=== seg_scan_ctrl ===
### src/rtl/seg_pkg.sv
// Shared constants, FSM encoding and segment table for the 4-digit scanner.
// Segment patterns are hgfedcba, active-high.
package seg_pkg;

  localparam int SCAN_DIV_DEF  = 50000;
  localparam int BLANK_CYC_DEF = 4;
  localparam int NUM_DIG       = 4;

  typedef enum logic {
    ST_BLANK = 1'b0,
    ST_SHOW  = 1'b1
  } scan_st_e;

  function automatic logic [7:0] seg_encode(
    input logic [3:0] code
  );
    logic [7:0] s;
    case (code)
      4'd0:    s = 8'b0011_1111;
      4'd1:    s = 8'b0000_0110;
      4'd2:    s = 8'b0101_1011;
      4'd3:    s = 8'b0100_1111;
      4'd4:    s = 8'b0110_0110;
      4'd5:    s = 8'b0110_1101;
      4'd6:    s = 8'b0111_1101;
      4'd7:    s = 8'b0000_0111;
      4'd8:    s = 8'b0111_1111;
      4'd9:    s = 8'b0110_1111;
      // non-BCD codes light only the decimal point
      default: s = 8'b1000_0000;
    endcase
    return s;
  endfunction

endpackage

### src/rtl/seg_scan_ctrl_decoder.sv
// Registered BCD to 7-segment decoder; adds one cycle of latency.
// Reset-free: the scanner keeps the segment lines blanked until valid.
module seg_scan_ctrl_decoder
  import seg_pkg::*;
(
  input  logic       clk,
  input  logic [3:0] num,
  output logic [7:0] dig
);

  always_ff @(posedge clk) begin
    dig <= seg_encode(num);
  end

endmodule

### src/rtl/seg_scan_ctrl.sv
// Multiplexed 4-digit 7-segment scan controller with blanking,
// leading-zero suppression and frame-synchronous double buffering.
module seg_scan_ctrl
  import seg_pkg::*;
#(
  parameter int SCAN_DIV  = SCAN_DIV_DEF,
  parameter int BLANK_CYC = BLANK_CYC_DEF
) (
  input  logic               clk,
  input  logic               rst,
  input  logic               upd_valid,
  input  logic [15:0]        upd_data,
  input  logic               lz_en,
  output logic [7:0]         seg,
  output logic [NUM_DIG-1:0] an,
  output logic               frame_start
);

  localparam int CW = (SCAN_DIV > 1) ? $clog2(SCAN_DIV) : 1;
  localparam int IW = $clog2(NUM_DIG);
  localparam logic [CW-1:0] CNT_MAX = CW'(SCAN_DIV - 1);
  localparam logic [CW-1:0] BLK_END = CW'(BLANK_CYC);
  localparam logic [IW-1:0] IDX_MAX = IW'(NUM_DIG - 1);

  logic [CW-1:0]      cnt;
  logic [CW-1:0]      cnt_d;
  logic [IW-1:0]      idx;
  logic [IW-1:0]      idx_d;
  scan_st_e           state;
  scan_st_e           state_d;
  logic [15:0]        shadow;
  logic [15:0]        pending;
  logic               pend_flag;
  logic [3:0]         num;
  logic [3:0]         cur_dig;
  logic [NUM_DIG-1:0] supp;
  logic               slot_end;
  logic               frame_end;

  assign slot_end    = (cnt == CNT_MAX);
  assign frame_end   = slot_end && (idx == IDX_MAX);
  assign frame_start = (cnt == '0) && (idx == '0);
  assign cur_dig     = shadow[{idx, 2'b00} +: 4];

  // A digit is dark when it and every digit to its left are zero.
  assign supp[3] = lz_en && (shadow[15:12] == 4'd0);
  assign supp[2] = supp[3] && (shadow[11:8] == 4'd0);
  assign supp[1] = supp[2] && (shadow[7:4] == 4'd0);
  assign supp[0] = 1'b0;

  always_comb begin
    cnt_d   = slot_end ? '0 : cnt + CW'(1);
    idx_d   = slot_end ? idx + IW'(1) : idx;
    state_d = (cnt_d < BLK_END) ? ST_BLANK : ST_SHOW;
    an      = '1;
    unique case (state)
      ST_SHOW: begin
        if (!supp[idx]) begin
          an = ~({{(NUM_DIG-1){1'b0}}, 1'b1} << idx);
        end
      end
      default: an = '1;
    endcase
  end

  always_ff @(posedge clk) begin
    if (rst) begin
      cnt       <= '0;
      idx       <= '0;
      state     <= ST_BLANK;
      num       <= 4'd0;
      shadow    <= 16'h0000;
      pending   <= 16'h0000;
      pend_flag <= 1'b0;
    end else begin
      cnt   <= cnt_d;
      idx   <= idx_d;
      state <= state_d;
      if (cnt == '0) begin
        num <= cur_dig;
      end
      if (frame_end && pend_flag) begin
        shadow <= pending;
      end
      // a same-cycle update lands in pending and stays flagged
      if (upd_valid) begin
        pending   <= upd_data;
        pend_flag <= 1'b1;
      end else if (frame_end) begin
        pend_flag <= 1'b0;
      end
    end
  end

  seg_scan_ctrl_decoder u_dec (
    .clk (clk),
    .num (num),
    .dig (seg)
  );

endmodule

### config.mk
export PLATFORM = sky130hd
export DESIGN_NAME = seg_scan_ctrl
export DESIGN_NICKNAME = d
export VERILOG_FILES = /design/src/rtl/seg_pkg.sv /design/src/rtl/seg_scan_ctrl_decoder.sv /design/src/rtl/seg_scan_ctrl.sv
export SDC_FILE = /design/constraint.sdc
export NUM_CORES = 1
export LEC_CHECK = 0
export CORE_MARGIN = 4
export CORE_UTILIZATION = 50
export DETAILED_ROUTE_END_ITERATION = 16
export GPL_ROUTABILITY_DRIVEN = 0
export PLACE_DENSITY_LB_ADDON = 0.2
export SLEW_MARGIN = 20
export SYNTH_ARGS = -nofsm -noshare
export SYNTH_HDL_FRONTEND = slang
export SYNTH_SLANG_ARGS = --single-unit
### constraint.sdc
create_clock -name clk -period 2.27 [get_ports clk]
set_input_delay 0.227 -clock clk [delete_from_list [all_inputs] [get_ports clk]]
set_output_delay 0.227 -clock clk [all_outputs]
set_load 0.02 [all_outputs]
=== game_menu_ctl_flat ===
--- src/rtl/game_menu_ctl_if.sv ---
// Signal bundle between the game menu controller and its surroundings:
// timing/key/game inputs toward the controller, menu state back out.
interface game_menu_ctl_if;
  logic       vblnk;
  logic       key_up;
  logic       key_down;
  logic       key_left;
  logic       key_right;
  logic       key_enter;
  logic       game_over;
  logic       is_game_on;
  logic       sel_item;
  logic [3:0] size_val;
  logic [3:0] lvl_val;
  logic [1:0] state;
  logic [7:0] frame_cnt;

  modport master (
    output vblnk, key_up, key_down, key_left, key_right, key_enter, game_over,
    input  is_game_on, sel_item, size_val, lvl_val, state, frame_cnt
  );

  modport slave (
    input  vblnk, key_up, key_down, key_left, key_right, key_enter, game_over,
    output is_game_on, sel_item, size_val, lvl_val, state, frame_cnt
  );
endinterface

--- src/rtl/game_menu_ctl.sv ---
// Menu / countdown / play / game-over controller. Key presses are captured as
// edge flags and acted on once per frame, at the rising edge of vblnk.
module game_menu_ctl #(
  parameter int SIZE_MIN     = 1,
  parameter int SIZE_MAX     = 9,
  parameter int LVL_MIN      = 1,
  parameter int LVL_MAX      = 9,
  parameter int START_FRAMES = 60,
  parameter int OVER_FRAMES  = 120
) (
  input  logic          clk,
  input  logic          rst,
  game_menu_ctl_if.slave bus
);

  typedef enum logic [1:0] {
    MENU      = 2'd0,
    COUNTDOWN = 2'd1,
    PLAY      = 2'd2,
    OVER      = 2'd3
  } state_t;

  localparam logic [3:0] SIZE_LO    = 4'(SIZE_MIN);
  localparam logic [3:0] SIZE_HI    = 4'(SIZE_MAX);
  localparam logic [3:0] LVL_LO     = 4'(LVL_MIN);
  localparam logic [3:0] LVL_HI     = 4'(LVL_MAX);
  localparam logic [7:0] START_LOAD = 8'(START_FRAMES - 1);
  localparam logic [7:0] OVER_LOAD  = 8'(OVER_FRAMES - 1);

  localparam int K_UP    = 0;
  localparam int K_DOWN  = 1;
  localparam int K_LEFT  = 2;
  localparam int K_RIGHT = 3;
  localparam int K_ENTER = 4;

  function automatic logic [3:0] inc_sat(input logic [3:0] v, input logic [3:0] hi);
    return (v >= hi) ? hi : v + 4'd1;
  endfunction

  function automatic logic [3:0] dec_sat(input logic [3:0] v, input logic [3:0] lo);
    return (v <= lo) ? lo : v - 4'd1;
  endfunction

  logic [4:0] key_p0;
  logic [4:0] key_p1;
  logic [4:0] key_pend;
  logic [4:0] key_ev;
  logic       vblnk_p1;
  logic       tick;

  state_t     state_q, state_d;
  logic       sel_q, sel_d;
  logic [3:0] size_q, size_d;
  logic [3:0] lvl_q, lvl_d;
  logic [7:0] fc_q, fc_d;
  logic       on_q;

  assign key_p0 = {bus.key_enter, bus.key_right, bus.key_left, bus.key_down, bus.key_up};
  assign key_ev = key_pend | (key_p0 & ~key_p1);
  assign tick   = bus.vblnk & ~vblnk_p1;

  // Stage p1: registered key/vblnk copies and pending-event flags.
  // The copies track their inputs even in reset, so a key held across reset
  // release looks already-pressed and must be released before it counts.
  always_ff @(posedge clk) begin
    key_p1   <= key_p0;
    vblnk_p1 <= bus.vblnk;
    if (rst) begin
      key_pend <= '0;
    end else begin
      key_pend <= tick ? 5'd0 : key_ev;
    end
  end

  always_comb begin
    state_d = state_q;
    sel_d   = sel_q;
    size_d  = size_q;
    lvl_d   = lvl_q;
    fc_d    = fc_q;
    if (tick) begin
      case (state_q)
        MENU: begin
          if (key_ev[K_UP] ^ key_ev[K_DOWN]) sel_d = ~sel_q;
          if (key_ev[K_RIGHT] && !key_ev[K_LEFT]) begin
            if (sel_q) lvl_d = inc_sat(lvl_q, LVL_HI);
            else       size_d = inc_sat(size_q, SIZE_HI);
          end else if (key_ev[K_LEFT] && !key_ev[K_RIGHT]) begin
            if (sel_q) lvl_d = dec_sat(lvl_q, LVL_LO);
            else       size_d = dec_sat(size_q, SIZE_LO);
          end
          if (key_ev[K_ENTER]) begin
            state_d = COUNTDOWN;
            fc_d    = START_LOAD;
          end
        end
        COUNTDOWN: begin
          if (key_ev[K_ENTER]) begin
            state_d = MENU;
            fc_d    = 8'd0;
          end else if (fc_q == 8'd0) begin
            state_d = PLAY;
          end else begin
            fc_d = fc_q - 8'd1;
          end
        end
        PLAY: begin
          if (bus.game_over) begin
            state_d = OVER;
            fc_d    = OVER_LOAD;
          end
        end
        OVER: begin
          if (key_ev[K_ENTER] || fc_q == 8'd0) begin
            state_d = MENU;
            sel_d   = 1'b0;
            fc_d    = 8'd0;
          end else begin
            fc_d = fc_q - 8'd1;
          end
        end
        default: state_d = MENU;
      endcase
    end
  end

  // Stage p1: committed menu state; is_game_on is decoded from the next state
  // so it lines up with state without an extra cycle.
  always_ff @(posedge clk) begin
    if (rst) begin
      state_q <= MENU;
      sel_q   <= 1'b0;
      size_q  <= SIZE_LO;
      lvl_q   <= LVL_LO;
      fc_q    <= 8'd0;
      on_q    <= 1'b0;
    end else begin
      state_q <= state_d;
      sel_q   <= sel_d;
      size_q  <= size_d;
      lvl_q   <= lvl_d;
      fc_q    <= fc_d;
      on_q    <= (state_d == PLAY);
    end
  end

  assign bus.is_game_on = on_q;
  assign bus.sel_item   = sel_q;
  assign bus.size_val   = size_q;
  assign bus.lvl_val    = lvl_q;
  assign bus.state      = state_q;
  assign bus.frame_cnt  = fc_q;

endmodule

--- src/flat_wrapper.sv ---
// flat-port wrapper written by rule: the top's interface ports become plain ports
module game_menu_ctl_flat 
#(
  parameter int SIZE_MIN     = 1,
  parameter int SIZE_MAX     = 9,
  parameter int LVL_MIN      = 1,
  parameter int LVL_MAX      = 9,
  parameter int START_FRAMES = 60,
  parameter int OVER_FRAMES  = 120
)
  (clk, rst, bus_vblnk, bus_key_up, bus_key_down, bus_key_left, bus_key_right, bus_key_enter, bus_game_over, bus_is_game_on, bus_sel_item, bus_size_val, bus_lvl_val, bus_state, bus_frame_cnt);
  game_menu_ctl_if bus_i ();
  input  logic clk;
  input  logic rst;
  input wire logic [$bits(bus_i.vblnk)-1:0] bus_vblnk;
  input wire logic [$bits(bus_i.key_up)-1:0] bus_key_up;
  input wire logic [$bits(bus_i.key_down)-1:0] bus_key_down;
  input wire logic [$bits(bus_i.key_left)-1:0] bus_key_left;
  input wire logic [$bits(bus_i.key_right)-1:0] bus_key_right;
  input wire logic [$bits(bus_i.key_enter)-1:0] bus_key_enter;
  input wire logic [$bits(bus_i.game_over)-1:0] bus_game_over;
  output wire logic [$bits(bus_i.is_game_on)-1:0] bus_is_game_on;
  output wire logic [$bits(bus_i.sel_item)-1:0] bus_sel_item;
  output wire logic [$bits(bus_i.size_val)-1:0] bus_size_val;
  output wire logic [$bits(bus_i.lvl_val)-1:0] bus_lvl_val;
  output wire logic [$bits(bus_i.state)-1:0] bus_state;
  output wire logic [$bits(bus_i.frame_cnt)-1:0] bus_frame_cnt;
  assign bus_i.vblnk = bus_vblnk;
  assign bus_i.key_up = bus_key_up;
  assign bus_i.key_down = bus_key_down;
  assign bus_i.key_left = bus_key_left;
  assign bus_i.key_right = bus_key_right;
  assign bus_i.key_enter = bus_key_enter;
  assign bus_i.game_over = bus_game_over;
  assign bus_is_game_on = bus_i.is_game_on;
  assign bus_sel_item = bus_i.sel_item;
  assign bus_size_val = bus_i.size_val;
  assign bus_lvl_val = bus_i.lvl_val;
  assign bus_state = bus_i.state;
  assign bus_frame_cnt = bus_i.frame_cnt;
  game_menu_ctl #(.SIZE_MIN(SIZE_MIN), .SIZE_MAX(SIZE_MAX), .LVL_MIN(LVL_MIN), .LVL_MAX(LVL_MAX), .START_FRAMES(START_FRAMES), .OVER_FRAMES(OVER_FRAMES)) u_core (.clk(clk), .rst(rst), .bus(bus_i));
endmodule
--- config.mk ---
export PLATFORM = sky130hd
export DESIGN_NAME = game_menu_ctl_flat
export DESIGN_NICKNAME = d
export VERILOG_FILES = /design/src/rtl/game_menu_ctl_if.sv /design/src/rtl/game_menu_ctl.sv /design/src/flat_wrapper.sv
export SDC_FILE = /design/constraint.sdc
export NUM_CORES = 1
export LEC_CHECK = 0
export ABC_AREA = 1
export ABC_CLOCK_PERIOD_IN_PS = 3600
export CAP_MARGIN = 10
export CORE_UTILIZATION = 40
export CTS_CLUSTER_SIZE = 30
export DETAILED_ROUTE_END_ITERATION = 8
export GPL_TIMING_DRIVEN = 0
export PLACE_DENSITY = 0.64
export SKIP_LAST_GASP = 1
export SYNTH_ARGS = -nofsm -noshare
export SYNTH_HDL_FRONTEND = slang
export SYNTH_SLANG_ARGS = --single-unit
--- constraint.sdc ---
create_clock -name clk -period 3.6 [get_ports clk]
set_input_delay 0.54 -clock clk [delete_from_list [all_inputs] [get_ports clk]]
set_output_delay 0.54 -clock clk [all_outputs]
set_load 0.005 [all_outputs]
=== leon_inst_feeder_flat ===
## src/rtl/leon_inst_feeder_pkg.sv

```systemverilog
// rtl/leon_inst_feeder_pkg.sv - shared types and constants for the LEON instruction feeder
//
// Contents:
//   LEON_NOP        SPARC "sethi 0,%g0" encoding, presented to the core while it is stalled
//   feeder_state_e  feeder FSM states
//   feeder_entry_t  one buffered (pc, inst) pair
package leon_feeder_pkg;

    localparam logic [31:0] LEON_NOP = 32'h0100_0000;

    typedef enum logic [1:0] {
        IDLE  = 2'd0,
        RUN   = 2'd1,
        STALL = 2'd2,
        ERR   = 2'd3
    } feeder_state_e;

    typedef struct packed {
        logic [31:0] pc;
        logic [31:0] inst;
    } feeder_entry_t;

endpackage

```

## src/rtl/leon_inst_feeder_if.sv

```systemverilog
// rtl/leon_inst_feeder_if.sv - driver push channel and core fetch channel of the feeder
//
// Signals:
//   in_valid/in_ready/in_inst/in_pc   driver -> feeder entry push handshake
//   ici_fetch/ici_addr                core fetch strobe and address
//   ico_data/ico_hold                 instruction and run/stall indication to the core
// Modports:
//   master  driver + core side
//   slave   feeder side
interface leon_inst_feeder_if;

    logic        in_valid;
    logic        in_ready;
    logic [31:0] in_inst;
    logic [31:0] in_pc;
    logic        ici_fetch;
    logic [31:0] ici_addr;
    logic [31:0] ico_data;
    logic        ico_hold;

    modport master (
        output in_valid, in_inst, in_pc, ici_fetch, ici_addr,
        input  in_ready, ico_data, ico_hold
    );

    modport slave (
        input  in_valid, in_inst, in_pc, ici_fetch, ici_addr,
        output in_ready, ico_data, ico_hold
    );

endinterface

```

## src/rtl/feeder_fifo.sv

```systemverilog
// rtl/feeder_fifo.sv - first-word-fall-through FIFO of feeder_entry_t with occupancy
//
// Ports:
//   clk, rst    clock, asynchronous active-low reset (pointers and count only)
//   push        write push_data this cycle (caller guarantees not full)
//   push_data   entry to write
//   pop         drop the head this cycle (caller guarantees not empty)
//   head_nxt    entry that will sit at the head after this clock edge
//   level       current occupancy
//   level_nxt   occupancy after this clock edge
//
// head_nxt lets the owner register the presented instruction without an
// extra cycle of latency after a pop or a push into an empty FIFO.
module feeder_fifo
    import leon_feeder_pkg::*;
#(
    parameter int DEPTH = 8
) (
    input  logic                   clk,
    input  logic                   rst,
    input  logic                   push,
    input  feeder_entry_t          push_data,
    input  logic                   pop,
    output feeder_entry_t          head_nxt,
    output logic [$clog2(DEPTH):0] level,
    output logic [$clog2(DEPTH):0] level_nxt
);

    localparam int AW = $clog2(DEPTH);
    localparam int LW = AW + 1;

    feeder_entry_t mem [DEPTH];
    logic [AW-1:0] wr_ptr;
    logic [AW-1:0] rd_ptr;
    logic [AW-1:0] rd_ptr_nxt;
    logic [LW-1:0] cnt;

    always_comb begin
        rd_ptr_nxt = pop ? rd_ptr + AW'(1) : rd_ptr;

        case ({push, pop})
            2'b10:   level_nxt = cnt + LW'(1);
            2'b01:   level_nxt = cnt - LW'(1);
            default: level_nxt = cnt;
        endcase

        // No older entry survives this edge: the pushed word becomes the head.
        if (push && (cnt == {{AW{1'b0}}, pop})) begin
            head_nxt = push_data;
        end else begin
            head_nxt = mem[rd_ptr_nxt];
        end
    end

    always_ff @(posedge clk or negedge rst) begin
        if (!rst) begin
            wr_ptr <= '0;
            rd_ptr <= '0;
            cnt    <= '0;
        end else begin
            if (push) begin
                wr_ptr <= wr_ptr + AW'(1);
            end
            rd_ptr <= rd_ptr_nxt;
            cnt    <= level_nxt;
        end
    end

    always_ff @(posedge clk) begin
        if (push) begin
            mem[wr_ptr] <= push_data;
        end
    end

    assign level = cnt;

endmodule

```

## src/rtl/leon_inst_feeder.sv

```systemverilog
// rtl/leon_inst_feeder.sv - buffered instruction source driving the LEON icache output port
//
// Ports:
//   clk         core clock
//   rst         asynchronous active-low reset
//   start       single-cycle pulse, leaves IDLE
//   bus         leon_inst_feeder_if.slave: entry push channel, core fetch/ico channel
//   level       FIFO occupancy
//   issued_cnt  instructions consumed by the core (wraps)
//   stall_cnt   fetch cycles spent in STALL (saturates)
//   pc_err      sticky fetch-address mismatch flag
//   err_pc      fetch address captured at the mismatch
//
// Build option LEON_FEEDER_NOP_FILL_EN: when defined, an empty FIFO in RUN
// feeds virtual NOPs with ico_hold=1 instead of stalling the core.
module leon_inst_feeder
    import leon_feeder_pkg::*;
#(
    parameter int DEPTH   = 8,
    parameter int STALL_W = 16
) (
    input  logic                   clk,
    input  logic                   rst,
    input  logic                   start,
    leon_inst_feeder_if.slave      bus,
    output logic [$clog2(DEPTH):0] level,
    output logic [31:0]            issued_cnt,
    output logic [STALL_W-1:0]     stall_cnt,
    output logic                   pc_err,
    output logic [31:0]            err_pc
);

    localparam int              LW       = $clog2(DEPTH) + 1;
    localparam logic [LW-1:0]   FULL_LVL = LW'(DEPTH);

`ifdef LEON_FEEDER_NOP_FILL_EN
    localparam bit NOP_FILL = 1'b1;
`else
    localparam bit NOP_FILL = 1'b0;
`endif

    feeder_state_e state;
    feeder_state_e state_n;

    logic          in_ready_q;
    logic          ico_hold_q;
    logic [31:0]   ico_data_q;
    // pc of the entry currently at the FIFO head; registered alongside
    // ico_data_q so the fetch check needs no read of the FIFO array.
    logic [31:0]   head_pc_q;

    logic          push;
    logic          pop;
    logic          pc_miss;
    logic          nonempty;
    feeder_entry_t push_entry;
    feeder_entry_t head_nxt;
    logic [LW-1:0] level_nxt;

    assign push            = bus.in_valid && in_ready_q;
    assign nonempty        = (level != '0);
    assign push_entry.pc   = bus.in_pc;
    assign push_entry.inst = bus.in_inst;

    feeder_fifo #(
        .DEPTH(DEPTH)
    ) u_fifo (
        .clk       (clk),
        .rst       (rst),
        .push      (push),
        .push_data (push_entry),
        .pop       (pop),
        .head_nxt  (head_nxt),
        .level     (level),
        .level_nxt (level_nxt)
    );

    always_comb begin
        state_n = state;
        pop     = 1'b0;
        pc_miss = 1'b0;

        case (state)
            IDLE: begin
                if (start) begin
                    state_n = nonempty ? RUN : STALL;
                end
            end
            RUN: begin
                // An empty FIFO in RUN only happens with NOP fill; the fetch
                // then consumes the virtual NOP and is not checked.
                if (bus.ici_fetch && nonempty) begin
                    if (bus.ici_addr == head_pc_q) begin
                        pop = 1'b1;
                        if (!NOP_FILL && (level == LW'(1)) && !push) begin
                            state_n = STALL;
                        end
                    end else begin
                        pc_miss = 1'b1;
                        state_n = ERR;
                    end
                end
            end
            STALL: begin
                // Uses the registered level, so a push reaches the core two
                // cycles after it is accepted.
                if (nonempty) begin
                    state_n = RUN;
                end
            end
            ERR: begin
                state_n = ERR;
            end
            default: begin
                state_n = IDLE;
            end
        endcase
    end

    always_ff @(posedge clk or negedge rst) begin
        if (!rst) begin
            state      <= IDLE;
            in_ready_q <= 1'b1;
            ico_hold_q <= 1'b0;
            ico_data_q <= LEON_NOP;
            head_pc_q  <= '0;
            issued_cnt <= '0;
            stall_cnt  <= '0;
            pc_err     <= 1'b0;
            err_pc     <= '0;
        end else begin
            state      <= state_n;
            in_ready_q <= (level_nxt != FULL_LVL);
            ico_hold_q <= (state_n == RUN);
            ico_data_q <= ((state_n == RUN) && (level_nxt != '0)) ? head_nxt.inst : LEON_NOP;
            head_pc_q  <= head_nxt.pc;

            if (pop) begin
                issued_cnt <= issued_cnt + 32'd1;
            end

            if ((state == STALL) && bus.ici_fetch && (stall_cnt != '1)) begin
                stall_cnt <= stall_cnt + STALL_W'(1);
            end

            if (pc_miss) begin
                pc_err <= 1'b1;
                err_pc <= bus.ici_addr;
            end
        end
    end

    assign bus.in_ready = in_ready_q;
    assign bus.ico_hold = ico_hold_q;
    assign bus.ico_data = ico_data_q;

endmodule
```

## src/flat_wrapper.sv

```systemverilog
// flat-port wrapper written by rule: the top's interface ports become plain ports
module leon_inst_feeder_flat import leon_feeder_pkg::*;
#(
    parameter int DEPTH   = 8,
    parameter int STALL_W = 16
)
  (clk, rst, start, level, issued_cnt, stall_cnt, pc_err, err_pc, bus_in_valid, bus_in_inst, bus_in_pc, bus_ici_fetch, bus_ici_addr, bus_in_ready, bus_ico_data, bus_ico_hold);
  leon_inst_feeder_if bus_i ();
  input  logic clk;
  input  logic rst;
  input  logic start;
  output logic [$clog2(DEPTH):0] level;
  output logic [31:0] issued_cnt;
  output logic [STALL_W-1:0] stall_cnt;
  output logic pc_err;
  output logic [31:0] err_pc;
  input wire logic [$bits(bus_i.in_valid)-1:0] bus_in_valid;
  input wire logic [$bits(bus_i.in_inst)-1:0] bus_in_inst;
  input wire logic [$bits(bus_i.in_pc)-1:0] bus_in_pc;
  input wire logic [$bits(bus_i.ici_fetch)-1:0] bus_ici_fetch;
  input wire logic [$bits(bus_i.ici_addr)-1:0] bus_ici_addr;
  output wire logic [$bits(bus_i.in_ready)-1:0] bus_in_ready;
  output wire logic [$bits(bus_i.ico_data)-1:0] bus_ico_data;
  output wire logic [$bits(bus_i.ico_hold)-1:0] bus_ico_hold;
  assign bus_i.in_valid = bus_in_valid;
  assign bus_i.in_inst = bus_in_inst;
  assign bus_i.in_pc = bus_in_pc;
  assign bus_i.ici_fetch = bus_ici_fetch;
  assign bus_i.ici_addr = bus_ici_addr;
  assign bus_in_ready = bus_i.in_ready;
  assign bus_ico_data = bus_i.ico_data;
  assign bus_ico_hold = bus_i.ico_hold;
  leon_inst_feeder #(.DEPTH(DEPTH), .STALL_W(STALL_W)) u_core (.clk(clk), .rst(rst), .start(start), .bus(bus_i), .level(level), .issued_cnt(issued_cnt), .stall_cnt(stall_cnt), .pc_err(pc_err), .err_pc(err_pc));
endmodule
```

## config.mk

```make
export PLATFORM = sky130hd
export DESIGN_NAME = leon_inst_feeder_flat
export DESIGN_NICKNAME = d
export VERILOG_FILES = /design/src/rtl/leon_inst_feeder_pkg.sv /design/src/rtl/leon_inst_feeder_if.sv /design/src/rtl/feeder_fifo.sv /design/src/rtl/leon_inst_feeder.sv /design/src/flat_wrapper.sv
export SDC_FILE = /design/constraint.sdc
export NUM_CORES = 1
export LEC_CHECK = 0
export ABC_AREA = 1
export CORE_MARGIN = 1
export CORE_UTILIZATION = 40
export CTS_CLUSTER_DIAMETER = 100
export DETAILED_ROUTE_END_ITERATION = 7
export GPL_TIMING_DRIVEN = 0
export PLACE_DENSITY_LB_ADDON = 0.12
export SLEW_MARGIN = 5
export SYNTH_ARGS = -nofsm -noshare
export SYNTH_HDL_FRONTEND = slang
export SYNTH_SLANG_ARGS = --single-unit
```

## constraint.sdc

```tcl
create_clock -name clk -period 10.6 [get_ports clk]
set_clock_uncertainty 0.05 [all_clocks]
set_input_delay 2.12 -clock clk [delete_from_list [all_inputs] [get_ports clk]]
set_output_delay 2.12 -clock clk [all_outputs]
set_load 0.05 [all_outputs]
```

=== toggle_monitor_flat ===
### src/rtl/toggle_monitor_if.sv
// Bundle of control inputs and measurement outputs for toggle_monitor.
// With TOGGLE_MON_INV_CHECK_EN defined it also carries ref_in/inv_err.
interface toggle_monitor_if #(
    parameter int CNT_W = 16
);
    logic             en;
    logic             clr;
    logic             sig_in;
    logic [CNT_W-1:0] half_period;
    logic             period_valid;
    logic [CNT_W-1:0] edge_count;
    logic             err_short;
    logic             err_long;
    logic             err_stall;
`ifdef TOGGLE_MON_INV_CHECK_EN
    logic             ref_in;
    logic             inv_err;

    modport master (
        output en, clr, sig_in, ref_in,
        input  half_period, period_valid, edge_count,
        input  err_short, err_long, err_stall, inv_err
    );

    modport slave (
        input  en, clr, sig_in, ref_in,
        output half_period, period_valid, edge_count,
        output err_short, err_long, err_stall, inv_err
    );
`else
    modport master (
        output en, clr, sig_in,
        input  half_period, period_valid, edge_count,
        input  err_short, err_long, err_stall
    );

    modport slave (
        input  en, clr, sig_in,
        output half_period, period_valid, edge_count,
        output err_short, err_long, err_stall
    );
`endif
endinterface

### src/rtl/toggle_monitor.sv
// Square-wave half-period checker: syncs sig_in, times edge-to-edge intervals, flags short/long/stall.
// Optional TOGGLE_MON_INV_CHECK_EN adds an inverse-of-ref_in check (ref_in/inv_err).
module toggle_monitor #(
    parameter int CNT_W    = 16,
    parameter int EXP_HALF = 10,
    parameter int TOL      = 1,
    parameter int TIMEOUT  = 64
) (
    input  logic            clk,
    input  logic            rst,
    toggle_monitor_if.slave mon
);
    typedef enum logic [1:0] {IDLE, WAIT_FIRST, MEASURE, STALL} state_t;

    localparam logic [CNT_W:0]   LOW_BOUND  = (EXP_HALF >= TOL) ? (CNT_W+1)'(EXP_HALF - TOL) : '0;
    localparam logic [CNT_W:0]   HIGH_BOUND = (CNT_W+1)'(EXP_HALF + TOL);
    localparam logic [CNT_W-1:0] CNT_LAST   = CNT_W'(TIMEOUT - 1);
    localparam logic [CNT_W-1:0] CNT_SAT    = CNT_W'(TIMEOUT);
    localparam logic [CNT_W-1:0] EC_MAX     = '1;

    state_t           state, state_nxt;
    logic             s1, s2, s3;
    logic             sig_edge;
    logic [CNT_W-1:0] cnt, cnt_nxt, cnt_inc;
    logic [CNT_W-1:0] hp_r, hp_nxt;
    logic             pv_r, pv_nxt;
    logic [CNT_W-1:0] ec_r, ec_nxt, ec_base;
    logic             short_r, short_nxt;
    logic             long_r, long_nxt;
    logic             stall_r, stall_nxt;
    logic             count_edge, set_short, set_long, set_stall;

    assign sig_edge = s2 ^ s3;

    always_ff @(posedge clk) begin
        if (rst) begin
            state   <= IDLE;
            s1      <= 1'b0;
            s2      <= 1'b0;
            s3      <= 1'b0;
            cnt     <= '0;
            hp_r    <= '0;
            pv_r    <= 1'b0;
            ec_r    <= '0;
            short_r <= 1'b0;
            long_r  <= 1'b0;
            stall_r <= 1'b0;
        end else begin
            state   <= state_nxt;
            s1      <= mon.sig_in;
            s2      <= s1;
            s3      <= s2;
            cnt     <= cnt_nxt;
            hp_r    <= hp_nxt;
            pv_r    <= pv_nxt;
            ec_r    <= ec_nxt;
            short_r <= short_nxt;
            long_r  <= long_nxt;
            stall_r <= stall_nxt;
        end
    end

    // An edge always beats a timeout in the same cycle, so edge handling is tested first.
    always_comb begin
        state_nxt  = state;
        cnt_inc    = (cnt >= CNT_SAT) ? cnt : cnt + CNT_W'(1);
        cnt_nxt    = cnt;
        hp_nxt     = hp_r;
        pv_nxt     = 1'b0;
        count_edge = 1'b0;
        set_short  = 1'b0;
        set_long   = 1'b0;
        set_stall  = 1'b0;
        if (!mon.en) begin
            state_nxt = IDLE;
            cnt_nxt   = '0;
        end else begin
            case (state)
                IDLE: begin
                    cnt_nxt   = '0;
                    state_nxt = WAIT_FIRST;
                end
                WAIT_FIRST, MEASURE: begin
                    if (sig_edge) begin
                        state_nxt  = MEASURE;
                        cnt_nxt    = CNT_W'(1);
                        count_edge = 1'b1;
                        if (state == MEASURE) begin
                            hp_nxt    = cnt;
                            pv_nxt    = 1'b1;
                            set_short = ({1'b0, cnt} < LOW_BOUND);
                            set_long  = ({1'b0, cnt} > HIGH_BOUND);
                        end
                    end else begin
                        cnt_nxt = cnt_inc;
                        if (cnt == CNT_LAST) begin
                            state_nxt = STALL;
                            set_stall = 1'b1;
                        end
                    end
                end
                STALL: begin
                    if (sig_edge) begin
                        state_nxt  = MEASURE;
                        cnt_nxt    = CNT_W'(1);
                        count_edge = 1'b1;
                    end
                end
                default: state_nxt = IDLE;
            endcase
        end
        // A clear and a same-cycle set resolve in favour of the set.
        ec_base   = mon.clr ? '0 : ec_r;
        ec_nxt    = (count_edge && ec_base != EC_MAX) ? ec_base + CNT_W'(1) : ec_base;
        short_nxt = (mon.clr ? 1'b0 : short_r) | set_short;
        long_nxt  = (mon.clr ? 1'b0 : long_r)  | set_long;
        stall_nxt = (mon.clr ? 1'b0 : stall_r) | set_stall;
    end

    assign mon.half_period  = hp_r;
    assign mon.period_valid = pv_r;
    assign mon.edge_count   = ec_r;
    assign mon.err_short    = short_r;
    assign mon.err_long     = long_r;
    assign mon.err_stall    = stall_r;

`ifdef TOGGLE_MON_INV_CHECK_EN
    logic       r1, r2;
    logic [1:0] match_run;
    logic       inv_r;
    logic       same_now, inv_set;

    // Two sync stages keep r2 aligned with s2 so the comparison sees matched samples.
    assign same_now = mon.en && (state == MEASURE) && (s2 == r2);
    assign inv_set  = same_now && (match_run == 2'd2);

    always_ff @(posedge clk) begin
        if (rst) begin
            r1        <= 1'b0;
            r2        <= 1'b0;
            match_run <= 2'd0;
            inv_r     <= 1'b0;
        end else begin
            r1        <= mon.ref_in;
            r2        <= r1;
            match_run <= same_now ? ((match_run == 2'd2) ? 2'd2 : match_run + 2'd1) : 2'd0;
            inv_r     <= (mon.clr ? 1'b0 : inv_r) | inv_set;
        end
    end

    assign mon.inv_err = inv_r;
`endif
endmodule

### src/flat_wrapper.sv
// flat-port wrapper written by rule: the top's interface ports become plain ports
module toggle_monitor_flat 
#(
    parameter int CNT_W    = 16,
    parameter int EXP_HALF = 10,
    parameter int TOL      = 1,
    parameter int TIMEOUT  = 64
)
  (clk, rst, mon_en, mon_clr, mon_sig_in, mon_half_period, mon_period_valid, mon_edge_count, mon_err_short, mon_err_long, mon_err_stall);
  toggle_monitor_if #(.CNT_W(CNT_W)) mon_i ();
  input  logic clk;
  input  logic rst;
  input wire logic [$bits(mon_i.en)-1:0] mon_en;
  input wire logic [$bits(mon_i.clr)-1:0] mon_clr;
  input wire logic [$bits(mon_i.sig_in)-1:0] mon_sig_in;
  output wire logic [$bits(mon_i.half_period)-1:0] mon_half_period;
  output wire logic [$bits(mon_i.period_valid)-1:0] mon_period_valid;
  output wire logic [$bits(mon_i.edge_count)-1:0] mon_edge_count;
  output wire logic [$bits(mon_i.err_short)-1:0] mon_err_short;
  output wire logic [$bits(mon_i.err_long)-1:0] mon_err_long;
  output wire logic [$bits(mon_i.err_stall)-1:0] mon_err_stall;
  assign mon_i.en = mon_en;
  assign mon_i.clr = mon_clr;
  assign mon_i.sig_in = mon_sig_in;
  assign mon_half_period = mon_i.half_period;
  assign mon_period_valid = mon_i.period_valid;
  assign mon_edge_count = mon_i.edge_count;
  assign mon_err_short = mon_i.err_short;
  assign mon_err_long = mon_i.err_long;
  assign mon_err_stall = mon_i.err_stall;
  toggle_monitor #(.CNT_W(CNT_W), .EXP_HALF(EXP_HALF), .TOL(TOL), .TIMEOUT(TIMEOUT)) u_core (.clk(clk), .rst(rst), .mon(mon_i));
endmodule
### config.mk
export PLATFORM = sky130hd
export DESIGN_NAME = toggle_monitor_flat
export DESIGN_NICKNAME = d
export VERILOG_FILES = /design/src/rtl/toggle_monitor_if.sv /design/src/rtl/toggle_monitor.sv /design/src/flat_wrapper.sv
export SDC_FILE = /design/constraint.sdc
export NUM_CORES = 1
export LEC_CHECK = 0
export CAP_MARGIN = 5
export CORE_MARGIN = 1.5
export CORE_UTILIZATION = 53
export DETAILED_ROUTE_END_ITERATION = 7
export PLACE_DENSITY = 0.83
export SYNTH_ARGS = -nofsm -noshare
export SYNTH_HDL_FRONTEND = slang
export SYNTH_SLANG_ARGS = --single-unit
### constraint.sdc
create_clock -name clk -period 2.9 [get_ports clk]
set_clock_uncertainty 0.2 [all_clocks]
set_input_delay 0.435 -clock clk [delete_from_list [all_inputs] [get_ports clk]]
set_output_delay 0.435 -clock clk [all_outputs]
set_load 0.03 [all_outputs]
### Routed metal, one colour a layer, game_menu_ctl_flat

(6 px per um)
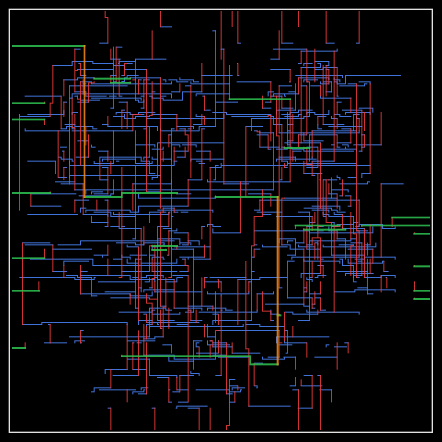
met1 -> blue  # wire length 1850 um
met3 -> green  # wire length 166 um
met4 -> orange  # wire length 53.0 um
met2 -> red  # wire length 1560 um
WL per Instance: 10.5 um
final wirelength: 3.62 mm
gr usage total: 0.166
total number of vias: 1623

==> impl_metrics.py, game_menu_ctl_flat <==
# Auto-generated metrics
metrics = {
    "setup_path": {
        "slowest_delay_ns": 0.41,
        "crit_path_top_delay_cell": "clkdlybuf4s50_1",
        "path_max_fanout": 7,
        "critPathCaptureType": "flip-flop",
        "crit_family": "buffers and inverters",
        "r2r_slack_ns": 1.86,
    },
    "floorplan": {
        "rows": 24,
        "boundaryPins": 29,
        "nWellTaps": 52,
        "die_y_um": 70.3,
        "core_um2": 4410,
    },
    "yosys": {
        "synthTopCellsByCount": "45 x nand2_1, 40 x inv_1, 31 x dfxtp_1",
        "yosys.area.top_type": "dfxtp_1",
        "synth_dominant_cell_count": "nand2_1",
        "syn_inst": 257,
        "async_flop_share": 0,
        "ys.flops": 31,
        "synthTopLogicFamily": "simple AND/OR/NAND/NOR gates",
        "syn_avg_cell_area_um2": 7.25,
    },
    "sta": {
        "period_used_share": 0.557,
        "hold_slack_ns": 0.457,
        "hold_viol": 0,
    },
    "drt": {
        "vias_per_cell": 4.72,
        "drc": 0,
    },
    "min_path": {
        "holdPathStages": 2,
        "hold_end": "u_core.key_pend[2]",
        "min_from": "u_core.key_pend[2]",
    },
    "power": {
        "p_switching_mw": 0.231,
        "p_int_mw": 0.559,
        "combPwrFrac": 0.197,
        "powerComb_mw": 0.156,
        "vdd_drop_max_mv": 0.205,
    },
    "flow_run": {
        "warning_count": 35,
    },
    "clocking": {
        "clk-insertion-delay-late_ns": 0.29,
        "post_cts_buffers": 0,
        "path_clk_slew_ns": 0.07,
    },
    "global_route": {
        "met2_usage": 0.258,
    },
    "placed_design": {
        "place_area_um2": 2200,
        "dp.cells": 336,
        "dp_hpwl_mm": 2.71,
        "port_buffers": 27,
    },
    "cells_and_area": {
        "clkbuf_count": 7,
        "largest_class": "multi-input combinational cells",
        "drive_gt1_frac": 0.113,
        "comb_area_um2": 1050,
        "post-route-util": 0.517,
        "buffer_area_frac": 0.125,
        "fin_cells": 344,
    },
    "outcome": {
        "status": "completed",
    },
}
### Placed cells, one colour a class, toggle_monitor_flat

(6 px per um) Fill, decap, tap and diode cells in grey.
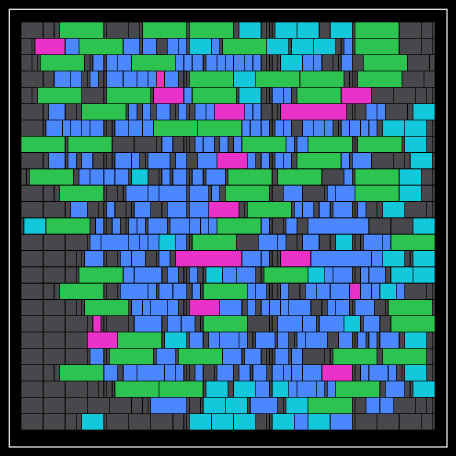
all other logic -> blue  # cells 233, share of their area 43%
other buffers and delay cells -> cyan  # cells 48, share of their area 14%
flip-flops -> green  # cells 57, share of their area 36%
clock drivers and dummy loads -> magenta  # cells 15, share of their area 6.6%
Core Region: 4690 um^2
FP Rows: 25
final core occ: 0.697
fin area: 3270 um^2

### Clock wires, drivers and flops, toggle_monitor_flat

(4 px per um)
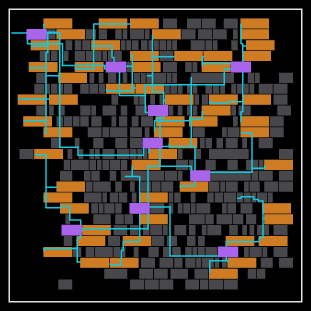
clock wires -> cyan  # length 676 um
cells driving clock nets -> purple  # count 9
flip-flops -> orange  # count 57
flops lie = spread over the die
clock-net power: 0.792 mW
Worst-Skew Late Latency: 0.34 ns

==> impl_metrics.py, toggle_monitor_flat <==
# Auto-generated metrics
metrics = {
    "floorplan": {
        "boundaryPins": 41,
        "dieArea_um2": 5290,
        "die_w_um": 72.7,
        "nWellTaps": 54,
        "initial_utilization": 0.549,
        "die_y_um": 72.7,
    },
    "drt": {
        "drt-pass1-iter-count": 4,
        "wirelength_mm": 5.92,
        "dr.first_iter.drc_count": 168,
        "drc": 0,
        "top_layer": "met4",
        "num_vias": 2353,
        "route.met3.wl_um": 387,
    },
    "power": {
        "seq_power_mw": 0.795,
        "clockPowerShare": 0.472,
        "p_switching_mw": 0.352,
        "combPwrFrac": 0.054,
        "p_int_mw": 1.33,
        "power_leader": "registers",
    },
    "global_route": {
        "antenna_found_initial": 0,
        "met2_usage": 0.377,
        "gr-usage-met1": 0.317,
        "grt_usage": 0.246,
        "use_met3": 0.0843,
        "grt_max_degree": 29,
        "grt-ovfl-total": 0,
    },
    "sta": {
        "min_period_ns": 2.43,
        "hold_slack_ns": 0.236,
        "max_freq_mhz": 411,
        "setup_tns_ns": 0,
        "period_used_share": 0.839,
        "relSlewSlack": 0.494,
        "tightestPinTransition_ns": 0.756,
    },
    "cells_and_area": {
        "buffer_area_frac": 0.141,
        "seq_share": 0.349,
        "non_clock_buffer_count": 48,
        "n_all_inverters": 10,
        "diodes": 0,
        "num-fill-cells": 374,
        "fin_cells": 407,
    },
    "setup_path": {
        "worstSetupEndpoint": "u_core.mon.edge_count[6]",
        "critPathLaunch": "mon_clr",
        "rr_worst_depth": 7,
        "crit_arrival_ns": 2.46,
        "path_buffers": 1,
        "crit_family": "simple AND/OR/NAND/NOR gates",
        "path_cells": "clkdlybuf4s50_1 > nor2b_1 > ha_1 > nand2_1 > or3_1 > o211a_1 > a31o_2",
        "slowest_delay_ns": 0.46,
        "reg2reg_from": "u_core.state[1]",
    },
    "yosys": {
        "synth_dominant_cell_count": "dfxtp_1",
        "xor_share": 0.0539,
        "syn_area_um2": 2580,
        "async_flop_share": 0,
        "ys_cells": 301,
        "synth.distinct_cells": 45,
        "area_leaders": "dfxtp_1 44%, nand2_1 7.1%, a21oi_1 5.4%",
        "ys.flops": 57,
        "yosysSeqAreaShare": 0.443,
        "mux_area_frac": 0,
    },
    "placed_design": {
        "gp_congestion": 0.974,
        "port_buffers": 40,
        "post-place-ws_ns": 0.154,
        "dp_hpwl_mm": 4.18,
    },
    "clocking": {
        "cts_buffer_depth": 2,
        "ctsResizeCount": 0,
        "root_buffer": "clkbuf_8",
    },
    "outcome": {
        "status": "completed",
    },
}
### Placed cells, one colour a class, seg_scan_ctrl

(6 px per um) Fill, decap, tap and diode cells in grey.
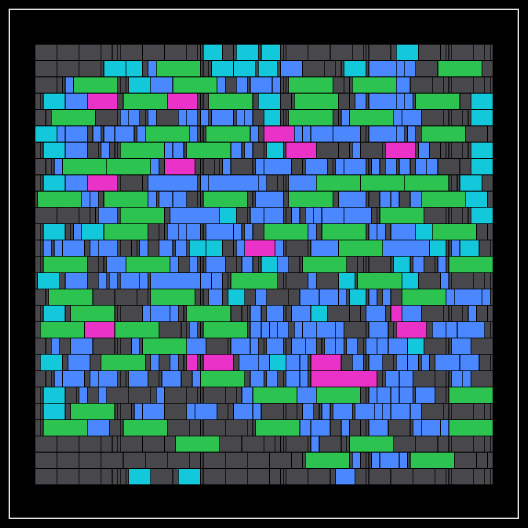
all other logic -> blue  # cells 247, share of their area 45%
other buffers and delay cells -> cyan  # cells 49, share of their area 13%
flip-flops -> green  # cells 64, share of their area 37%
clock drivers and dummy loads -> magenta  # cells 15, share of their area 5.9%
Core Region: 5610 um^2
Seq/total area: 0.358

### Clock wires, drivers and flops, seg_scan_ctrl

(4 px per um)
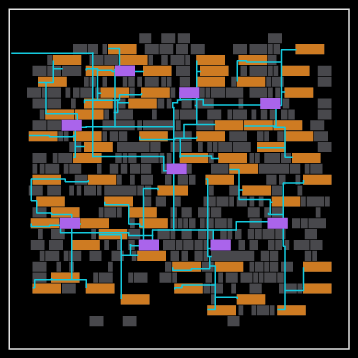
flip-flops -> orange  # count 64
clock wires -> cyan  # length 776 um
cells driving clock nets -> purple  # count 9
routed clock nets = 10
clock-net power: 0.998 mW
Final Skew: 0.00513 ns

==> impl_metrics.py, seg_scan_ctrl <==
# Auto-generated metrics
metrics = {
    "outcome": {
        "status": "completed",
    },
    "min_path": {
        "min_path_type": "flip-flop to flip-flop",
    },
    "yosys": {
        "ys_cells": 329,
        "ys_chip_area_um2": 2930,
    },
    "cells_and_area": {
        "largest_class": "multi-input combinational cells",
        "most-common-layout-cells": "63 x dfxtp_1, 48 x nor2_1, 46 x nand2_1",
        "flop_area_um2": 1280,
    },
    "clocking": {
        "post_cts_buffers": 0,
        "cts_buffer_depth": 2,
        "cts-buffers-inserted": 9,
    },
    "global_route": {
        "grt-ovfl-total": 0,
        "grt_pass1_wl_mm": 10.6,
    },
    "drt": {
        "drc": 0,
        "dr_wl_met2_mm": 3.00,
    },
    "power": {
        "clockPowerShare": 0.434,
        "power_leader": "registers",
    },
    "sta": {
        "tightestPinTransition_ns": 0.385,
    },
    "setup_path": {
        "path_cells": "or4_4 > nor4_4 > nand3_1 > nor2_1 > dlygate4sd2_1",
    },
    "placed_design": {
        "place_area_um2": 3380,
    },
}
### Placed cells, one colour a class, leon_inst_feeder_flat

(2 px per um) Fill, decap, tap and diode cells in grey.
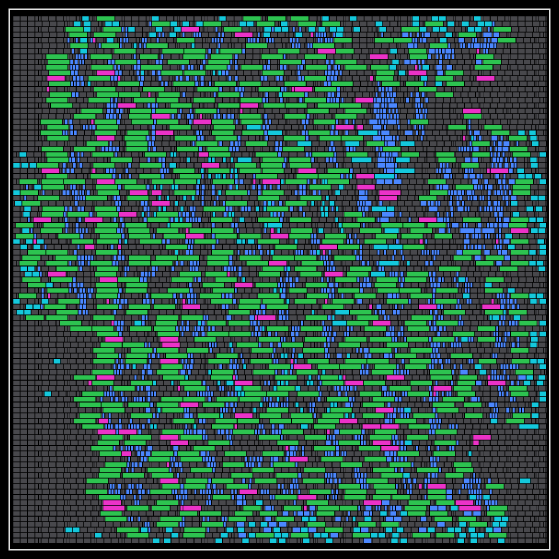
other buffers and delay cells -> cyan  # cells 375, share of their area 9.9%
all other logic -> blue  # cells 1857, share of their area 26%
clock drivers and dummy loads -> magenta  # cells 136, share of their area 7.0%
flip-flops -> green  # cells 671, share of their area 57%
final core occ: 0.496
Core Region: 70400 um^2

==> impl_metrics.py, leon_inst_feeder_flat <==
# Auto-generated metrics
metrics = {
    "cells_and_area": {
        "clkbuf_count": 105,
        "diodes": 2,
        "layout_top_cell": "nand2_1",
        "largest_reg_flops": 512,
        "buffer_area_frac": 0.0952,
        "syn2layout_area_growth_pct": 21.9,
    },
    "drt": {
        "wire_per_inst_um": 20.6,
        "drt-met1-wl_mm": 35.8,
    },
    "placed_design": {
        "post-place-ws_ns": 4.28,
        "gp_congestion": 0.861,
        "place_area_um2": 32500,
    },
    "yosys": {
        "syn_inst": 2663,
        "fa_ha_area_frac": 0.00437,
        "synth_dominant_cell_count": "nand2_1",
        "synth-edff-count": 512,
    },
    "setup_path": {
        "rr_worst_depth": 19,
        "crit_arrival_ns": 5.99,
    },
    "outcome": {
        "status": "completed",
    },
    "flow_run": {
        "warning_count": 30,
    },
    "power": {
        "seq_power_share": 0.476,
    },
    "sta": {
        "finalMaxSlewViolations": 0,
    },
}

==> gallery <==
PDN straps and rails.
image #1
(6 px per um) Pins as bars on the die edge. Tap cells in grey.
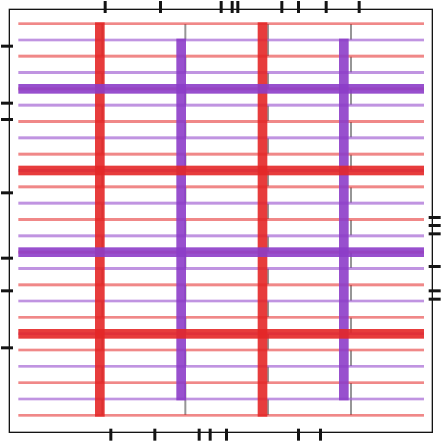
image #2
(6 px per um) Pins as bars on the die edge. Tap cells in grey.
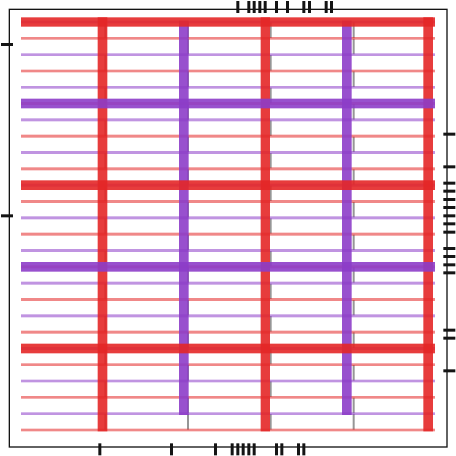
image #3
(6 px per um) Pins as bars on the die edge. Tap cells in grey.
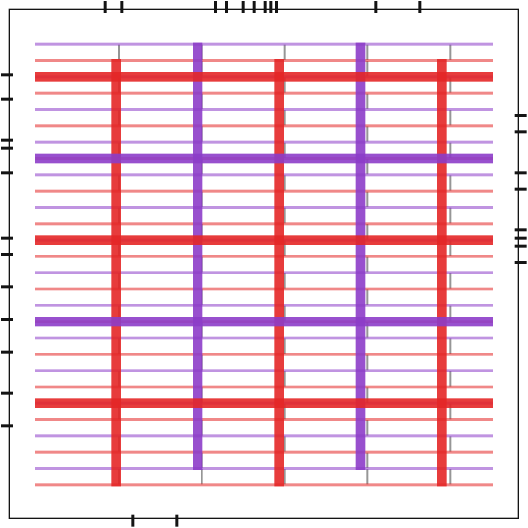
image #4
(2 px per um) Pins as bars on the die edge. Tap cells in grey.
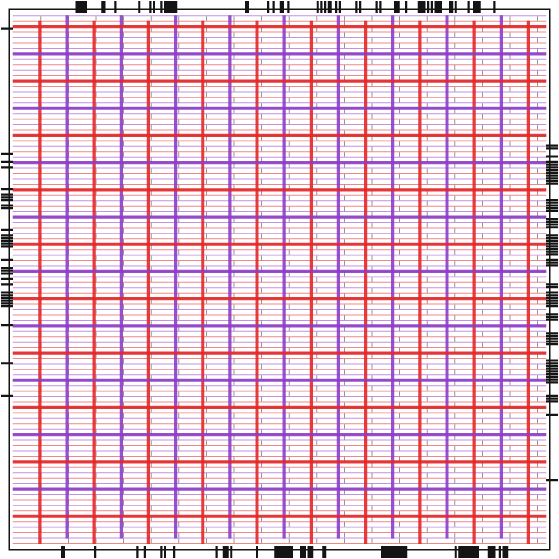
| from | picture |
|---|---|
| game_menu_ctl_flat | image #1 |
| seg_scan_ctrl | image #3 |
| toggle_monitor_flat | image #2 |
| leon_inst_feeder_flat | image #4 |
The one with the most pins is image #4.
The one with the largest die is image #4.

Key to image #3:
VSS -> red
VDD -> purple
met1 rails = 28
tap cells = 72


=== clock_display_driver ===
**src/rtl/clock_display_driver.sv**
```systemverilog
// clock_display_driver
// Converts binary minutes/hours to BCD with a sequential double-dabble engine
// and drives a 4-digit multiplexed common-anode seven-segment display (HH:MM).
//
// state    | meaning
// ---------+---------------------------------------------------------------
// S_IDLE   | waiting for update (or a pending reload); digits stable
// S_SHIFT  | six add-3/shift steps on minutes and hours in parallel
// S_COMMIT | load all four digit registers at once, then reload or idle
module clock_display_driver #(
  parameter int SCAN_DIV   = 1000,
  parameter bit LEAD_BLANK = 1'b1
) (
  input  logic       i_clk,
  input  logic       i_reset,
  input  logic       i_update,
  input  logic [5:0] i_min_in,
  input  logic [4:0] i_hour_in,
  output logic       o_busy,
  output logic [6:0] o_seg,
  output logic [3:0] o_an
);

  localparam int PW = (SCAN_DIV > 1) ? $clog2(SCAN_DIV) : 1;
  localparam logic [PW-1:0] PMAX = PW'(SCAN_DIV - 1);

  // Digit register codes beyond 0-9
  localparam logic [3:0] DIG_DASH  = 4'hA;
  localparam logic [3:0] DIG_BLANK = 4'hF;

  localparam logic [6:0] SEG_DASH  = 7'b0111111;
  localparam logic [6:0] SEG_BLANK = 7'b1111111;

  typedef enum logic [1:0] {
    S_IDLE   = 2'd0,
    S_SHIFT  = 2'd1,
    S_COMMIT = 2'd2
  } state_t;

  state_t      r_state;
  logic [13:0] r_min_sr;
  logic [13:0] r_hour_sr;
  logic [2:0]  r_cnt;
  logic        r_min_bad;
  logic        r_hour_bad;
  logic        r_pending;
  logic [5:0]  r_min_sh;
  logic [4:0]  r_hour_sh;
  logic        r_busy;

  logic [3:0]  r_dig0;
  logic [3:0]  r_dig1;
  logic [3:0]  r_dig2;
  logic [3:0]  r_dig3;

  logic [PW-1:0] r_presc;
  logic [1:0]    r_idx;
  logic [6:0]    r_seg;
  logic [3:0]    r_an;

  logic [5:0]  w_src_min;
  logic [4:0]  w_src_hour;
  logic        w_start;
  logic [1:0]  w_next_idx;
  logic [3:0]  w_next_dig;
  logic [6:0]  w_next_seg;

  // One double-dabble step: add 3 to any BCD nibble >= 5, then shift left.
  // Layout is {tens[3:0], units[3:0], binary[5:0]}.
  function automatic logic [13:0] dabble_step(input logic [13:0] v);
    logic [13:0] t;
    t = v;
    if (t[13:10] >= 4'd5) t[13:10] = t[13:10] + 4'd3;
    if (t[9:6]   >= 4'd5) t[9:6]   = t[9:6]   + 4'd3;
    return {t[12:0], 1'b0};
  endfunction

  function automatic logic [6:0] seg_decode(input logic [3:0] d);
    logic [6:0] s;
    case (d)
      4'd0:     s = 7'b1000000;
      4'd1:     s = 7'b1111001;
      4'd2:     s = 7'b0100100;
      4'd3:     s = 7'b0110000;
      4'd4:     s = 7'b0011001;
      4'd5:     s = 7'b0010010;
      4'd6:     s = 7'b0000010;
      4'd7:     s = 7'b1111000;
      4'd8:     s = 7'b0000000;
      4'd9:     s = 7'b0010000;
      DIG_DASH: s = SEG_DASH;
      default:  s = SEG_BLANK;
    endcase
    return s;
  endfunction

  // A fresh update wins over the shadow copy; otherwise reload from the shadow.
  always_comb begin
    w_start    = (r_state == S_IDLE) && (i_update || r_pending);
    w_src_min  = i_update ? i_min_in  : r_min_sh;
    w_src_hour = i_update ? i_hour_in : r_hour_sh;
  end

  // Conversion FSM: capture, six dabble steps, atomic commit of all digits.
  always_ff @(posedge i_clk or negedge i_reset) begin
    if (!i_reset) begin
      r_state    <= S_IDLE;
      r_min_sr   <= '0;
      r_hour_sr  <= '0;
      r_cnt      <= '0;
      r_min_bad  <= 1'b0;
      r_hour_bad <= 1'b0;
      r_pending  <= 1'b0;
      r_min_sh   <= '0;
      r_hour_sh  <= '0;
      r_busy     <= 1'b0;
      r_dig0     <= '0;
      r_dig1     <= '0;
      r_dig2     <= '0;
      r_dig3     <= '0;
    end else begin
      case (r_state)
        S_IDLE: begin
          if (w_start) begin
            r_min_sr   <= {8'd0, w_src_min};
            r_hour_sr  <= {8'd0, 1'b0, w_src_hour};
            r_min_bad  <= (w_src_min  > 6'd59);
            r_hour_bad <= (w_src_hour > 5'd23);
            r_cnt      <= '0;
            r_pending  <= 1'b0;
            r_busy     <= 1'b1;
            r_state    <= S_SHIFT;
          end
        end
        S_SHIFT: begin
          r_min_sr  <= dabble_step(r_min_sr);
          r_hour_sr <= dabble_step(r_hour_sr);
          r_cnt     <= r_cnt + 3'd1;
          if (r_cnt == 3'd5) r_state <= S_COMMIT;
          if (i_update) begin
            r_pending <= 1'b1;
            r_min_sh  <= i_min_in;
            r_hour_sh <= i_hour_in;
          end
        end
        S_COMMIT: begin
          r_dig0  <= r_min_bad  ? DIG_DASH : r_min_sr[9:6];
          r_dig1  <= r_min_bad  ? DIG_DASH : r_min_sr[13:10];
          r_dig2  <= r_hour_bad ? DIG_DASH : r_hour_sr[9:6];
          r_dig3  <= r_hour_bad ? DIG_DASH : r_hour_sr[13:10];
          // Busy stays high across the reload cycle when another value is queued.
          r_busy  <= r_pending | i_update;
          r_state <= S_IDLE;
          if (i_update) begin
            r_pending <= 1'b1;
            r_min_sh  <= i_min_in;
            r_hour_sh <= i_hour_in;
          end
        end
        default: begin
          r_state <= S_IDLE;
          r_busy  <= 1'b0;
        end
      endcase
    end
  end

  // Select the digit that becomes visible at the next scan step.
  always_comb begin
    w_next_idx = r_idx + 2'd1;
    case (w_next_idx)
      2'd0:    w_next_dig = r_dig0;
      2'd1:    w_next_dig = r_dig1;
      2'd2:    w_next_dig = r_dig2;
      default: w_next_dig = r_dig3;
    endcase
    if ((w_next_idx == 2'd3) && (w_next_dig == 4'd0) && LEAD_BLANK)
      w_next_seg = seg_decode(DIG_BLANK);
    else
      w_next_seg = seg_decode(w_next_dig);
  end

  // Display scan: prescaler wrap advances the digit; an and seg move together.
  always_ff @(posedge i_clk or negedge i_reset) begin
    if (!i_reset) begin
      r_presc <= '0;
      r_idx   <= '0;
      r_an    <= 4'b1110;
      r_seg   <= 7'b1000000;
    end else if (r_presc == PMAX) begin
      r_presc <= '0;
      r_idx   <= w_next_idx;
      r_an    <= ~(4'b0001 << w_next_idx);
      r_seg   <= w_next_seg;
    end else begin
      r_presc <= r_presc + 1'b1;
    end
  end

  assign o_busy = r_busy;
  assign o_seg  = r_seg;
  assign o_an   = r_an;

endmodule

```
**config.mk**
```make
export PLATFORM = sky130hd
export DESIGN_NAME = clock_display_driver
export DESIGN_NICKNAME = d
export VERILOG_FILES = /design/src/rtl/clock_display_driver.sv
export SDC_FILE = /design/constraint.sdc
export NUM_CORES = 1
export LEC_CHECK = 0
export ABC_AREA = 1
export CAP_MARGIN = 25
export CORE_MARGIN = 5
export CORE_UTILIZATION = 25
export DETAILED_ROUTE_END_ITERATION = 10
export GPL_TIMING_DRIVEN = 0
export PLACE_DENSITY = 0.42
export SLEW_MARGIN = 20
export SYNTH_ARGS = -nofsm -noshare
export SYNTH_HDL_FRONTEND = slang
export SYNTH_SLANG_ARGS = --single-unit
```
**constraint.sdc**
```tcl
create_clock -name i_clk -period 2.2 [get_ports i_clk]
set_input_delay 0.55 -clock i_clk [delete_from_list [all_inputs] [get_ports i_clk]]
set_output_delay 0.55 -clock i_clk [all_outputs]
set_load 0.02 [all_outputs]
```
=== alu_skid_reg ===
[src/rtl/alu_skid_reg.sv]
// Two-entry skid register between the ALU and the writeback/memory-address stage.
// Registered in_ready/out_valid/out_data, synchronous flush and a saturating stall counter.
module alu_skid_reg #(
  parameter int                 WIDTH       = 32,
  parameter logic [WIDTH-1:0]   RESET_VALUE = '0,
  parameter int                 CNT_W       = 8
) (
  input  logic             clk,
  input  logic             reset,
  input  logic             in_valid,
  input  logic [WIDTH-1:0] in_data,
  output logic             in_ready,
  output logic             out_valid,
  output logic [WIDTH-1:0] out_data,
  input  logic             out_ready,
  input  logic             flush,
  output logic [1:0]       occupancy,
  output logic [CNT_W-1:0] stall_cnt
);

  // Encoding doubles as the occupancy count.
  typedef enum logic [1:0] {
    EMPTY = 2'd0,
    ONE   = 2'd1,
    FULL  = 2'd2
  } state_t;

  state_t             state_q, state_d;
  logic               in_ready_q, out_valid_q;
  logic [WIDTH-1:0]   main_q, skid_q;
  logic [CNT_W-1:0]   stall_q;

  logic push, pop;
  logic load_main, main_from_skid, load_skid;

  assign push = in_valid & in_ready_q;
  assign pop  = out_valid_q & out_ready;

  // NOTE: every signal written in this block gets a default first, so no
  // path through the case statement can leave one unassigned and infer a latch.
  always_comb begin
    state_d        = state_q;
    load_main      = 1'b0;
    main_from_skid = 1'b0;
    load_skid      = 1'b0;
    if (flush) begin
      state_d = EMPTY;
    end else begin
      unique case (state_q)
        EMPTY: begin
          if (push) begin
            load_main = 1'b1;
            state_d   = ONE;
          end
        end
        ONE: begin
          unique case ({push, pop})
            2'b11: load_main = 1'b1;
            2'b10: begin
              load_skid = 1'b1;
              state_d   = FULL;
            end
            2'b01:   state_d = EMPTY;
            default: state_d = ONE;
          endcase
        end
        FULL: begin
          if (pop) begin
            load_main      = 1'b1;
            main_from_skid = 1'b1;
            state_d        = ONE;
          end
        end
        default: state_d = EMPTY;
      endcase
    end
  end

  // Handshake flags are registered from the next state so neither output
  // has a combinational path from out_ready or the in_* inputs.
  // NOTE: sequential state uses non-blocking assignments only, so every flop
  // samples pre-edge values regardless of process ordering.
  always_ff @(posedge clk or posedge reset) begin
    if (reset) begin
      state_q     <= EMPTY;
      in_ready_q  <= 1'b1;
      out_valid_q <= 1'b0;
    end else begin
      state_q     <= state_d;
      in_ready_q  <= (state_d != FULL);
      out_valid_q <= (state_d != EMPTY);
    end
  end

  // NOTE: the data registers are reset on purpose so out_data shows a known
  // value straight after reset; they are two words, not a RAM array.
  always_ff @(posedge clk or posedge reset) begin
    if (reset) begin
      main_q <= RESET_VALUE;
      skid_q <= RESET_VALUE;
    end else begin
      if (load_main) main_q <= main_from_skid ? skid_q : in_data;
      if (load_skid) skid_q <= in_data;
    end
  end

  // Saturating count of cycles where a held result was refused downstream.
  always_ff @(posedge clk or posedge reset) begin
    if (reset) begin
      stall_q <= '0;
    end else if (flush) begin
      stall_q <= '0;
    end else if (out_valid_q && !out_ready && (stall_q != {CNT_W{1'b1}})) begin
      stall_q <= stall_q + CNT_W'(1);
    end
  end

  assign in_ready  = in_ready_q;
  assign out_valid = out_valid_q;
  assign out_data  = main_q;
  assign occupancy = state_q;
  assign stall_cnt = stall_q;

endmodule

[config.mk]
export PLATFORM = sky130hd
export DESIGN_NAME = alu_skid_reg
export DESIGN_NICKNAME = d
export VERILOG_FILES = /design/src/rtl/alu_skid_reg.sv
export SDC_FILE = /design/constraint.sdc
export NUM_CORES = 1
export LEC_CHECK = 0
export ABC_AREA = 1
export CORE_MARGIN = 2
export CORE_UTILIZATION = 40
export CTS_BUF_LIST = sky130_fd_sc_hd__clkbuf_4
export CTS_CLUSTER_DIAMETER = 40
export CTS_CLUSTER_SIZE = 12
export DETAILED_ROUTE_END_ITERATION = 12
export DONT_BUFFER_PORTS = 1
export PLACE_DENSITY = 0.6
export SLEW_MARGIN = 20
export SYNTH_ARGS = -nofsm -noshare
export SYNTH_HDL_FRONTEND = slang
export SYNTH_SLANG_ARGS = --single-unit
[constraint.sdc]
create_clock -name clk -period 2.8 [get_ports clk]
set_input_delay 0.7 -clock clk [delete_from_list [all_inputs] [get_ports clk]]
set_output_delay 0.7 -clock clk [all_outputs]
set_load 0.05 [all_outputs]
=== enc_arbiter_flat ===
--- src/rtl/enc_arbiter_if.sv ---
// Request/grant bundle between the requesters and the round-robin arbiter.
// The master side drives the requests, and the slave (arbiter) side drives the grant.
interface enc_arbiter_if #(
    parameter int NREQ = 8,
    parameter int IDXW = 3
);
    logic [NREQ-1:0] req_value;
    logic            EN_release;
    logic [NREQ-1:0] gnt_value;
    logic [IDXW-1:0] gnt_idx;
    logic            gnt_valid;
    logic            RDY_release;
    logic            timeout_pulse;

    modport master (
        output req_value, EN_release,
        input  gnt_value, gnt_idx, gnt_valid, RDY_release, timeout_pulse
    );

    modport slave (
        input  req_value, EN_release,
        output gnt_value, gnt_idx, gnt_valid, RDY_release, timeout_pulse
    );
endinterface

--- src/rtl/enc_arbiter.sv ---
// Round-robin arbiter for eight requesters with registered one-hot grant plus encoded index.
// A grant ends on release, owner request drop or hold expiry, then one turnaround cycle follows.
module enc_arbiter #(
    parameter int NREQ     = 8,
    parameter int IDXW     = 3,
    parameter int MAX_HOLD = 16
) (
    input  logic          CLK,
    input  logic          RST_N,
    enc_arbiter_if.slave  bus
);

    typedef enum logic [1:0] {
        ST_IDLE  = 2'd0,
        ST_GRANT = 2'd1,
        ST_GAP   = 2'd2
    } state_t;

    localparam logic [7:0] HOLD_LAST = 8'(MAX_HOLD - 1);

    // First requester at or after base, wrapping; MSB flags that any request was found.
    function automatic logic [IDXW:0] rr_pick(input logic [NREQ-1:0] req,
                                              input logic [IDXW-1:0] base);
        logic            found;
        logic [IDXW-1:0] win;
        logic [IDXW-1:0] idx;
        found = 1'b0;
        win   = {IDXW{1'b0}};
        for (int i = 0; i < NREQ; i++) begin
            idx   = base + IDXW'(i);
            win   = (!found && req[idx]) ? idx : win;
            found = found | req[idx];
        end
        return {found, win};
    endfunction

    function automatic logic [NREQ-1:0] onehot(input logic [IDXW-1:0] idx);
        return {{(NREQ-1){1'b0}}, 1'b1} << idx;
    endfunction

    state_t          state_r,     state_nxt_s;
    logic [IDXW-1:0] ptr_r,       ptr_nxt_s;
    logic [7:0]      hcnt_r,      hcnt_nxt_s;
    logic [IDXW-1:0] owner_r,     owner_nxt_s;
    logic [NREQ-1:0] gnt_value_r, gnt_value_nxt_s;
    logic [IDXW-1:0] gnt_idx_r,   gnt_idx_nxt_s;
    logic            gnt_valid_r, gnt_valid_nxt_s;
    logic            timeout_r,   timeout_nxt_s;

    logic [IDXW:0]   pick_s;
    logic            pick_found_s;
    logic [IDXW-1:0] pick_idx_s;
    logic            rel_s;
    logic            exp_s;

    assign pick_s       = rr_pick(bus.req_value, ptr_r);
    assign pick_found_s = pick_s[IDXW];
    assign pick_idx_s   = pick_s[IDXW-1:0];
    // Dropping the owner's own request counts as a release.
    assign rel_s        = bus.EN_release | ~bus.req_value[owner_r];
    assign exp_s        = (hcnt_r == HOLD_LAST);

    // State register.
    always_ff @(posedge CLK or negedge RST_N) begin
        if (!RST_N) begin
            state_r <= ST_IDLE;
        end else begin
            state_r <= state_nxt_s;
        end
    end

    // Next-state decision.
    always_comb begin
        state_nxt_s = state_r;
        case (state_r)
            ST_IDLE: begin
                if (pick_found_s) begin
                    state_nxt_s = ST_GRANT;
                end else begin
                    state_nxt_s = ST_IDLE;
                end
            end
            ST_GRANT: begin
                if (rel_s || exp_s) begin
                    state_nxt_s = ST_GAP;
                end else begin
                    state_nxt_s = ST_GRANT;
                end
            end
            ST_GAP:  state_nxt_s = ST_IDLE;
            default: state_nxt_s = ST_IDLE;
        endcase
    end

    // Next values of the datapath and of the registered outputs.
    always_comb begin
        ptr_nxt_s       = ptr_r;
        hcnt_nxt_s      = 8'd0;
        owner_nxt_s     = owner_r;
        gnt_value_nxt_s = {NREQ{1'b0}};
        gnt_idx_nxt_s   = {IDXW{1'b0}};
        gnt_valid_nxt_s = 1'b0;
        timeout_nxt_s   = 1'b0;
        case (state_r)
            ST_IDLE: begin
                if (pick_found_s) begin
                    owner_nxt_s     = pick_idx_s;
                    gnt_value_nxt_s = onehot(pick_idx_s);
                    gnt_idx_nxt_s   = pick_idx_s;
                    gnt_valid_nxt_s = 1'b1;
                end else begin
                    owner_nxt_s     = owner_r;
                end
            end
            ST_GRANT: begin
                if (rel_s || exp_s) begin
                    // Release wins over a coincident expiry, so no timeout flag then.
                    ptr_nxt_s     = owner_r + {{(IDXW-1){1'b0}}, 1'b1};
                    timeout_nxt_s = ~rel_s & exp_s;
                end else begin
                    hcnt_nxt_s      = hcnt_r + 8'd1;
                    gnt_value_nxt_s = gnt_value_r;
                    gnt_idx_nxt_s   = gnt_idx_r;
                    gnt_valid_nxt_s = gnt_valid_r;
                end
            end
            ST_GAP:  ptr_nxt_s = ptr_r;
            default: ptr_nxt_s = ptr_r;
        endcase
    end

    // Datapath and output registers.
    always_ff @(posedge CLK or negedge RST_N) begin
        if (!RST_N) begin
            ptr_r       <= {IDXW{1'b0}};
            hcnt_r      <= 8'd0;
            owner_r     <= {IDXW{1'b0}};
            gnt_value_r <= {NREQ{1'b0}};
            gnt_idx_r   <= {IDXW{1'b0}};
            gnt_valid_r <= 1'b0;
            timeout_r   <= 1'b0;
        end else begin
            ptr_r       <= ptr_nxt_s;
            hcnt_r      <= hcnt_nxt_s;
            owner_r     <= owner_nxt_s;
            gnt_value_r <= gnt_value_nxt_s;
            gnt_idx_r   <= gnt_idx_nxt_s;
            gnt_valid_r <= gnt_valid_nxt_s;
            timeout_r   <= timeout_nxt_s;
        end
    end

    assign bus.gnt_value     = gnt_value_r;
    assign bus.gnt_idx       = gnt_idx_r;
    assign bus.gnt_valid     = gnt_valid_r;
    assign bus.RDY_release   = gnt_valid_r;
    assign bus.timeout_pulse = timeout_r;

endmodule

--- src/flat_wrapper.sv ---
// flat-port wrapper written by rule: the top's interface ports become plain ports
module enc_arbiter_flat 
#(
    parameter int NREQ     = 8,
    parameter int IDXW     = 3,
    parameter int MAX_HOLD = 16
)
  (CLK, RST_N, bus_req_value, bus_EN_release, bus_gnt_value, bus_gnt_idx, bus_gnt_valid, bus_RDY_release, bus_timeout_pulse);
  enc_arbiter_if #(.NREQ(NREQ), .IDXW(IDXW)) bus_i ();
  input  logic CLK;
  input  logic RST_N;
  input wire logic [$bits(bus_i.req_value)-1:0] bus_req_value;
  input wire logic [$bits(bus_i.EN_release)-1:0] bus_EN_release;
  output wire logic [$bits(bus_i.gnt_value)-1:0] bus_gnt_value;
  output wire logic [$bits(bus_i.gnt_idx)-1:0] bus_gnt_idx;
  output wire logic [$bits(bus_i.gnt_valid)-1:0] bus_gnt_valid;
  output wire logic [$bits(bus_i.RDY_release)-1:0] bus_RDY_release;
  output wire logic [$bits(bus_i.timeout_pulse)-1:0] bus_timeout_pulse;
  assign bus_i.req_value = bus_req_value;
  assign bus_i.EN_release = bus_EN_release;
  assign bus_gnt_value = bus_i.gnt_value;
  assign bus_gnt_idx = bus_i.gnt_idx;
  assign bus_gnt_valid = bus_i.gnt_valid;
  assign bus_RDY_release = bus_i.RDY_release;
  assign bus_timeout_pulse = bus_i.timeout_pulse;
  enc_arbiter #(.NREQ(NREQ), .IDXW(IDXW), .MAX_HOLD(MAX_HOLD)) u_core (.CLK(CLK), .RST_N(RST_N), .bus(bus_i));
endmodule
--- config.mk ---
export PLATFORM = sky130hd
export DESIGN_NAME = enc_arbiter_flat
export DESIGN_NICKNAME = d
export VERILOG_FILES = /design/src/rtl/enc_arbiter_if.sv /design/src/rtl/enc_arbiter.sv /design/src/flat_wrapper.sv
export SDC_FILE = /design/constraint.sdc
export NUM_CORES = 1
export LEC_CHECK = 0
export ABC_AREA = 1
export CORE_ASPECT_RATIO = 0.75
export CORE_MARGIN = 1.5
export CORE_UTILIZATION = 30
export CTS_BUF_LIST = sky130_fd_sc_hd__clkbuf_2 sky130_fd_sc_hd__clkbuf_4 sky130_fd_sc_hd__clkbuf_8
export CTS_CLUSTER_DIAMETER = 80
export DETAILED_ROUTE_END_ITERATION = 12
export PLACE_DENSITY_LB_ADDON = 0.15
export SYNTH_ARGS = -nofsm -noshare
export SYNTH_HDL_FRONTEND = slang
export SYNTH_SLANG_ARGS = --single-unit
export TNS_END_PERCENT = 20
--- constraint.sdc ---
create_clock -name CLK -period 2.6 [get_ports CLK]
set_input_delay 0.39 -clock CLK [delete_from_list [all_inputs] [get_ports CLK]]
set_output_delay 0.39 -clock CLK [all_outputs]
set_load 0.01 [all_outputs]

==> layout pictures side by side <==
Clock wires, drivers and flops.
picture 1
(2 px per um)
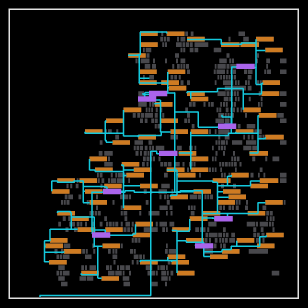
picture 2
(4 px per um)
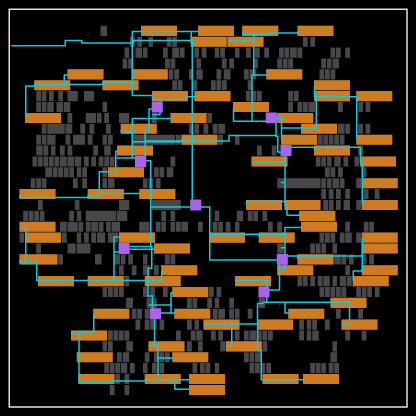
picture 3
(4 px per um)
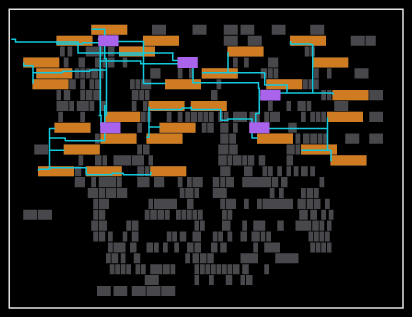
picture 2 -> alu_skid_reg
picture 3 -> enc_arbiter_flat
picture 1 -> clock_display_driver

Key to picture 2:
clock wires -> cyan  # length 968 um
flip-flops -> orange  # count 76
cells driving clock nets -> purple  # count 9
flops lie = spread over the die
routed clock nets = 10

### PDN straps and rails, clock_display_driver

(3 px per um) Pins as bars on the die edge. Tap cells in grey.
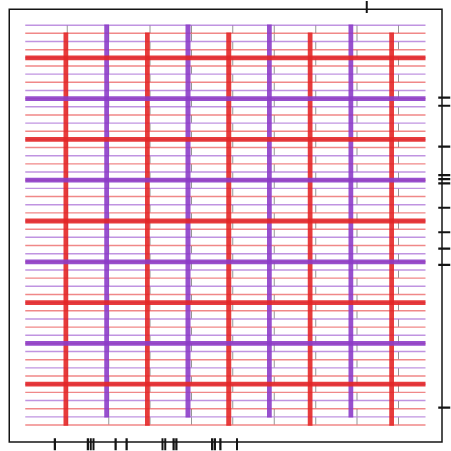
VDD -> purple
VSS -> red
met1 rails = 50
rows = 49
signal pins = 26
met4 straps = 9
Die W: 144 um
Die Ht: 144 um

==> impl_metrics.py, clock_display_driver <==
# Auto-generated metrics
metrics = {
    "yosys": {
        "syn_nets": 561,
        "ys_cells": 524,
        "synth_dominant_cell_count": "nand2_1",
        "syn_inst": 524,
        "ys_warn_count": 0,
    },
    "drt": {
        "vias_per_cell": 4.37,
        "drt-pass1-iter-count": 4,
        "dr_wl_met2_mm": 4.63,
        "route.met3.wl_um": 301,
        "drc": 0,
        "top_layer": "met4",
        "num_vias": 3486,
    },
    "setup_path": {
        "critPathCaptureType": "flip-flop",
        "crit_path_top_delay_cell": "dfrtp_2",
        "reg2reg_from": "r_idx[0]",
        "crit_top_cell": "nor2_1",
        "r2r-end": "o_seg[5]",
        "path_class": "flip-flop to flip-flop",
        "path_buffers": 7,
        "r2r_slack_ns": 0.17,
        "path_depth": 17,
        "worstSetupEndpoint": "o_seg[5]",
        "required_ns": 2.44,
    },
    "global_route": {
        "grt_max_degree": 67,
        "met2_usage": 0.174,
        "grt_pass1_wl_mm": 17.5,
        "grt.busiest_layer": "met2",
        "grt_usage": 0.106,
    },
    "cells_and_area": {
        "flop_area_um2": 2180,
        "drive_gt1_frac": 0.114,
        "comb_area_um2": 1930,
        "buffer_area_frac": 0.0759,
        "syn2layout_area_growth_pct": 20.4,
        "clkbuf_count": 12,
        "nNetsFinal": 601,
        "logic_gates": 351,
        "design.seq.count": 87,
        "most-common-layout-cells": "106 x nand2_1, 82 x dfrtp_1, 60 x inv_1",
    },
    "clocking": {
        "root_buffer": "clkbuf_16",
        "clock-sinks": 87,
        "ctsResizeCount": 3,
        "path_clk_slew_ns": 0.06,
        "post_cts_buffers": 0,
        "clk-insertion-delay-late_ns": 0.34,
        "cts_htree_levels": 3,
        "ctsHoldBuffers": 0,
        "cts-buffers-inserted": 9,
    },
    "placed_design": {
        "dp_hpwl_mm": 7.39,
        "port_buffers": 24,
        "dp.cells": 778,
    },
    "outcome": {
        "status": "completed",
    },
    "sta": {
        "finalSetupViolCount": 0,
        "period_used_share": 0.922,
        "hold_slack_ns": 0.0453,
        "hold_viol": 0,
        "setup_tns_ns": 0,
        "max_freq_mhz": 493,
        "skew_ns": 0.00799,
        "finalMaxSlewViolations": 0,
    },
    "floorplan": {
        "initial_utilization": 0.252,
        "rows": 49,
        "boundaryPins": 26,
    },
    "min_path": {
        "min_path_type": "primary input to async pin",
    },
}
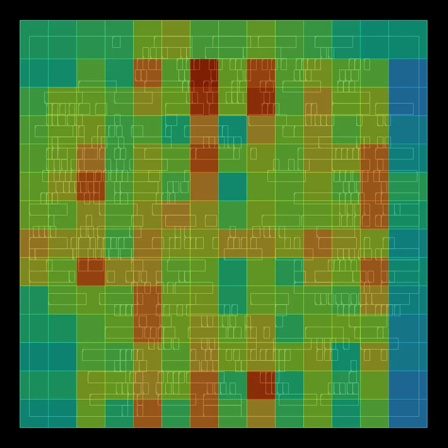
*Congestion heat map, alu_skid_reg*
GRT busiest layer: met2
met1 global-route usage: 0.207
gr usage total: 0.161

### Placed cells, one colour a class, alu_skid_reg

(4 px per um) Fill, decap, tap and diode cells in grey.
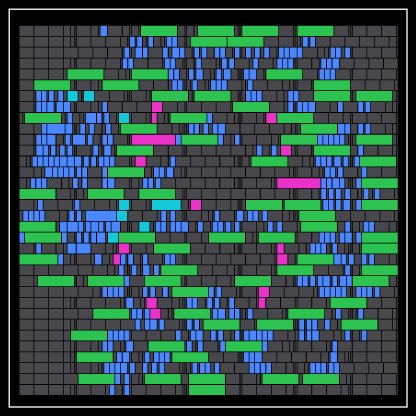
clock drivers and dummy loads -> magenta  # cells 16, share of their area 4.2%
other buffers and delay cells -> cyan  # cells 8, share of their area 2.0%
all other logic -> blue  # cells 381, share of their area 42%
flip-flops -> green  # cells 76, share of their area 52%
Seq/total area: 0.500
Core Region: 8760 um^2

==> impl_metrics.py, alu_skid_reg <==
# Auto-generated metrics
metrics = {
    "sta": {
        "rsz0062_at_grt": "false",
        "min_period_ns": 1.92,
        "tightestPinTransition_ns": 0.705,
        "hold_slack_ns": 0.208,
        "max_freq_mhz": 520,
        "hold_viol": 0,
    },
    "clocking": {
        "path_clk_slew_ns": 0.12,
        "ctsResizeCount": 0,
        "cts_htree_levels": 3,
        "post_cts_buffers": 0,
    },
    "placed_design": {
        "dp.cells": 573,
        "place_area_um2": 3650,
    },
    "global_route": {
        "antenna_found_initial": 0,
        "met2_usage": 0.247,
        "grt_pass1_vias": 2703,
    },
    "drt": {
        "wire_per_inst_um": 12.5,
        "top_layer": "met4",
    },
    "setup_path": {
        "required_ns": 3.14,
        "reg2reg_from": "out_valid",
        "r2r-end": "out_data[29]",
        "path_max_fanout": 32,
        "crit_family": "simple AND/OR/NAND/NOR gates",
        "path_depth": 7,
        "critPathCaptureType": "flip-flop",
        "rr_worst_depth": 7,
        "path_buffers": 1,
        "path_class": "flip-flop to flip-flop",
        "crit_path_top_delay_cell": "dfrtp_1",
        "critPathLaunch": "out_valid",
    },
    "yosys": {
        "mux_area_frac": 0,
        "ys_warn_count": 0,
        "ys_sh_aoi": 0.0519,
        "ys.flops": 76,
        "xor_share": 0.00242,
        "yosysSeqAreaShare": 0.526,
        "synthTopCellsByCount": "259 x nand2_1, 75 x dfrtp_1, 47 x inv_1",
        "syn_inst": 476,
        "syn_area_um2": 3610,
        "synthTopLogicFamily": "simple AND/OR/NAND/NOR gates",
        "top_cell_area_share": 0.519,
    },
    "cells_and_area": {
        "n_all_inverters": 49,
        "num-fill-cells": 931,
        "non_clock_buffer_count": 8,
        "diodes": 0,
        "post-route-util": 0.435,
        "clkbuf_count": 10,
    },
    "floorplan": {
        "boundaryPins": 81,
        "nWellTaps": 108,
        "die_w_um": 99.1,
        "rows": 34,
        "initial_utilization": 0.412,
    },
    "min_path": {
        "min_path_type": "primary input to async pin",
    },
    "outcome": {
        "status": "completed",
    },
}
### Congestion heat map, enc_arbiter_flat

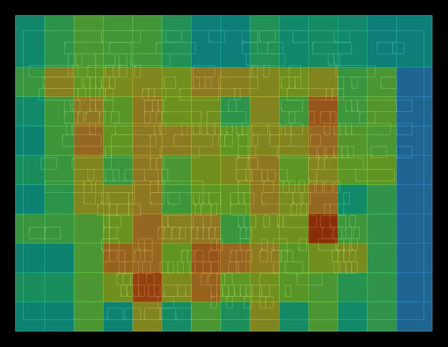
gr usage total: 0.145
final core occ: 0.390

### Placed cells, one colour a class, enc_arbiter_flat

(4 px per um) Fill, decap, tap and diode cells in grey.
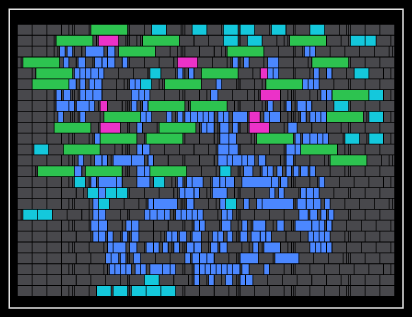
clock drivers and dummy loads -> magenta  # cells 8, share of their area 3.6%
all other logic -> blue  # cells 259, share of their area 53%
flip-flops -> green  # cells 29, share of their area 30%
other buffers and delay cells -> cyan  # cells 35, share of their area 13%
Seq/total area: 0.290
fin area: 2500 um^2
FP Rows: 25
Core Region: 6410 um^2

==> impl_metrics.py, enc_arbiter_flat <==
# Auto-generated metrics
metrics = {
    "yosys": {
        "synth_dominant_cell_count": "nand2_1",
        "synthTopLogicFamily": "simple AND/OR/NAND/NOR gates",
        "ys_cells": 294,
        "synth.distinct_cells": 30,
        "yosysSeqAreaShare": 0.357,
        "yosys.area.top_type": "dfrtp_1",
        "synthSimpleGateAreaFrac": 0.419,
        "synthFlopType": "dfrtp_1",
        "ys_sh_aoi": 0.0787,
        "area_leaders": "dfrtp_1 36%, nand2_1 17%, nand3_1 8.4%",
        "fa_ha_area_frac": 0.0246,
        "async_flop_share": 1.00,
    },
    "clocking": {
        "cts_tree": "done",
        "root_buffer": "clkbuf_8",
        "ctsResizeCount": 0,
        "cts-buffers-inserted": 5,
        "post_cts_buffers": 0,
    },
    "min_path": {
        "min_from": "u_core.hcnt_r[0]",
        "holdPathStages": 1,
    },
    "cells_and_area": {
        "clk_share": 0.0345,
        "nNetsFinal": 345,
        "diodes": 0,
        "layout_top_cell": "nand2_1",
        "largest_class": "multi-input combinational cells",
        "comb_area_um2": 1140,
        "most-common-layout-cells": "91 x nand2_1, 34 x nand3_1, 33 x nor2_1",
    },
    "setup_path": {
        "path_cells": "buf_4 > ha_1 > xor2_2 > inv_1 > nand2_2 > nand2_4 > nand3_1 > nor2_1 > nor2_1 > nand3_1 > nor2_1 > nand3_2 > nor2_2 > nand2_1 > nand2_1",
        "critPathCaptureType": "flip-flop",
        "r2r-end": "u_core.bus.gnt_value[4]",
        "slowest_delay_ns": 0.40,
        "crit_top_cell": "nor2_1",
        "required_ns": 2.82,
    },
    "global_route": {
        "grt_max_degree": 30,
        "grt_pass1_wl_mm": 8.21,
        "met2_usage": 0.207,
        "grt-ovfl-total": 0,
        "gr-usage-met1": 0.220,
    },
    "flow_run": {
        "warning_count": 27,
        "cap_violations": 0,
    },
    "drt": {
        "num_vias": 1926,
        "dr_wl_met2_mm": 2.01,
        "drt-pass1-iter-count": 5,
        "drt-met1-wl_mm": 2.64,
        "drc": 0,
        "antenna_left": 0,
    },
    "sta": {
        "rsz0062_at_grt": "false",
        "hold_viol": 0,
        "relSlewSlack": 0.745,
        "period_used_share": 0.896,
    },
    "placed_design": {
        "post-place-ws_ns": 0.118,
        "dp_hpwl_mm": 3.94,
    },
    "floorplan": {
        "die_y_um": 74.3,
    },
    "outcome": {
        "status": "completed",
    },
}

=== uart_rx ===
### Clock wires, drivers and flops, uart_rx

(6 px per um)
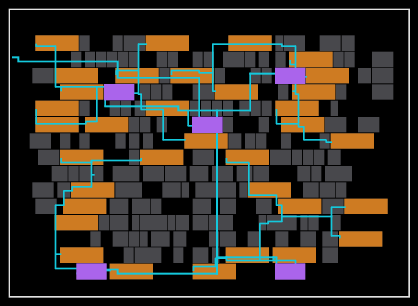

**src/rtl/uart_rx.sv**
```systemverilog
// 8N1 UART receiver, LSB first: two-flop synchronizer, falling-edge start detect,
// mid-bit sampling, with sticky ready/overrun flags and a framing-error flag.
module uart_rx #(
  parameter int unsigned BAUD_DIV = 43
) (
  input  logic       clk,
  input  logic       rst,
  input  logic       RX,
  input  logic       clr_rdy,
  output logic [7:0] rx_data,
  output logic       rdy,
  output logic       frm_err,
  output logic       ovr
);

  localparam int unsigned HALF = BAUD_DIV / 2;
  localparam int unsigned CW   = $clog2(BAUD_DIV);

  localparam logic [CW-1:0] HALF_M1 = CW'(HALF - 1);
  localparam logic [CW-1:0] BAUD_M1 = CW'(BAUD_DIV - 1);
  localparam logic [CW-1:0] CNT_ONE = CW'(1);

  typedef enum logic [1:0] {
    IDLE,
    START,
    DATA,
    STOP
  } state_e;

  state_e        state_q, state_d;
  logic [CW-1:0] baud_cnt_q, baud_cnt_d;
  logic [3:0]    bit_cnt_q, bit_cnt_d;
  logic [7:0]    shift_q, shift_d;
  logic [7:0]    rx_data_q, rx_data_d;
  logic          rdy_q, rdy_d;
  logic          frm_err_q, frm_err_d;
  logic          ovr_q, ovr_d;
  logic          rx_s1_q, rx_s2_q, rx_s3_q;
  logic          start_edge;

  // NOTE: sequential state uses non-blocking assignments so every flop samples pre-edge values.
  always_ff @(posedge clk) begin
    if (rst) begin
      state_q    <= IDLE;
      baud_cnt_q <= '0;
      bit_cnt_q  <= '0;
      shift_q    <= '0;
      rx_data_q  <= '0;
      rdy_q      <= 1'b0;
      frm_err_q  <= 1'b0;
      ovr_q      <= 1'b0;
      rx_s1_q    <= 1'b1;
      rx_s2_q    <= 1'b1;
      rx_s3_q    <= 1'b1;
    end else begin
      state_q    <= state_d;
      baud_cnt_q <= baud_cnt_d;
      bit_cnt_q  <= bit_cnt_d;
      shift_q    <= shift_d;
      rx_data_q  <= rx_data_d;
      rdy_q      <= rdy_d;
      frm_err_q  <= frm_err_d;
      ovr_q      <= ovr_d;
      rx_s1_q    <= RX;
      rx_s2_q    <= rx_s1_q;
      rx_s3_q    <= rx_s2_q;
    end
  end

  // A start needs a high-to-low transition, so a line stuck low after a bad stop bit cannot retrigger.
  assign start_edge = (state_q == IDLE) && rx_s3_q && !rx_s2_q;

  // NOTE: every signal gets a default first so no path through the case leaves a latch.
  always_comb begin
    state_d    = state_q;
    baud_cnt_d = baud_cnt_q + CNT_ONE;
    bit_cnt_d  = bit_cnt_q;
    shift_d    = shift_q;
    rx_data_d  = rx_data_q;
    rdy_d      = rdy_q & ~clr_rdy;
    ovr_d      = ovr_q & ~clr_rdy;
    frm_err_d  = frm_err_q;

    unique case (state_q)
      IDLE: begin
        baud_cnt_d = '0;
        if (start_edge) state_d = START;
      end
      START: begin
        if (baud_cnt_q == HALF_M1) begin
          baud_cnt_d = '0;
          if (rx_s2_q) begin
            state_d = IDLE;
          end else begin
            state_d   = DATA;
            bit_cnt_d = '0;
          end
        end
      end
      DATA: begin
        if (baud_cnt_q == BAUD_M1) begin
          baud_cnt_d = '0;
          shift_d    = {rx_s2_q, shift_q[7:1]};
          bit_cnt_d  = bit_cnt_q + 4'd1;
          if (bit_cnt_q == 4'd7) state_d = STOP;
        end
      end
      STOP: begin
        if (baud_cnt_q == BAUD_M1) begin
          baud_cnt_d = '0;
          state_d    = IDLE;
          if (rx_s2_q) begin
            // A completed byte overrides a coincident clr_rdy; overrun looks at the pre-clear rdy.
            rx_data_d = shift_q;
            rdy_d     = 1'b1;
            frm_err_d = 1'b0;
            if (rdy_q) ovr_d = 1'b1;
          end else begin
            frm_err_d = 1'b1;
          end
        end
      end
      default: begin
        state_d    = IDLE;
        baud_cnt_d = '0;
      end
    endcase
  end

  assign rx_data = rx_data_q;
  assign rdy     = rdy_q;
  assign frm_err = frm_err_q;
  assign ovr     = ovr_q;

endmodule
```
**config.mk**
```make
export PLATFORM = sky130hd
export DESIGN_NAME = uart_rx
export DESIGN_NICKNAME = d
export VERILOG_FILES = /design/src/rtl/uart_rx.sv
export SDC_FILE = /design/constraint.sdc
export NUM_CORES = 1
export LEC_CHECK = 0
export CORE_ASPECT_RATIO = 0.7
export CORE_MARGIN = 2
export CORE_UTILIZATION = 55
export CTS_CLUSTER_DIAMETER = 80
export DETAILED_ROUTE_END_ITERATION = 8
export PLACE_DENSITY = 0.77
export SYNTH_ARGS = -nofsm -noshare
export SYNTH_HDL_FRONTEND = slang
export SYNTH_SLANG_ARGS = --single-unit
export TNS_END_PERCENT = 10
```
**constraint.sdc**
```tcl
create_clock -name clk -period 2.1 [get_ports clk]
set_input_delay 0.42 -clock clk [delete_from_list [all_inputs] [get_ports clk]]
set_output_delay 0.42 -clock clk [all_outputs]
set_load 0.005 [all_outputs]
```
=== lcd_line_ctrl ===
`config.mk`:
```
export PLATFORM = sky130hd
export DESIGN_NAME = lcd_line_ctrl
export DESIGN_NICKNAME = d
export VERILOG_FILES = /design/src/rtl/lcd_line_ctrl.sv
export SDC_FILE = /design/constraint.sdc
export NUM_CORES = 1
export LEC_CHECK = 0
export CAP_MARGIN = 20
export CORE_MARGIN = 1
export CORE_UTILIZATION = 55
export CTS_BUF_LIST = sky130_fd_sc_hd__clkbuf_2
export DETAILED_ROUTE_END_ITERATION = 8
export GPL_TIMING_DRIVEN = 0
export PLACE_DENSITY_LB_ADDON = 0.1
export SLEW_MARGIN = 10
export SYNTH_ARGS = -nofsm -noshare
export SYNTH_HDL_FRONTEND = slang
export SYNTH_SLANG_ARGS = --single-unit
```
`constraint.sdc`:
```
create_clock -name clk -period 11.75 [get_ports clk]
set_clock_uncertainty 0.1 [all_clocks]
set_input_delay 1.7625 -clock clk [delete_from_list [all_inputs] [get_ports clk]]
set_output_delay 1.7625 -clock clk [all_outputs]
set_load 0.02 [all_outputs]
```
`src/rtl/lcd_line_ctrl.sv`:
```
// lcd_line_ctrl: two-line character buffer shown one line at a time on an HD44780 LCD.
// Optional button debounce is enabled with the macro LCD_BTN_DEBOUNCE_EN.
module lcd_line_ctrl #(
    parameter int CLK_DIV  = 5000,
    parameter int COLS     = 16,
    parameter int DB_TICKS = 20
) (
    input  logic       clk,
    input  logic       rst,
    input  logic       wr_en,
    input  logic       wr_line,
    input  logic [5:0] wr_col,
    input  logic [7:0] wr_char,
    input  logic       line_btn,
    output logic [7:0] lcd_data,
    output logic       lcd_en,
    output logic       lcd_rs,
    output logic       lcd_rw,
    output logic       cur_line,
    output logic       busy
);
    typedef enum logic [2:0] {PWR_WAIT, INIT, CLR_WAIT, ADDR, CHARS, IDLE} state_t;
    localparam int WW = $clog2((DB_TICKS > 200 ? DB_TICKS : 200) + 1);
    localparam int DW = CLK_DIV > 1 ? $clog2(CLK_DIV) : 1;
    localparam int AW = $clog2(2 * COLS);
    localparam logic [5:0] NC = 6'(COLS);

    state_t          state;
    logic [1:0]      phase;
    logic [WW-1:0]   wait_cnt;
    logic [5:0]      idx;
    logic [DW-1:0]   div_cnt;
    logic            tick;
    logic [7:0]      mem [2*COLS];
    logic            wr_ok;
    logic [AW-1:0]   wr_addr;
    logic [AW-1:0]   rd_addr;
    logic [1:0]      sync;
    logic            db_lvl;
    logic            db_prev;
    logic            dirty;
    logic            pending;
    logic [7:0]      byte_out;
    logic            last;
    state_t          next;

    assign lcd_rw  = 1'b0;
    assign tick    = div_cnt == DW'(CLK_DIV - 1);
    assign wr_ok   = wr_en && wr_col < NC;
    assign wr_addr = AW'(int'(wr_line) * COLS + int'(wr_col));
    assign rd_addr = AW'(int'(cur_line) * COLS + int'(idx));

    // free-running tick divider
    always_ff @(posedge clk or posedge rst) begin
        if (rst) div_cnt <= '0;
        else     div_cnt <= tick ? '0 : div_cnt + 1'b1;
    end

    // character buffer, writable at any time
    always_ff @(posedge clk or posedge rst) begin
        if (rst)        for (int i = 0; i < 2 * COLS; i++) mem[i] <= 8'h20;
        else if (wr_ok) mem[wr_addr] <= wr_char;
    end

    // two-stage synchroniser for the asynchronous button
    always_ff @(posedge clk or posedge rst) begin
        if (rst) sync <= 2'b11;
        else     sync <= {sync[0], line_btn};
    end

`ifdef LCD_BTN_DEBOUNCE_EN
    logic [WW-1:0] db_cnt;
    // level follows the synchronised button only after DB_TICKS differing ticks in a row
    always_ff @(posedge clk or posedge rst) begin
        if (rst) begin
            db_cnt <= '0;
            db_lvl <= 1'b1;
        end else if (tick) begin
            if (sync[1] == db_lvl) db_cnt <= '0;
            else if (db_cnt == WW'(DB_TICKS - 1)) begin
                db_lvl <= sync[1];
                db_cnt <= '0;
            end else db_cnt <= db_cnt + 1'b1;
        end
    end
`else
    assign db_lvl = sync[1];
`endif

    // byte source and sequencing for the byte-sending states
    always_comb begin
        byte_out = state == INIT ? (idx == 6'd0 ? 8'h38 : idx == 6'd1 ? 8'h0C : idx == 6'd2 ? 8'h06 : 8'h01)
                 : state == ADDR ? 8'h80 : mem[rd_addr];
        last     = state == INIT ? idx == 6'd3 : state == ADDR ? 1'b1 : idx == NC - 6'd1;
        next     = state == INIT ? CLR_WAIT : state == ADDR ? CHARS : IDLE;
    end

    // main sequencer with registered LCD outputs, dirty and toggle tracking
    always_ff @(posedge clk or posedge rst) begin
        if (rst) begin
            state    <= PWR_WAIT;
            phase    <= 2'd0;
            wait_cnt <= '0;
            idx      <= '0;
            lcd_data <= 8'h00;
            lcd_en   <= 1'b0;
            lcd_rs   <= 1'b0;
            cur_line <= 1'b0;
            busy     <= 1'b1;
            dirty    <= 1'b0;
            pending  <= 1'b0;
            db_prev  <= 1'b1;
        end else begin
            db_prev <= db_lvl;
            if (wr_ok && wr_line == cur_line) dirty <= 1'b1;
            if (tick) begin
                case (state)
                    PWR_WAIT: begin
                        state    <= wait_cnt == WW'(199) ? INIT : PWR_WAIT;
                        wait_cnt <= wait_cnt == WW'(199) ? '0 : wait_cnt + 1'b1;
                    end
                    CLR_WAIT: begin
                        state    <= wait_cnt == WW'(19) ? ADDR : CLR_WAIT;
                        wait_cnt <= wait_cnt == WW'(19) ? '0 : wait_cnt + 1'b1;
                    end
                    IDLE: begin
                        if (pending) begin
                            cur_line <= ~cur_line;
                            pending  <= 1'b0;
                            dirty    <= 1'b0;
                            state    <= ADDR;
                            busy     <= 1'b1;
                        end else if (dirty) begin
                            dirty <= 1'b0;
                            state <= ADDR;
                            busy  <= 1'b1;
                        end
                    end
                    default: begin
                        if (phase == 2'd0) begin
                            lcd_data <= byte_out;
                            lcd_rs   <= state == CHARS;
                            phase    <= 2'd1;
                        end else if (phase == 2'd1) begin
                            lcd_en <= 1'b1;
                            phase  <= 2'd2;
                        end else begin
                            lcd_en <= 1'b0;
                            phase  <= 2'd0;
                            idx    <= last ? 6'd0 : idx + 6'd1;
                            if (last) begin
                                state <= next;
                                busy  <= state != CHARS;
                            end
                        end
                    end
                endcase
            end
            if (db_prev && !db_lvl) pending <= 1'b1;
        end
    end
endmodule

```
=== prog_loader_flat ===
**src/rtl/prog_loader_if.sv**
```systemverilog
// Byte-stream / instruction-memory bundle for prog_loader.
//
// Handshake: a byte moves on a rising clk edge where byte_valid and
// byte_ready are both high. The upstream side holds byte_data stable
// and keeps byte_valid high until that happens. byte_ready never
// depends on byte_valid.
// imem_we is a one-cycle write strobe. imem_addr and imem_wdata are
// valid while it is high. There is no back-pressure on writes.
// dbg_state carries the loader FSM encoding for observation.
interface prog_loader_if #(
  parameter int ADDR_WIDTH = 32
);
  logic                  byte_valid;
  logic [7:0]            byte_data;
  logic                  byte_ready;
  logic                  imem_we;
  logic [ADDR_WIDTH-1:0] imem_addr;
  logic [31:0]           imem_wdata;
  logic                  core_rst;
  logic                  done;
  logic                  error;
  logic [2:0]            dbg_state;

  // Upstream byte source / memory-and-core observer side
  modport master (
    output byte_valid, byte_data,
    input  byte_ready, imem_we, imem_addr, imem_wdata,
    input  core_rst, done, error, dbg_state
  );

  // Loader side
  modport slave (
    input  byte_valid, byte_data,
    output byte_ready, imem_we, imem_addr, imem_wdata,
    output core_rst, done, error, dbg_state
  );
endinterface

```
**src/rtl/prog_loader.sv**
```systemverilog
// prog_loader: boot-time program loader.
// The stream is a 16-bit little-endian word count N, then 4*N data bytes.
// The loader assembles little-endian 32-bit words and writes each one to
// instruction memory. It holds the core in reset until the whole image
// has landed.
// Optional feature macro: LOADER_CHECKSUM_EN. When it is defined, one
// trailing byte must equal the XOR of all data bytes.
module prog_loader #(
  parameter int                    ADDR_WIDTH  = 32,
  parameter int                    DEPTH_WORDS = 256,
  parameter logic [ADDR_WIDTH-1:0] BASE_ADDR   = '0
) (
  input  logic          clk,
  input  logic          rst,
  prog_loader_if.slave  ld_if
);

  typedef enum logic [2:0] {
    S_LEN0  = 3'd0,
    S_LEN1  = 3'd1,
    S_DATA  = 3'd2,
    S_WRITE = 3'd3,
    S_DONE  = 3'd4,
    S_ERR   = 3'd5,
    S_CHK   = 3'd6
  } state_t;

  localparam logic [16:0] DEPTH_L = 17'(DEPTH_WORDS);

  state_t                state_q;
  logic [15:0]           n_q;
  logic [15:0]           word_idx_q;
  logic [1:0]            byte_cnt_q;
  logic [31:0]           wdata_q;
  logic [ADDR_WIDTH-1:0] addr_q;
  logic                  we_q;
  logic                  ready_q;
  logic                  done_q;
  logic                  error_q;
  logic                  core_rst_q;
`ifdef LOADER_CHECKSUM_EN
  logic [7:0]            csum_q;
`endif

  logic                  accept;
  logic [15:0]           n_full;
  logic                  last_word;
  logic [ADDR_WIDTH-1:0] word_addr;

  // ready_q holds the ready value for the current state. It is masked
  // while rst is high so nothing is accepted during the reset cycle.
  assign ld_if.byte_ready = ready_q & ~rst;
  assign accept           = ld_if.byte_valid & ld_if.byte_ready;
  // Full count as seen in LEN1, with the high byte arriving this cycle
  assign n_full           = {ld_if.byte_data, n_q[7:0]};
  // N <= DEPTH_WORDS is enforced before DATA, so this add cannot wrap
  assign last_word        = (word_idx_q + 16'd1) == n_q;
  assign word_addr        = BASE_ADDR + (ADDR_WIDTH'(word_idx_q) << 2);

  assign ld_if.imem_we    = we_q;
  assign ld_if.imem_addr  = addr_q;
  assign ld_if.imem_wdata = wdata_q;
  assign ld_if.core_rst   = core_rst_q;
  assign ld_if.done       = done_q;
  assign ld_if.error      = error_q;
  assign ld_if.dbg_state  = state_q;

  // Loader FSM with all outputs registered alongside the state
  always_ff @(posedge clk) begin
    if (rst) begin
      state_q    <= S_LEN0;
      n_q        <= '0;
      word_idx_q <= '0;
      byte_cnt_q <= '0;
      wdata_q    <= '0;
      addr_q     <= BASE_ADDR;
      we_q       <= 1'b0;
      ready_q    <= 1'b1;
      done_q     <= 1'b0;
      error_q    <= 1'b0;
      core_rst_q <= 1'b1;
`ifdef LOADER_CHECKSUM_EN
      csum_q     <= '0;
`endif
    end else begin
      we_q <= 1'b0;
      case (state_q)
        S_LEN0: begin
          if (accept) begin
            n_q[7:0] <= ld_if.byte_data;
            state_q  <= S_LEN1;
          end
        end
        S_LEN1: begin
          if (accept) begin
            n_q[15:8] <= ld_if.byte_data;
            if (n_full == 16'd0) begin
`ifdef LOADER_CHECKSUM_EN
              // An empty image still carries a checksum byte, expected 0x00
              state_q    <= S_CHK;
`else
              state_q    <= S_DONE;
              ready_q    <= 1'b0;
              done_q     <= 1'b1;
              core_rst_q <= 1'b0;
`endif
            end else if ({1'b0, n_full} > DEPTH_L) begin
              state_q <= S_ERR;
              ready_q <= 1'b0;
              error_q <= 1'b1;
            end else begin
              state_q <= S_DATA;
            end
          end
        end
        S_DATA: begin
          if (accept) begin
            // Bytes shift in from the top, so byte 0 ends up in [7:0]
            wdata_q    <= {ld_if.byte_data, wdata_q[31:8]};
            byte_cnt_q <= byte_cnt_q + 2'd1;
`ifdef LOADER_CHECKSUM_EN
            csum_q     <= csum_q ^ ld_if.byte_data;
`endif
            if (byte_cnt_q == 2'd3) begin
              state_q <= S_WRITE;
              ready_q <= 1'b0;
              we_q    <= 1'b1;
              addr_q  <= word_addr;
            end
          end
        end
        S_WRITE: begin
          word_idx_q <= word_idx_q + 16'd1;
          if (last_word) begin
`ifdef LOADER_CHECKSUM_EN
            state_q    <= S_CHK;
            ready_q    <= 1'b1;
`else
            state_q    <= S_DONE;
            done_q     <= 1'b1;
            core_rst_q <= 1'b0;
`endif
          end else begin
            state_q <= S_DATA;
            ready_q <= 1'b1;
          end
        end
`ifdef LOADER_CHECKSUM_EN
        S_CHK: begin
          if (accept) begin
            ready_q <= 1'b0;
            if (ld_if.byte_data == csum_q) begin
              state_q    <= S_DONE;
              done_q     <= 1'b1;
              core_rst_q <= 1'b0;
            end else begin
              state_q <= S_ERR;
              error_q <= 1'b1;
            end
          end
        end
`endif
        S_DONE: begin
          state_q <= S_DONE;
        end
        S_ERR: begin
          state_q <= S_ERR;
        end
        default: begin
          state_q <= S_ERR;
          ready_q <= 1'b0;
          error_q <= 1'b1;
        end
      endcase
    end
  end

endmodule

```
**src/flat_wrapper.sv**
```systemverilog
// flat-port wrapper written by rule: the top's interface ports become plain ports
module prog_loader_flat 
#(
  parameter int                    ADDR_WIDTH  = 32,
  parameter int                    DEPTH_WORDS = 256,
  parameter logic [ADDR_WIDTH-1:0] BASE_ADDR   = '0
)
  (clk, rst, ld_if_byte_valid, ld_if_byte_data, ld_if_byte_ready, ld_if_imem_we, ld_if_imem_addr, ld_if_imem_wdata, ld_if_core_rst, ld_if_done, ld_if_error, ld_if_dbg_state);
  prog_loader_if #(.ADDR_WIDTH(ADDR_WIDTH)) ld_if_i ();
  input  logic clk;
  input  logic rst;
  input wire logic [$bits(ld_if_i.byte_valid)-1:0] ld_if_byte_valid;
  input wire logic [$bits(ld_if_i.byte_data)-1:0] ld_if_byte_data;
  output wire logic [$bits(ld_if_i.byte_ready)-1:0] ld_if_byte_ready;
  output wire logic [$bits(ld_if_i.imem_we)-1:0] ld_if_imem_we;
  output wire logic [$bits(ld_if_i.imem_addr)-1:0] ld_if_imem_addr;
  output wire logic [$bits(ld_if_i.imem_wdata)-1:0] ld_if_imem_wdata;
  output wire logic [$bits(ld_if_i.core_rst)-1:0] ld_if_core_rst;
  output wire logic [$bits(ld_if_i.done)-1:0] ld_if_done;
  output wire logic [$bits(ld_if_i.error)-1:0] ld_if_error;
  output wire logic [$bits(ld_if_i.dbg_state)-1:0] ld_if_dbg_state;
  assign ld_if_i.byte_valid = ld_if_byte_valid;
  assign ld_if_i.byte_data = ld_if_byte_data;
  assign ld_if_byte_ready = ld_if_i.byte_ready;
  assign ld_if_imem_we = ld_if_i.imem_we;
  assign ld_if_imem_addr = ld_if_i.imem_addr;
  assign ld_if_imem_wdata = ld_if_i.imem_wdata;
  assign ld_if_core_rst = ld_if_i.core_rst;
  assign ld_if_done = ld_if_i.done;
  assign ld_if_error = ld_if_i.error;
  assign ld_if_dbg_state = ld_if_i.dbg_state;
  prog_loader #(.ADDR_WIDTH(ADDR_WIDTH), .DEPTH_WORDS(DEPTH_WORDS), .BASE_ADDR(BASE_ADDR)) u_core (.clk(clk), .rst(rst), .ld_if(ld_if_i));
endmodule
```
**config.mk**
```make
export PLATFORM = sky130hd
export DESIGN_NAME = prog_loader_flat
export DESIGN_NICKNAME = d
export VERILOG_FILES = /design/src/rtl/prog_loader_if.sv /design/src/rtl/prog_loader.sv /design/src/flat_wrapper.sv
export SDC_FILE = /design/constraint.sdc
export NUM_CORES = 1
export LEC_CHECK = 0
export CAP_MARGIN = 40
export CORE_MARGIN = 2
export CORE_UTILIZATION = 50
export DETAILED_ROUTE_END_ITERATION = 6
export PLACE_DENSITY = 0.86
export RECOVER_POWER = 25
export SYNTH_ARGS = -nofsm -noshare
export SYNTH_HDL_FRONTEND = slang
export SYNTH_SLANG_ARGS = --single-unit
export TNS_END_PERCENT = 5
```
**constraint.sdc**
```tcl
create_clock -name clk -period 3.6 [get_ports clk]
set_input_delay 0.36 -clock clk [delete_from_list [all_inputs] [get_ports clk]]
set_output_delay 0.36 -clock clk [all_outputs]
set_load 0.01 [all_outputs]
```
### PDN straps and rails, prog_loader_flat

(4 px per um) Pins as bars on the die edge. Tap cells in grey.
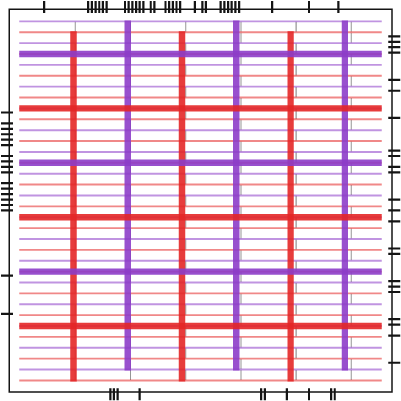
VSS -> red
VDD -> purple
tap cells = 105
met5 straps = 6
met4 straps = 6
met1 rails = 34
Die Ht: 95.3 um
Die W: 95.3 um
Core Region: 8130 um^2

==> impl_metrics.py, prog_loader_flat <==
# Auto-generated metrics
metrics = {
    "yosys": {
        "syn_inst": 517,
        "synthTopCellsByCount": "121 x nand2_1, 90 x dfxtp_1, 67 x a21oi_1",
        "synthSimpleGateAreaFrac": 0.257,
        "synthTopLogicFamily": "simple AND/OR/NAND/NOR gates",
        "ys_chip_area_um2": 4170,
        "syn_avg_cell_area_um2": 8.07,
        "ys_warn_count": 0,
    },
    "drt": {
        "drt-met1-wl_mm": 4.15,
        "wire_per_inst_um": 14.4,
        "num_vias": 3693,
        "dr.first_iter.drc_count": 228,
    },
    "floorplan": {
        "nWellTaps": 105,
        "rows": 33,
    },
    "power": {
        "total_power_mw": 1.87,
        "p_int_mw": 1.39,
        "powerComb_mw": 0.114,
        "clockPowerShare": 0.395,
        "powerClk_mw": 0.740,
        "combPwrFrac": 0.061,
    },
    "setup_path": {
        "path_max_fanout": 13,
        "path_class": "flip-flop to flip-flop",
        "crit_path_top_delay_cell": "nor2_1",
        "path_buffers": 0,
        "critPathLaunch": "u_core.ld_if.dbg_state[2]",
        "path_depth": 5,
        "critPathCaptureType": "flip-flop",
        "r2r_slack_ns": 1.11,
    },
    "global_route": {
        "gr-usage-met1": 0.293,
        "grt_pass1_wl_mm": 16.0,
    },
    "cells_and_area": {
        "comb_area_frac": 0.424,
        "post-route-util": 0.615,
        "clkbuf_count": 9,
        "largest_reg_flops": 32,
        "num-fill-cells": 700,
    },
    "min_path": {
        "min_path_type": "flip-flop to flip-flop",
        "min_from": "u_core.ld_if.imem_addr[11]",
    },
    "sta": {
        "tightestPinTransition_ns": 0.695,
        "finalMaxSlewViolations": 0,
    },
    "outcome": {
        "status": "completed",
    },
    "flow_run": {
        "warning_count": 26,
    },
    "clocking": {
        "cts_tree": "done",
        "root_buffer": "clkbuf_8",
        "ctsResizeCount": 0,
        "cts-buffers-inserted": 9,
    },
}
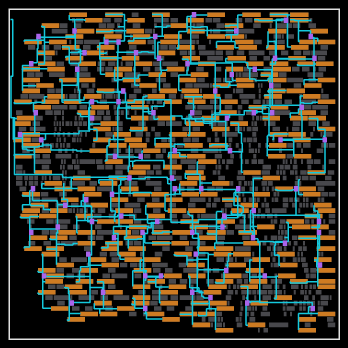
*Clock wires, drivers and flops, lcd_line_ctrl*
(2 px per um)
flip-flops -> orange  # count 305
cells driving clock nets -> purple  # count 80
clock wires -> cyan  # length 4240 um
flops lie = spread over the die
clock-net power: 0.724 mW
clock share of power: 0.347
Worst-Skew Late Latency: 0.88 ns

==> impl_metrics.py, lcd_line_ctrl <==
# Auto-generated metrics
metrics = {
    "yosys": {
        "yosysSeqAreaShare": 0.530,
        "synth_dominant_cell_count": "dfrtp_1",
        "syn_nets": 1078,
        "syn_avg_cell_area_um2": 13.7,
        "ys_sh_aoi": 0.0354,
        "ys_cells": 1053,
    },
    "sta": {
        "max_freq_mhz": 256,
    },
    "setup_path": {
        "r2r_slack_ns": 8.55,
        "required_ns": 9.89,
        "rr_worst_depth": 8,
        "slowest_delay_ns": 0.67,
    },
    "cells_and_area": {
        "logic_gates": 674,
        "comb_area_um2": 6480,
        "final_cell_area_um2": 16000,
        "largest_reg_flops": 256,
        "n_all_inverters": 11,
        "fin_cells": 1567,
        "top_regs": "mem: 256 flops, div_cnt: 13 flops",
    },
    "global_route": {
        "grt.busiest_layer": "met2",
        "gr-usage-met1": 0.413,
        "grt-ovfl-total": 0,
    },
    "clocking": {
        "ctsResizeCount": 0,
        "clock-sinks": 305,
        "cts_htree_levels": 3,
    },
    "flow_run": {
        "warning_count": 35,
    },
    "placed_design": {
        "post-place-ws_ns": 7.09,
    },
    "min_path": {
        "hold_end": "db_prev",
    },
    "power": {
        "combPwrFrac": 0.089,
        "seq_power_mw": 1.18,
        "seq_power_share": 0.564,
        "power.leakage_nw": 7.32,
        "total_power_mw": 2.09,
        "switching_share": 0.269,
    },
    "drt": {
        "drc": 0,
        "wirelength_mm": 39.1,
        "antenna_left": 0,
        "top_layer": "met4",
        "vias_per_cell": 6.10,
    },
    "floorplan": {
        "rows": 59,
        "die_y_um": 164,
    },
    "outcome": {
        "status": "completed",
    },
}
### Congestion heat map, uart_rx

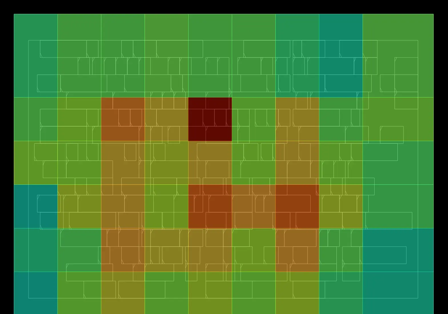
met2 Use GR: 0.336
WL per Instance: 14.8 um
GRT busiest layer: met2
gr usage total: 0.223
final core occ: 0.685

## Picture notes: 'Clock wires, drivers and flops' of uart_rx
clock wires -> cyan  # length 407 um
cells driving clock nets -> purple  # count 5
flip-flops -> orange  # count 34
routed clock nets = 6
clock share of power: 0.419
Final Skew: 0.00748 ns
clock-net power: 0.491 mW

==> impl_metrics.py, uart_rx <==
# Auto-generated metrics
metrics = {
    "outcome": {
        "status": "completed",
    },
    "yosys": {
        "synth.distinct_cells": 37,
        "ys_chip_area_um2": 1500,
        "syn_nets": 178,
        "fa_ha_area_frac": 0.0334,
        "ys_cells": 170,
        "syn_area_um2": 1500,
        "synth_dominant_cell_count": "dfxtp_1",
        "area_leaders": "dfxtp_1 45%, a21oi_1 8.0%, nand3_1 7.0%",
        "syn_inst": 170,
        "ys_warn_count": 0,
        "yosys.area.top_type": "dfxtp_1",
        "xor_share": 0.0175,
        "mux_area_frac": 0,
        "ys_sh_aoi": 0.215,
        "top_cell_area_share": 0.454,
        "syn_avg_cell_area_um2": 8.82,
    },
    "min_path": {
        "min_from": "rx_s1_q",
        "min_path_type": "flip-flop to flip-flop",
        "hold_end": "rx_s2_q",
    },
    "drt": {
        "vias_per_cell": 6.09,
        "antenna_left": 0,
        "dr.first_iter.drc_count": 105,
        "top_layer": "met4",
        "num_vias": 1304,
    },
    "global_route": {
        "gr-usage-met1": 0.296,
        "grt_pass1_vias": 1059,
        "grt-ovfl-total": 0,
    },
    "cells_and_area": {
        "most-common-layout-cells": "34 x dfxtp_1, 24 x a21oi_1, 21 x o21ai_0, 21 x nand3_1, 14 x clkdlybuf4s50_1",
        "drive_gt1_frac": 0.0722,
        "num-fill-cells": 203,
        "largest_class": "multi-input combinational cells",
        "n_all_inverters": 4,
        "layout_top_cell": "dfxtp_1",
        "clkbuf_count": 7,
        "design.seq.count": 34,
        "syn2layout_area_growth_pct": 14.9,
        "comb_area_um2": 737,
        "logic_gates": 118,
        "diodes": 0,
        "buffer_area_frac": 0.0901,
        "clk_share": 0.0531,
        "seq_share": 0.395,
    },
    "setup_path": {
        "crit_arrival_ns": 2.06,
        "r2r-end": "baud_cnt_q[1]",
        "path_depth": 3,
        "reg2reg_from": "baud_cnt_q[3]",
        "path_class": "flip-flop to flip-flop",
        "critPathLaunch": "baud_cnt_q[3]",
    },
    "clocking": {
        "cts_tree": "done",
        "clk-insertion-delay-late_ns": 0.29,
        "cts-buffers-inserted": 5,
        "ctsHoldBuffers": 0,
        "ctsResizeCount": 0,
        "cts_buffer_depth": 2,
    },
    "power": {
        "combPwrFrac": 0.024,
        "power.leakage_nw": 0.580,
    },
    "sta": {
        "hold_slack_ns": 0.436,
        "max_freq_mhz": 520,
        "period_used_share": 0.916,
    },
    "placed_design": {
        "dp.cells": 206,
        "port_buffers": 14,
    },
    "floorplan": {
        "rows": 15,
    },
    "flow_run": {
        "cap_violations": 0,
    },
}

==> layout pictures side by side <==
Placed cells, one colour a class.
(a)
(4 px per um) Fill, decap, tap and diode cells in grey.
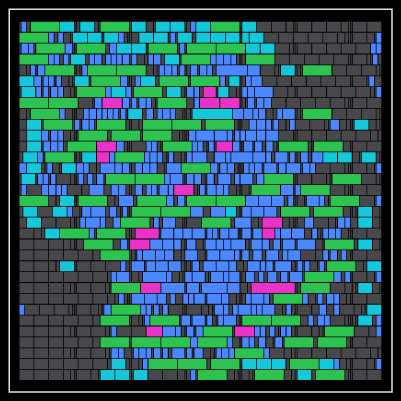
(b)
(8 px per um) Fill, decap, tap and diode cells in grey.
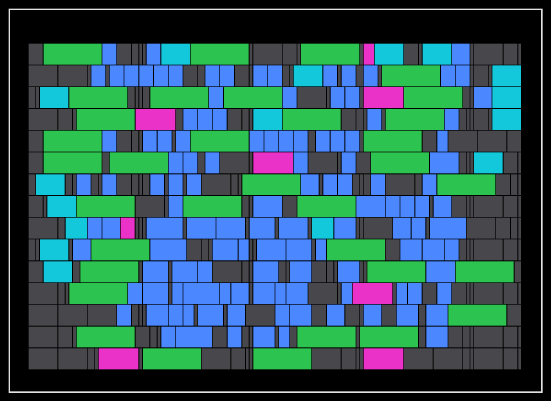
(c)
(3 px per um) Fill, decap, tap and diode cells in grey.
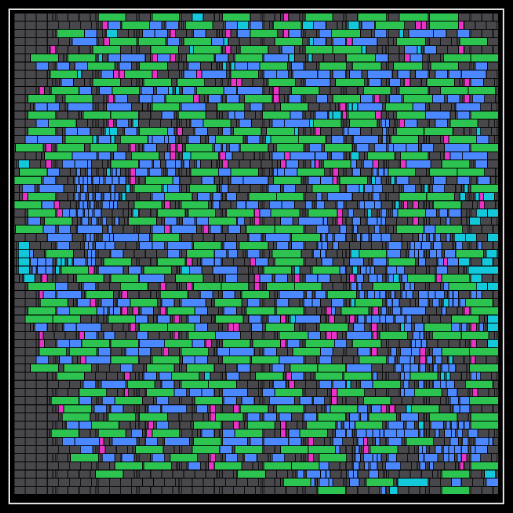
For lcd_line_ctrl, see (c).
For uart_rx, see (b).
For prog_loader_flat, see (a).
The one with the most cells is (c).

Key to (c):
flip-flops -> green  # cells 305, share of their area 49%
other buffers and delay cells -> cyan  # cells 94, share of their area 4.0%
clock drivers and dummy loads -> magenta  # cells 146, share of their area 4.6%
all other logic -> blue  # cells 685, share of their area 42%



==> notes/layouts.md <==
Pictures saved along the way, in no particular order.

Congestion heat map.
shot_01.png
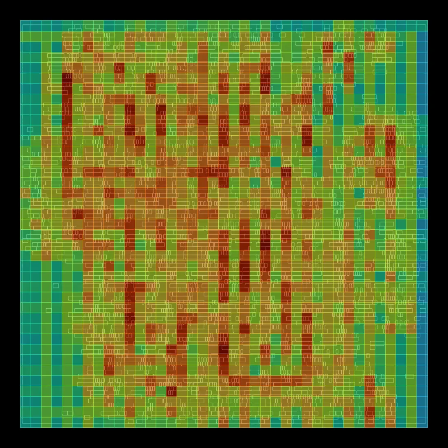
shot_02.png
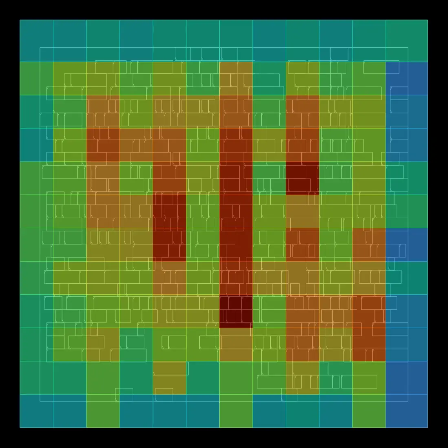
shot_03.png
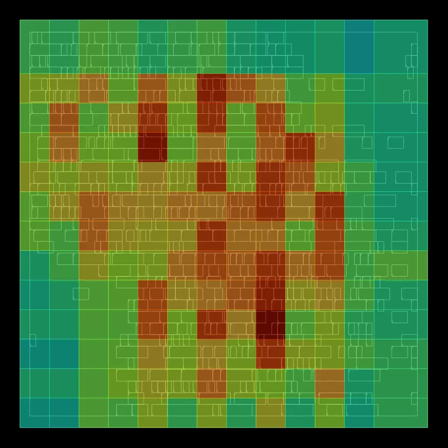
shot_04.png
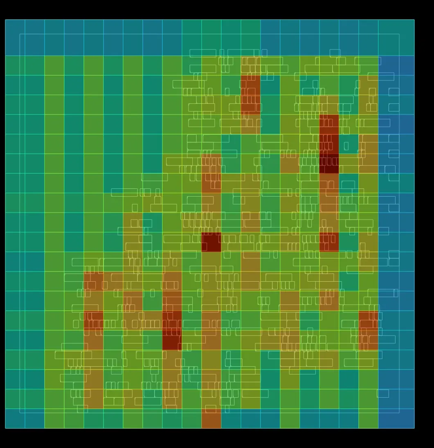
shot_05.png
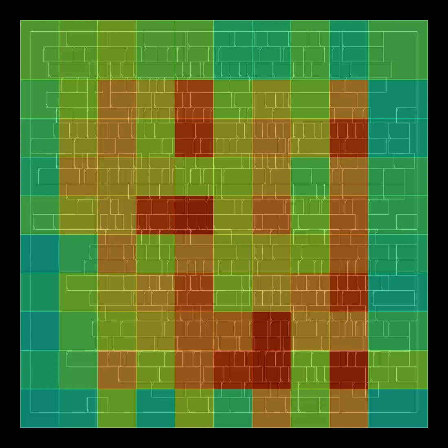
shot_06.png
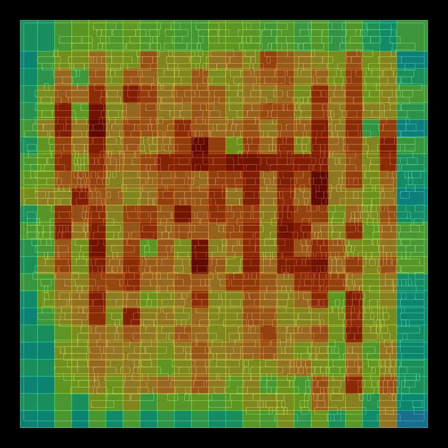
clock_display_driver is shot_04.png.
seg_scan_ctrl is shot_02.png.
toggle_monitor_flat is shot_05.png.
lcd_line_ctrl is shot_06.png.
leon_inst_feeder_flat is shot_01.png.
prog_loader_flat is shot_03.png.


==> gallery <==
PDN straps and rails.
Plate I
(4 px per um) Pins as bars on the die edge. Tap cells in grey.
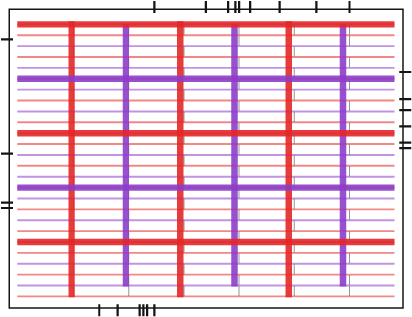
Plate II
(3 px per um) Pins as bars on the die edge. Tap cells in grey.
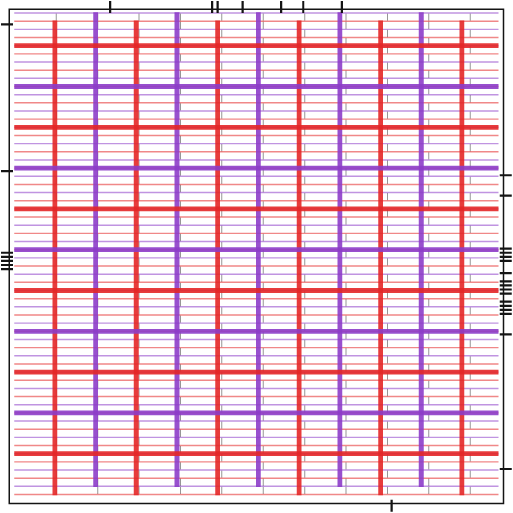
Plate III
(4 px per um) Pins as bars on the die edge. Tap cells in grey.
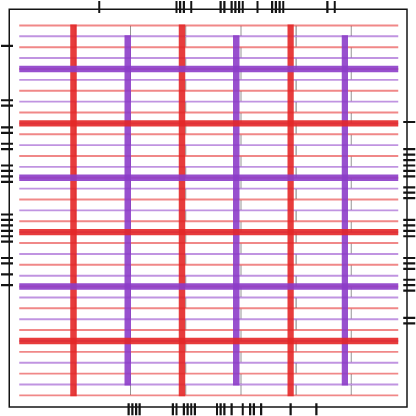
Plate IV
(8 px per um) Pins as bars on the die edge. Tap cells in grey.
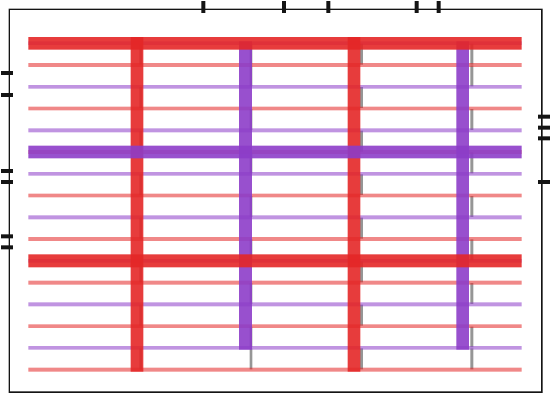
- enc_arbiter_flat = Plate I
- alu_skid_reg = Plate III
- uart_rx = Plate IV
- lcd_line_ctrl = Plate II
The one with the most pins is Plate III.
The one with the largest die is Plate II.

Key to Plate III:
VSS -> red
VDD -> purple
met1 rails = 35
tap cells = 108
signal pins = 81
met4 straps = 6
met5 straps = 6

Power and IR drop assume default switching activity.
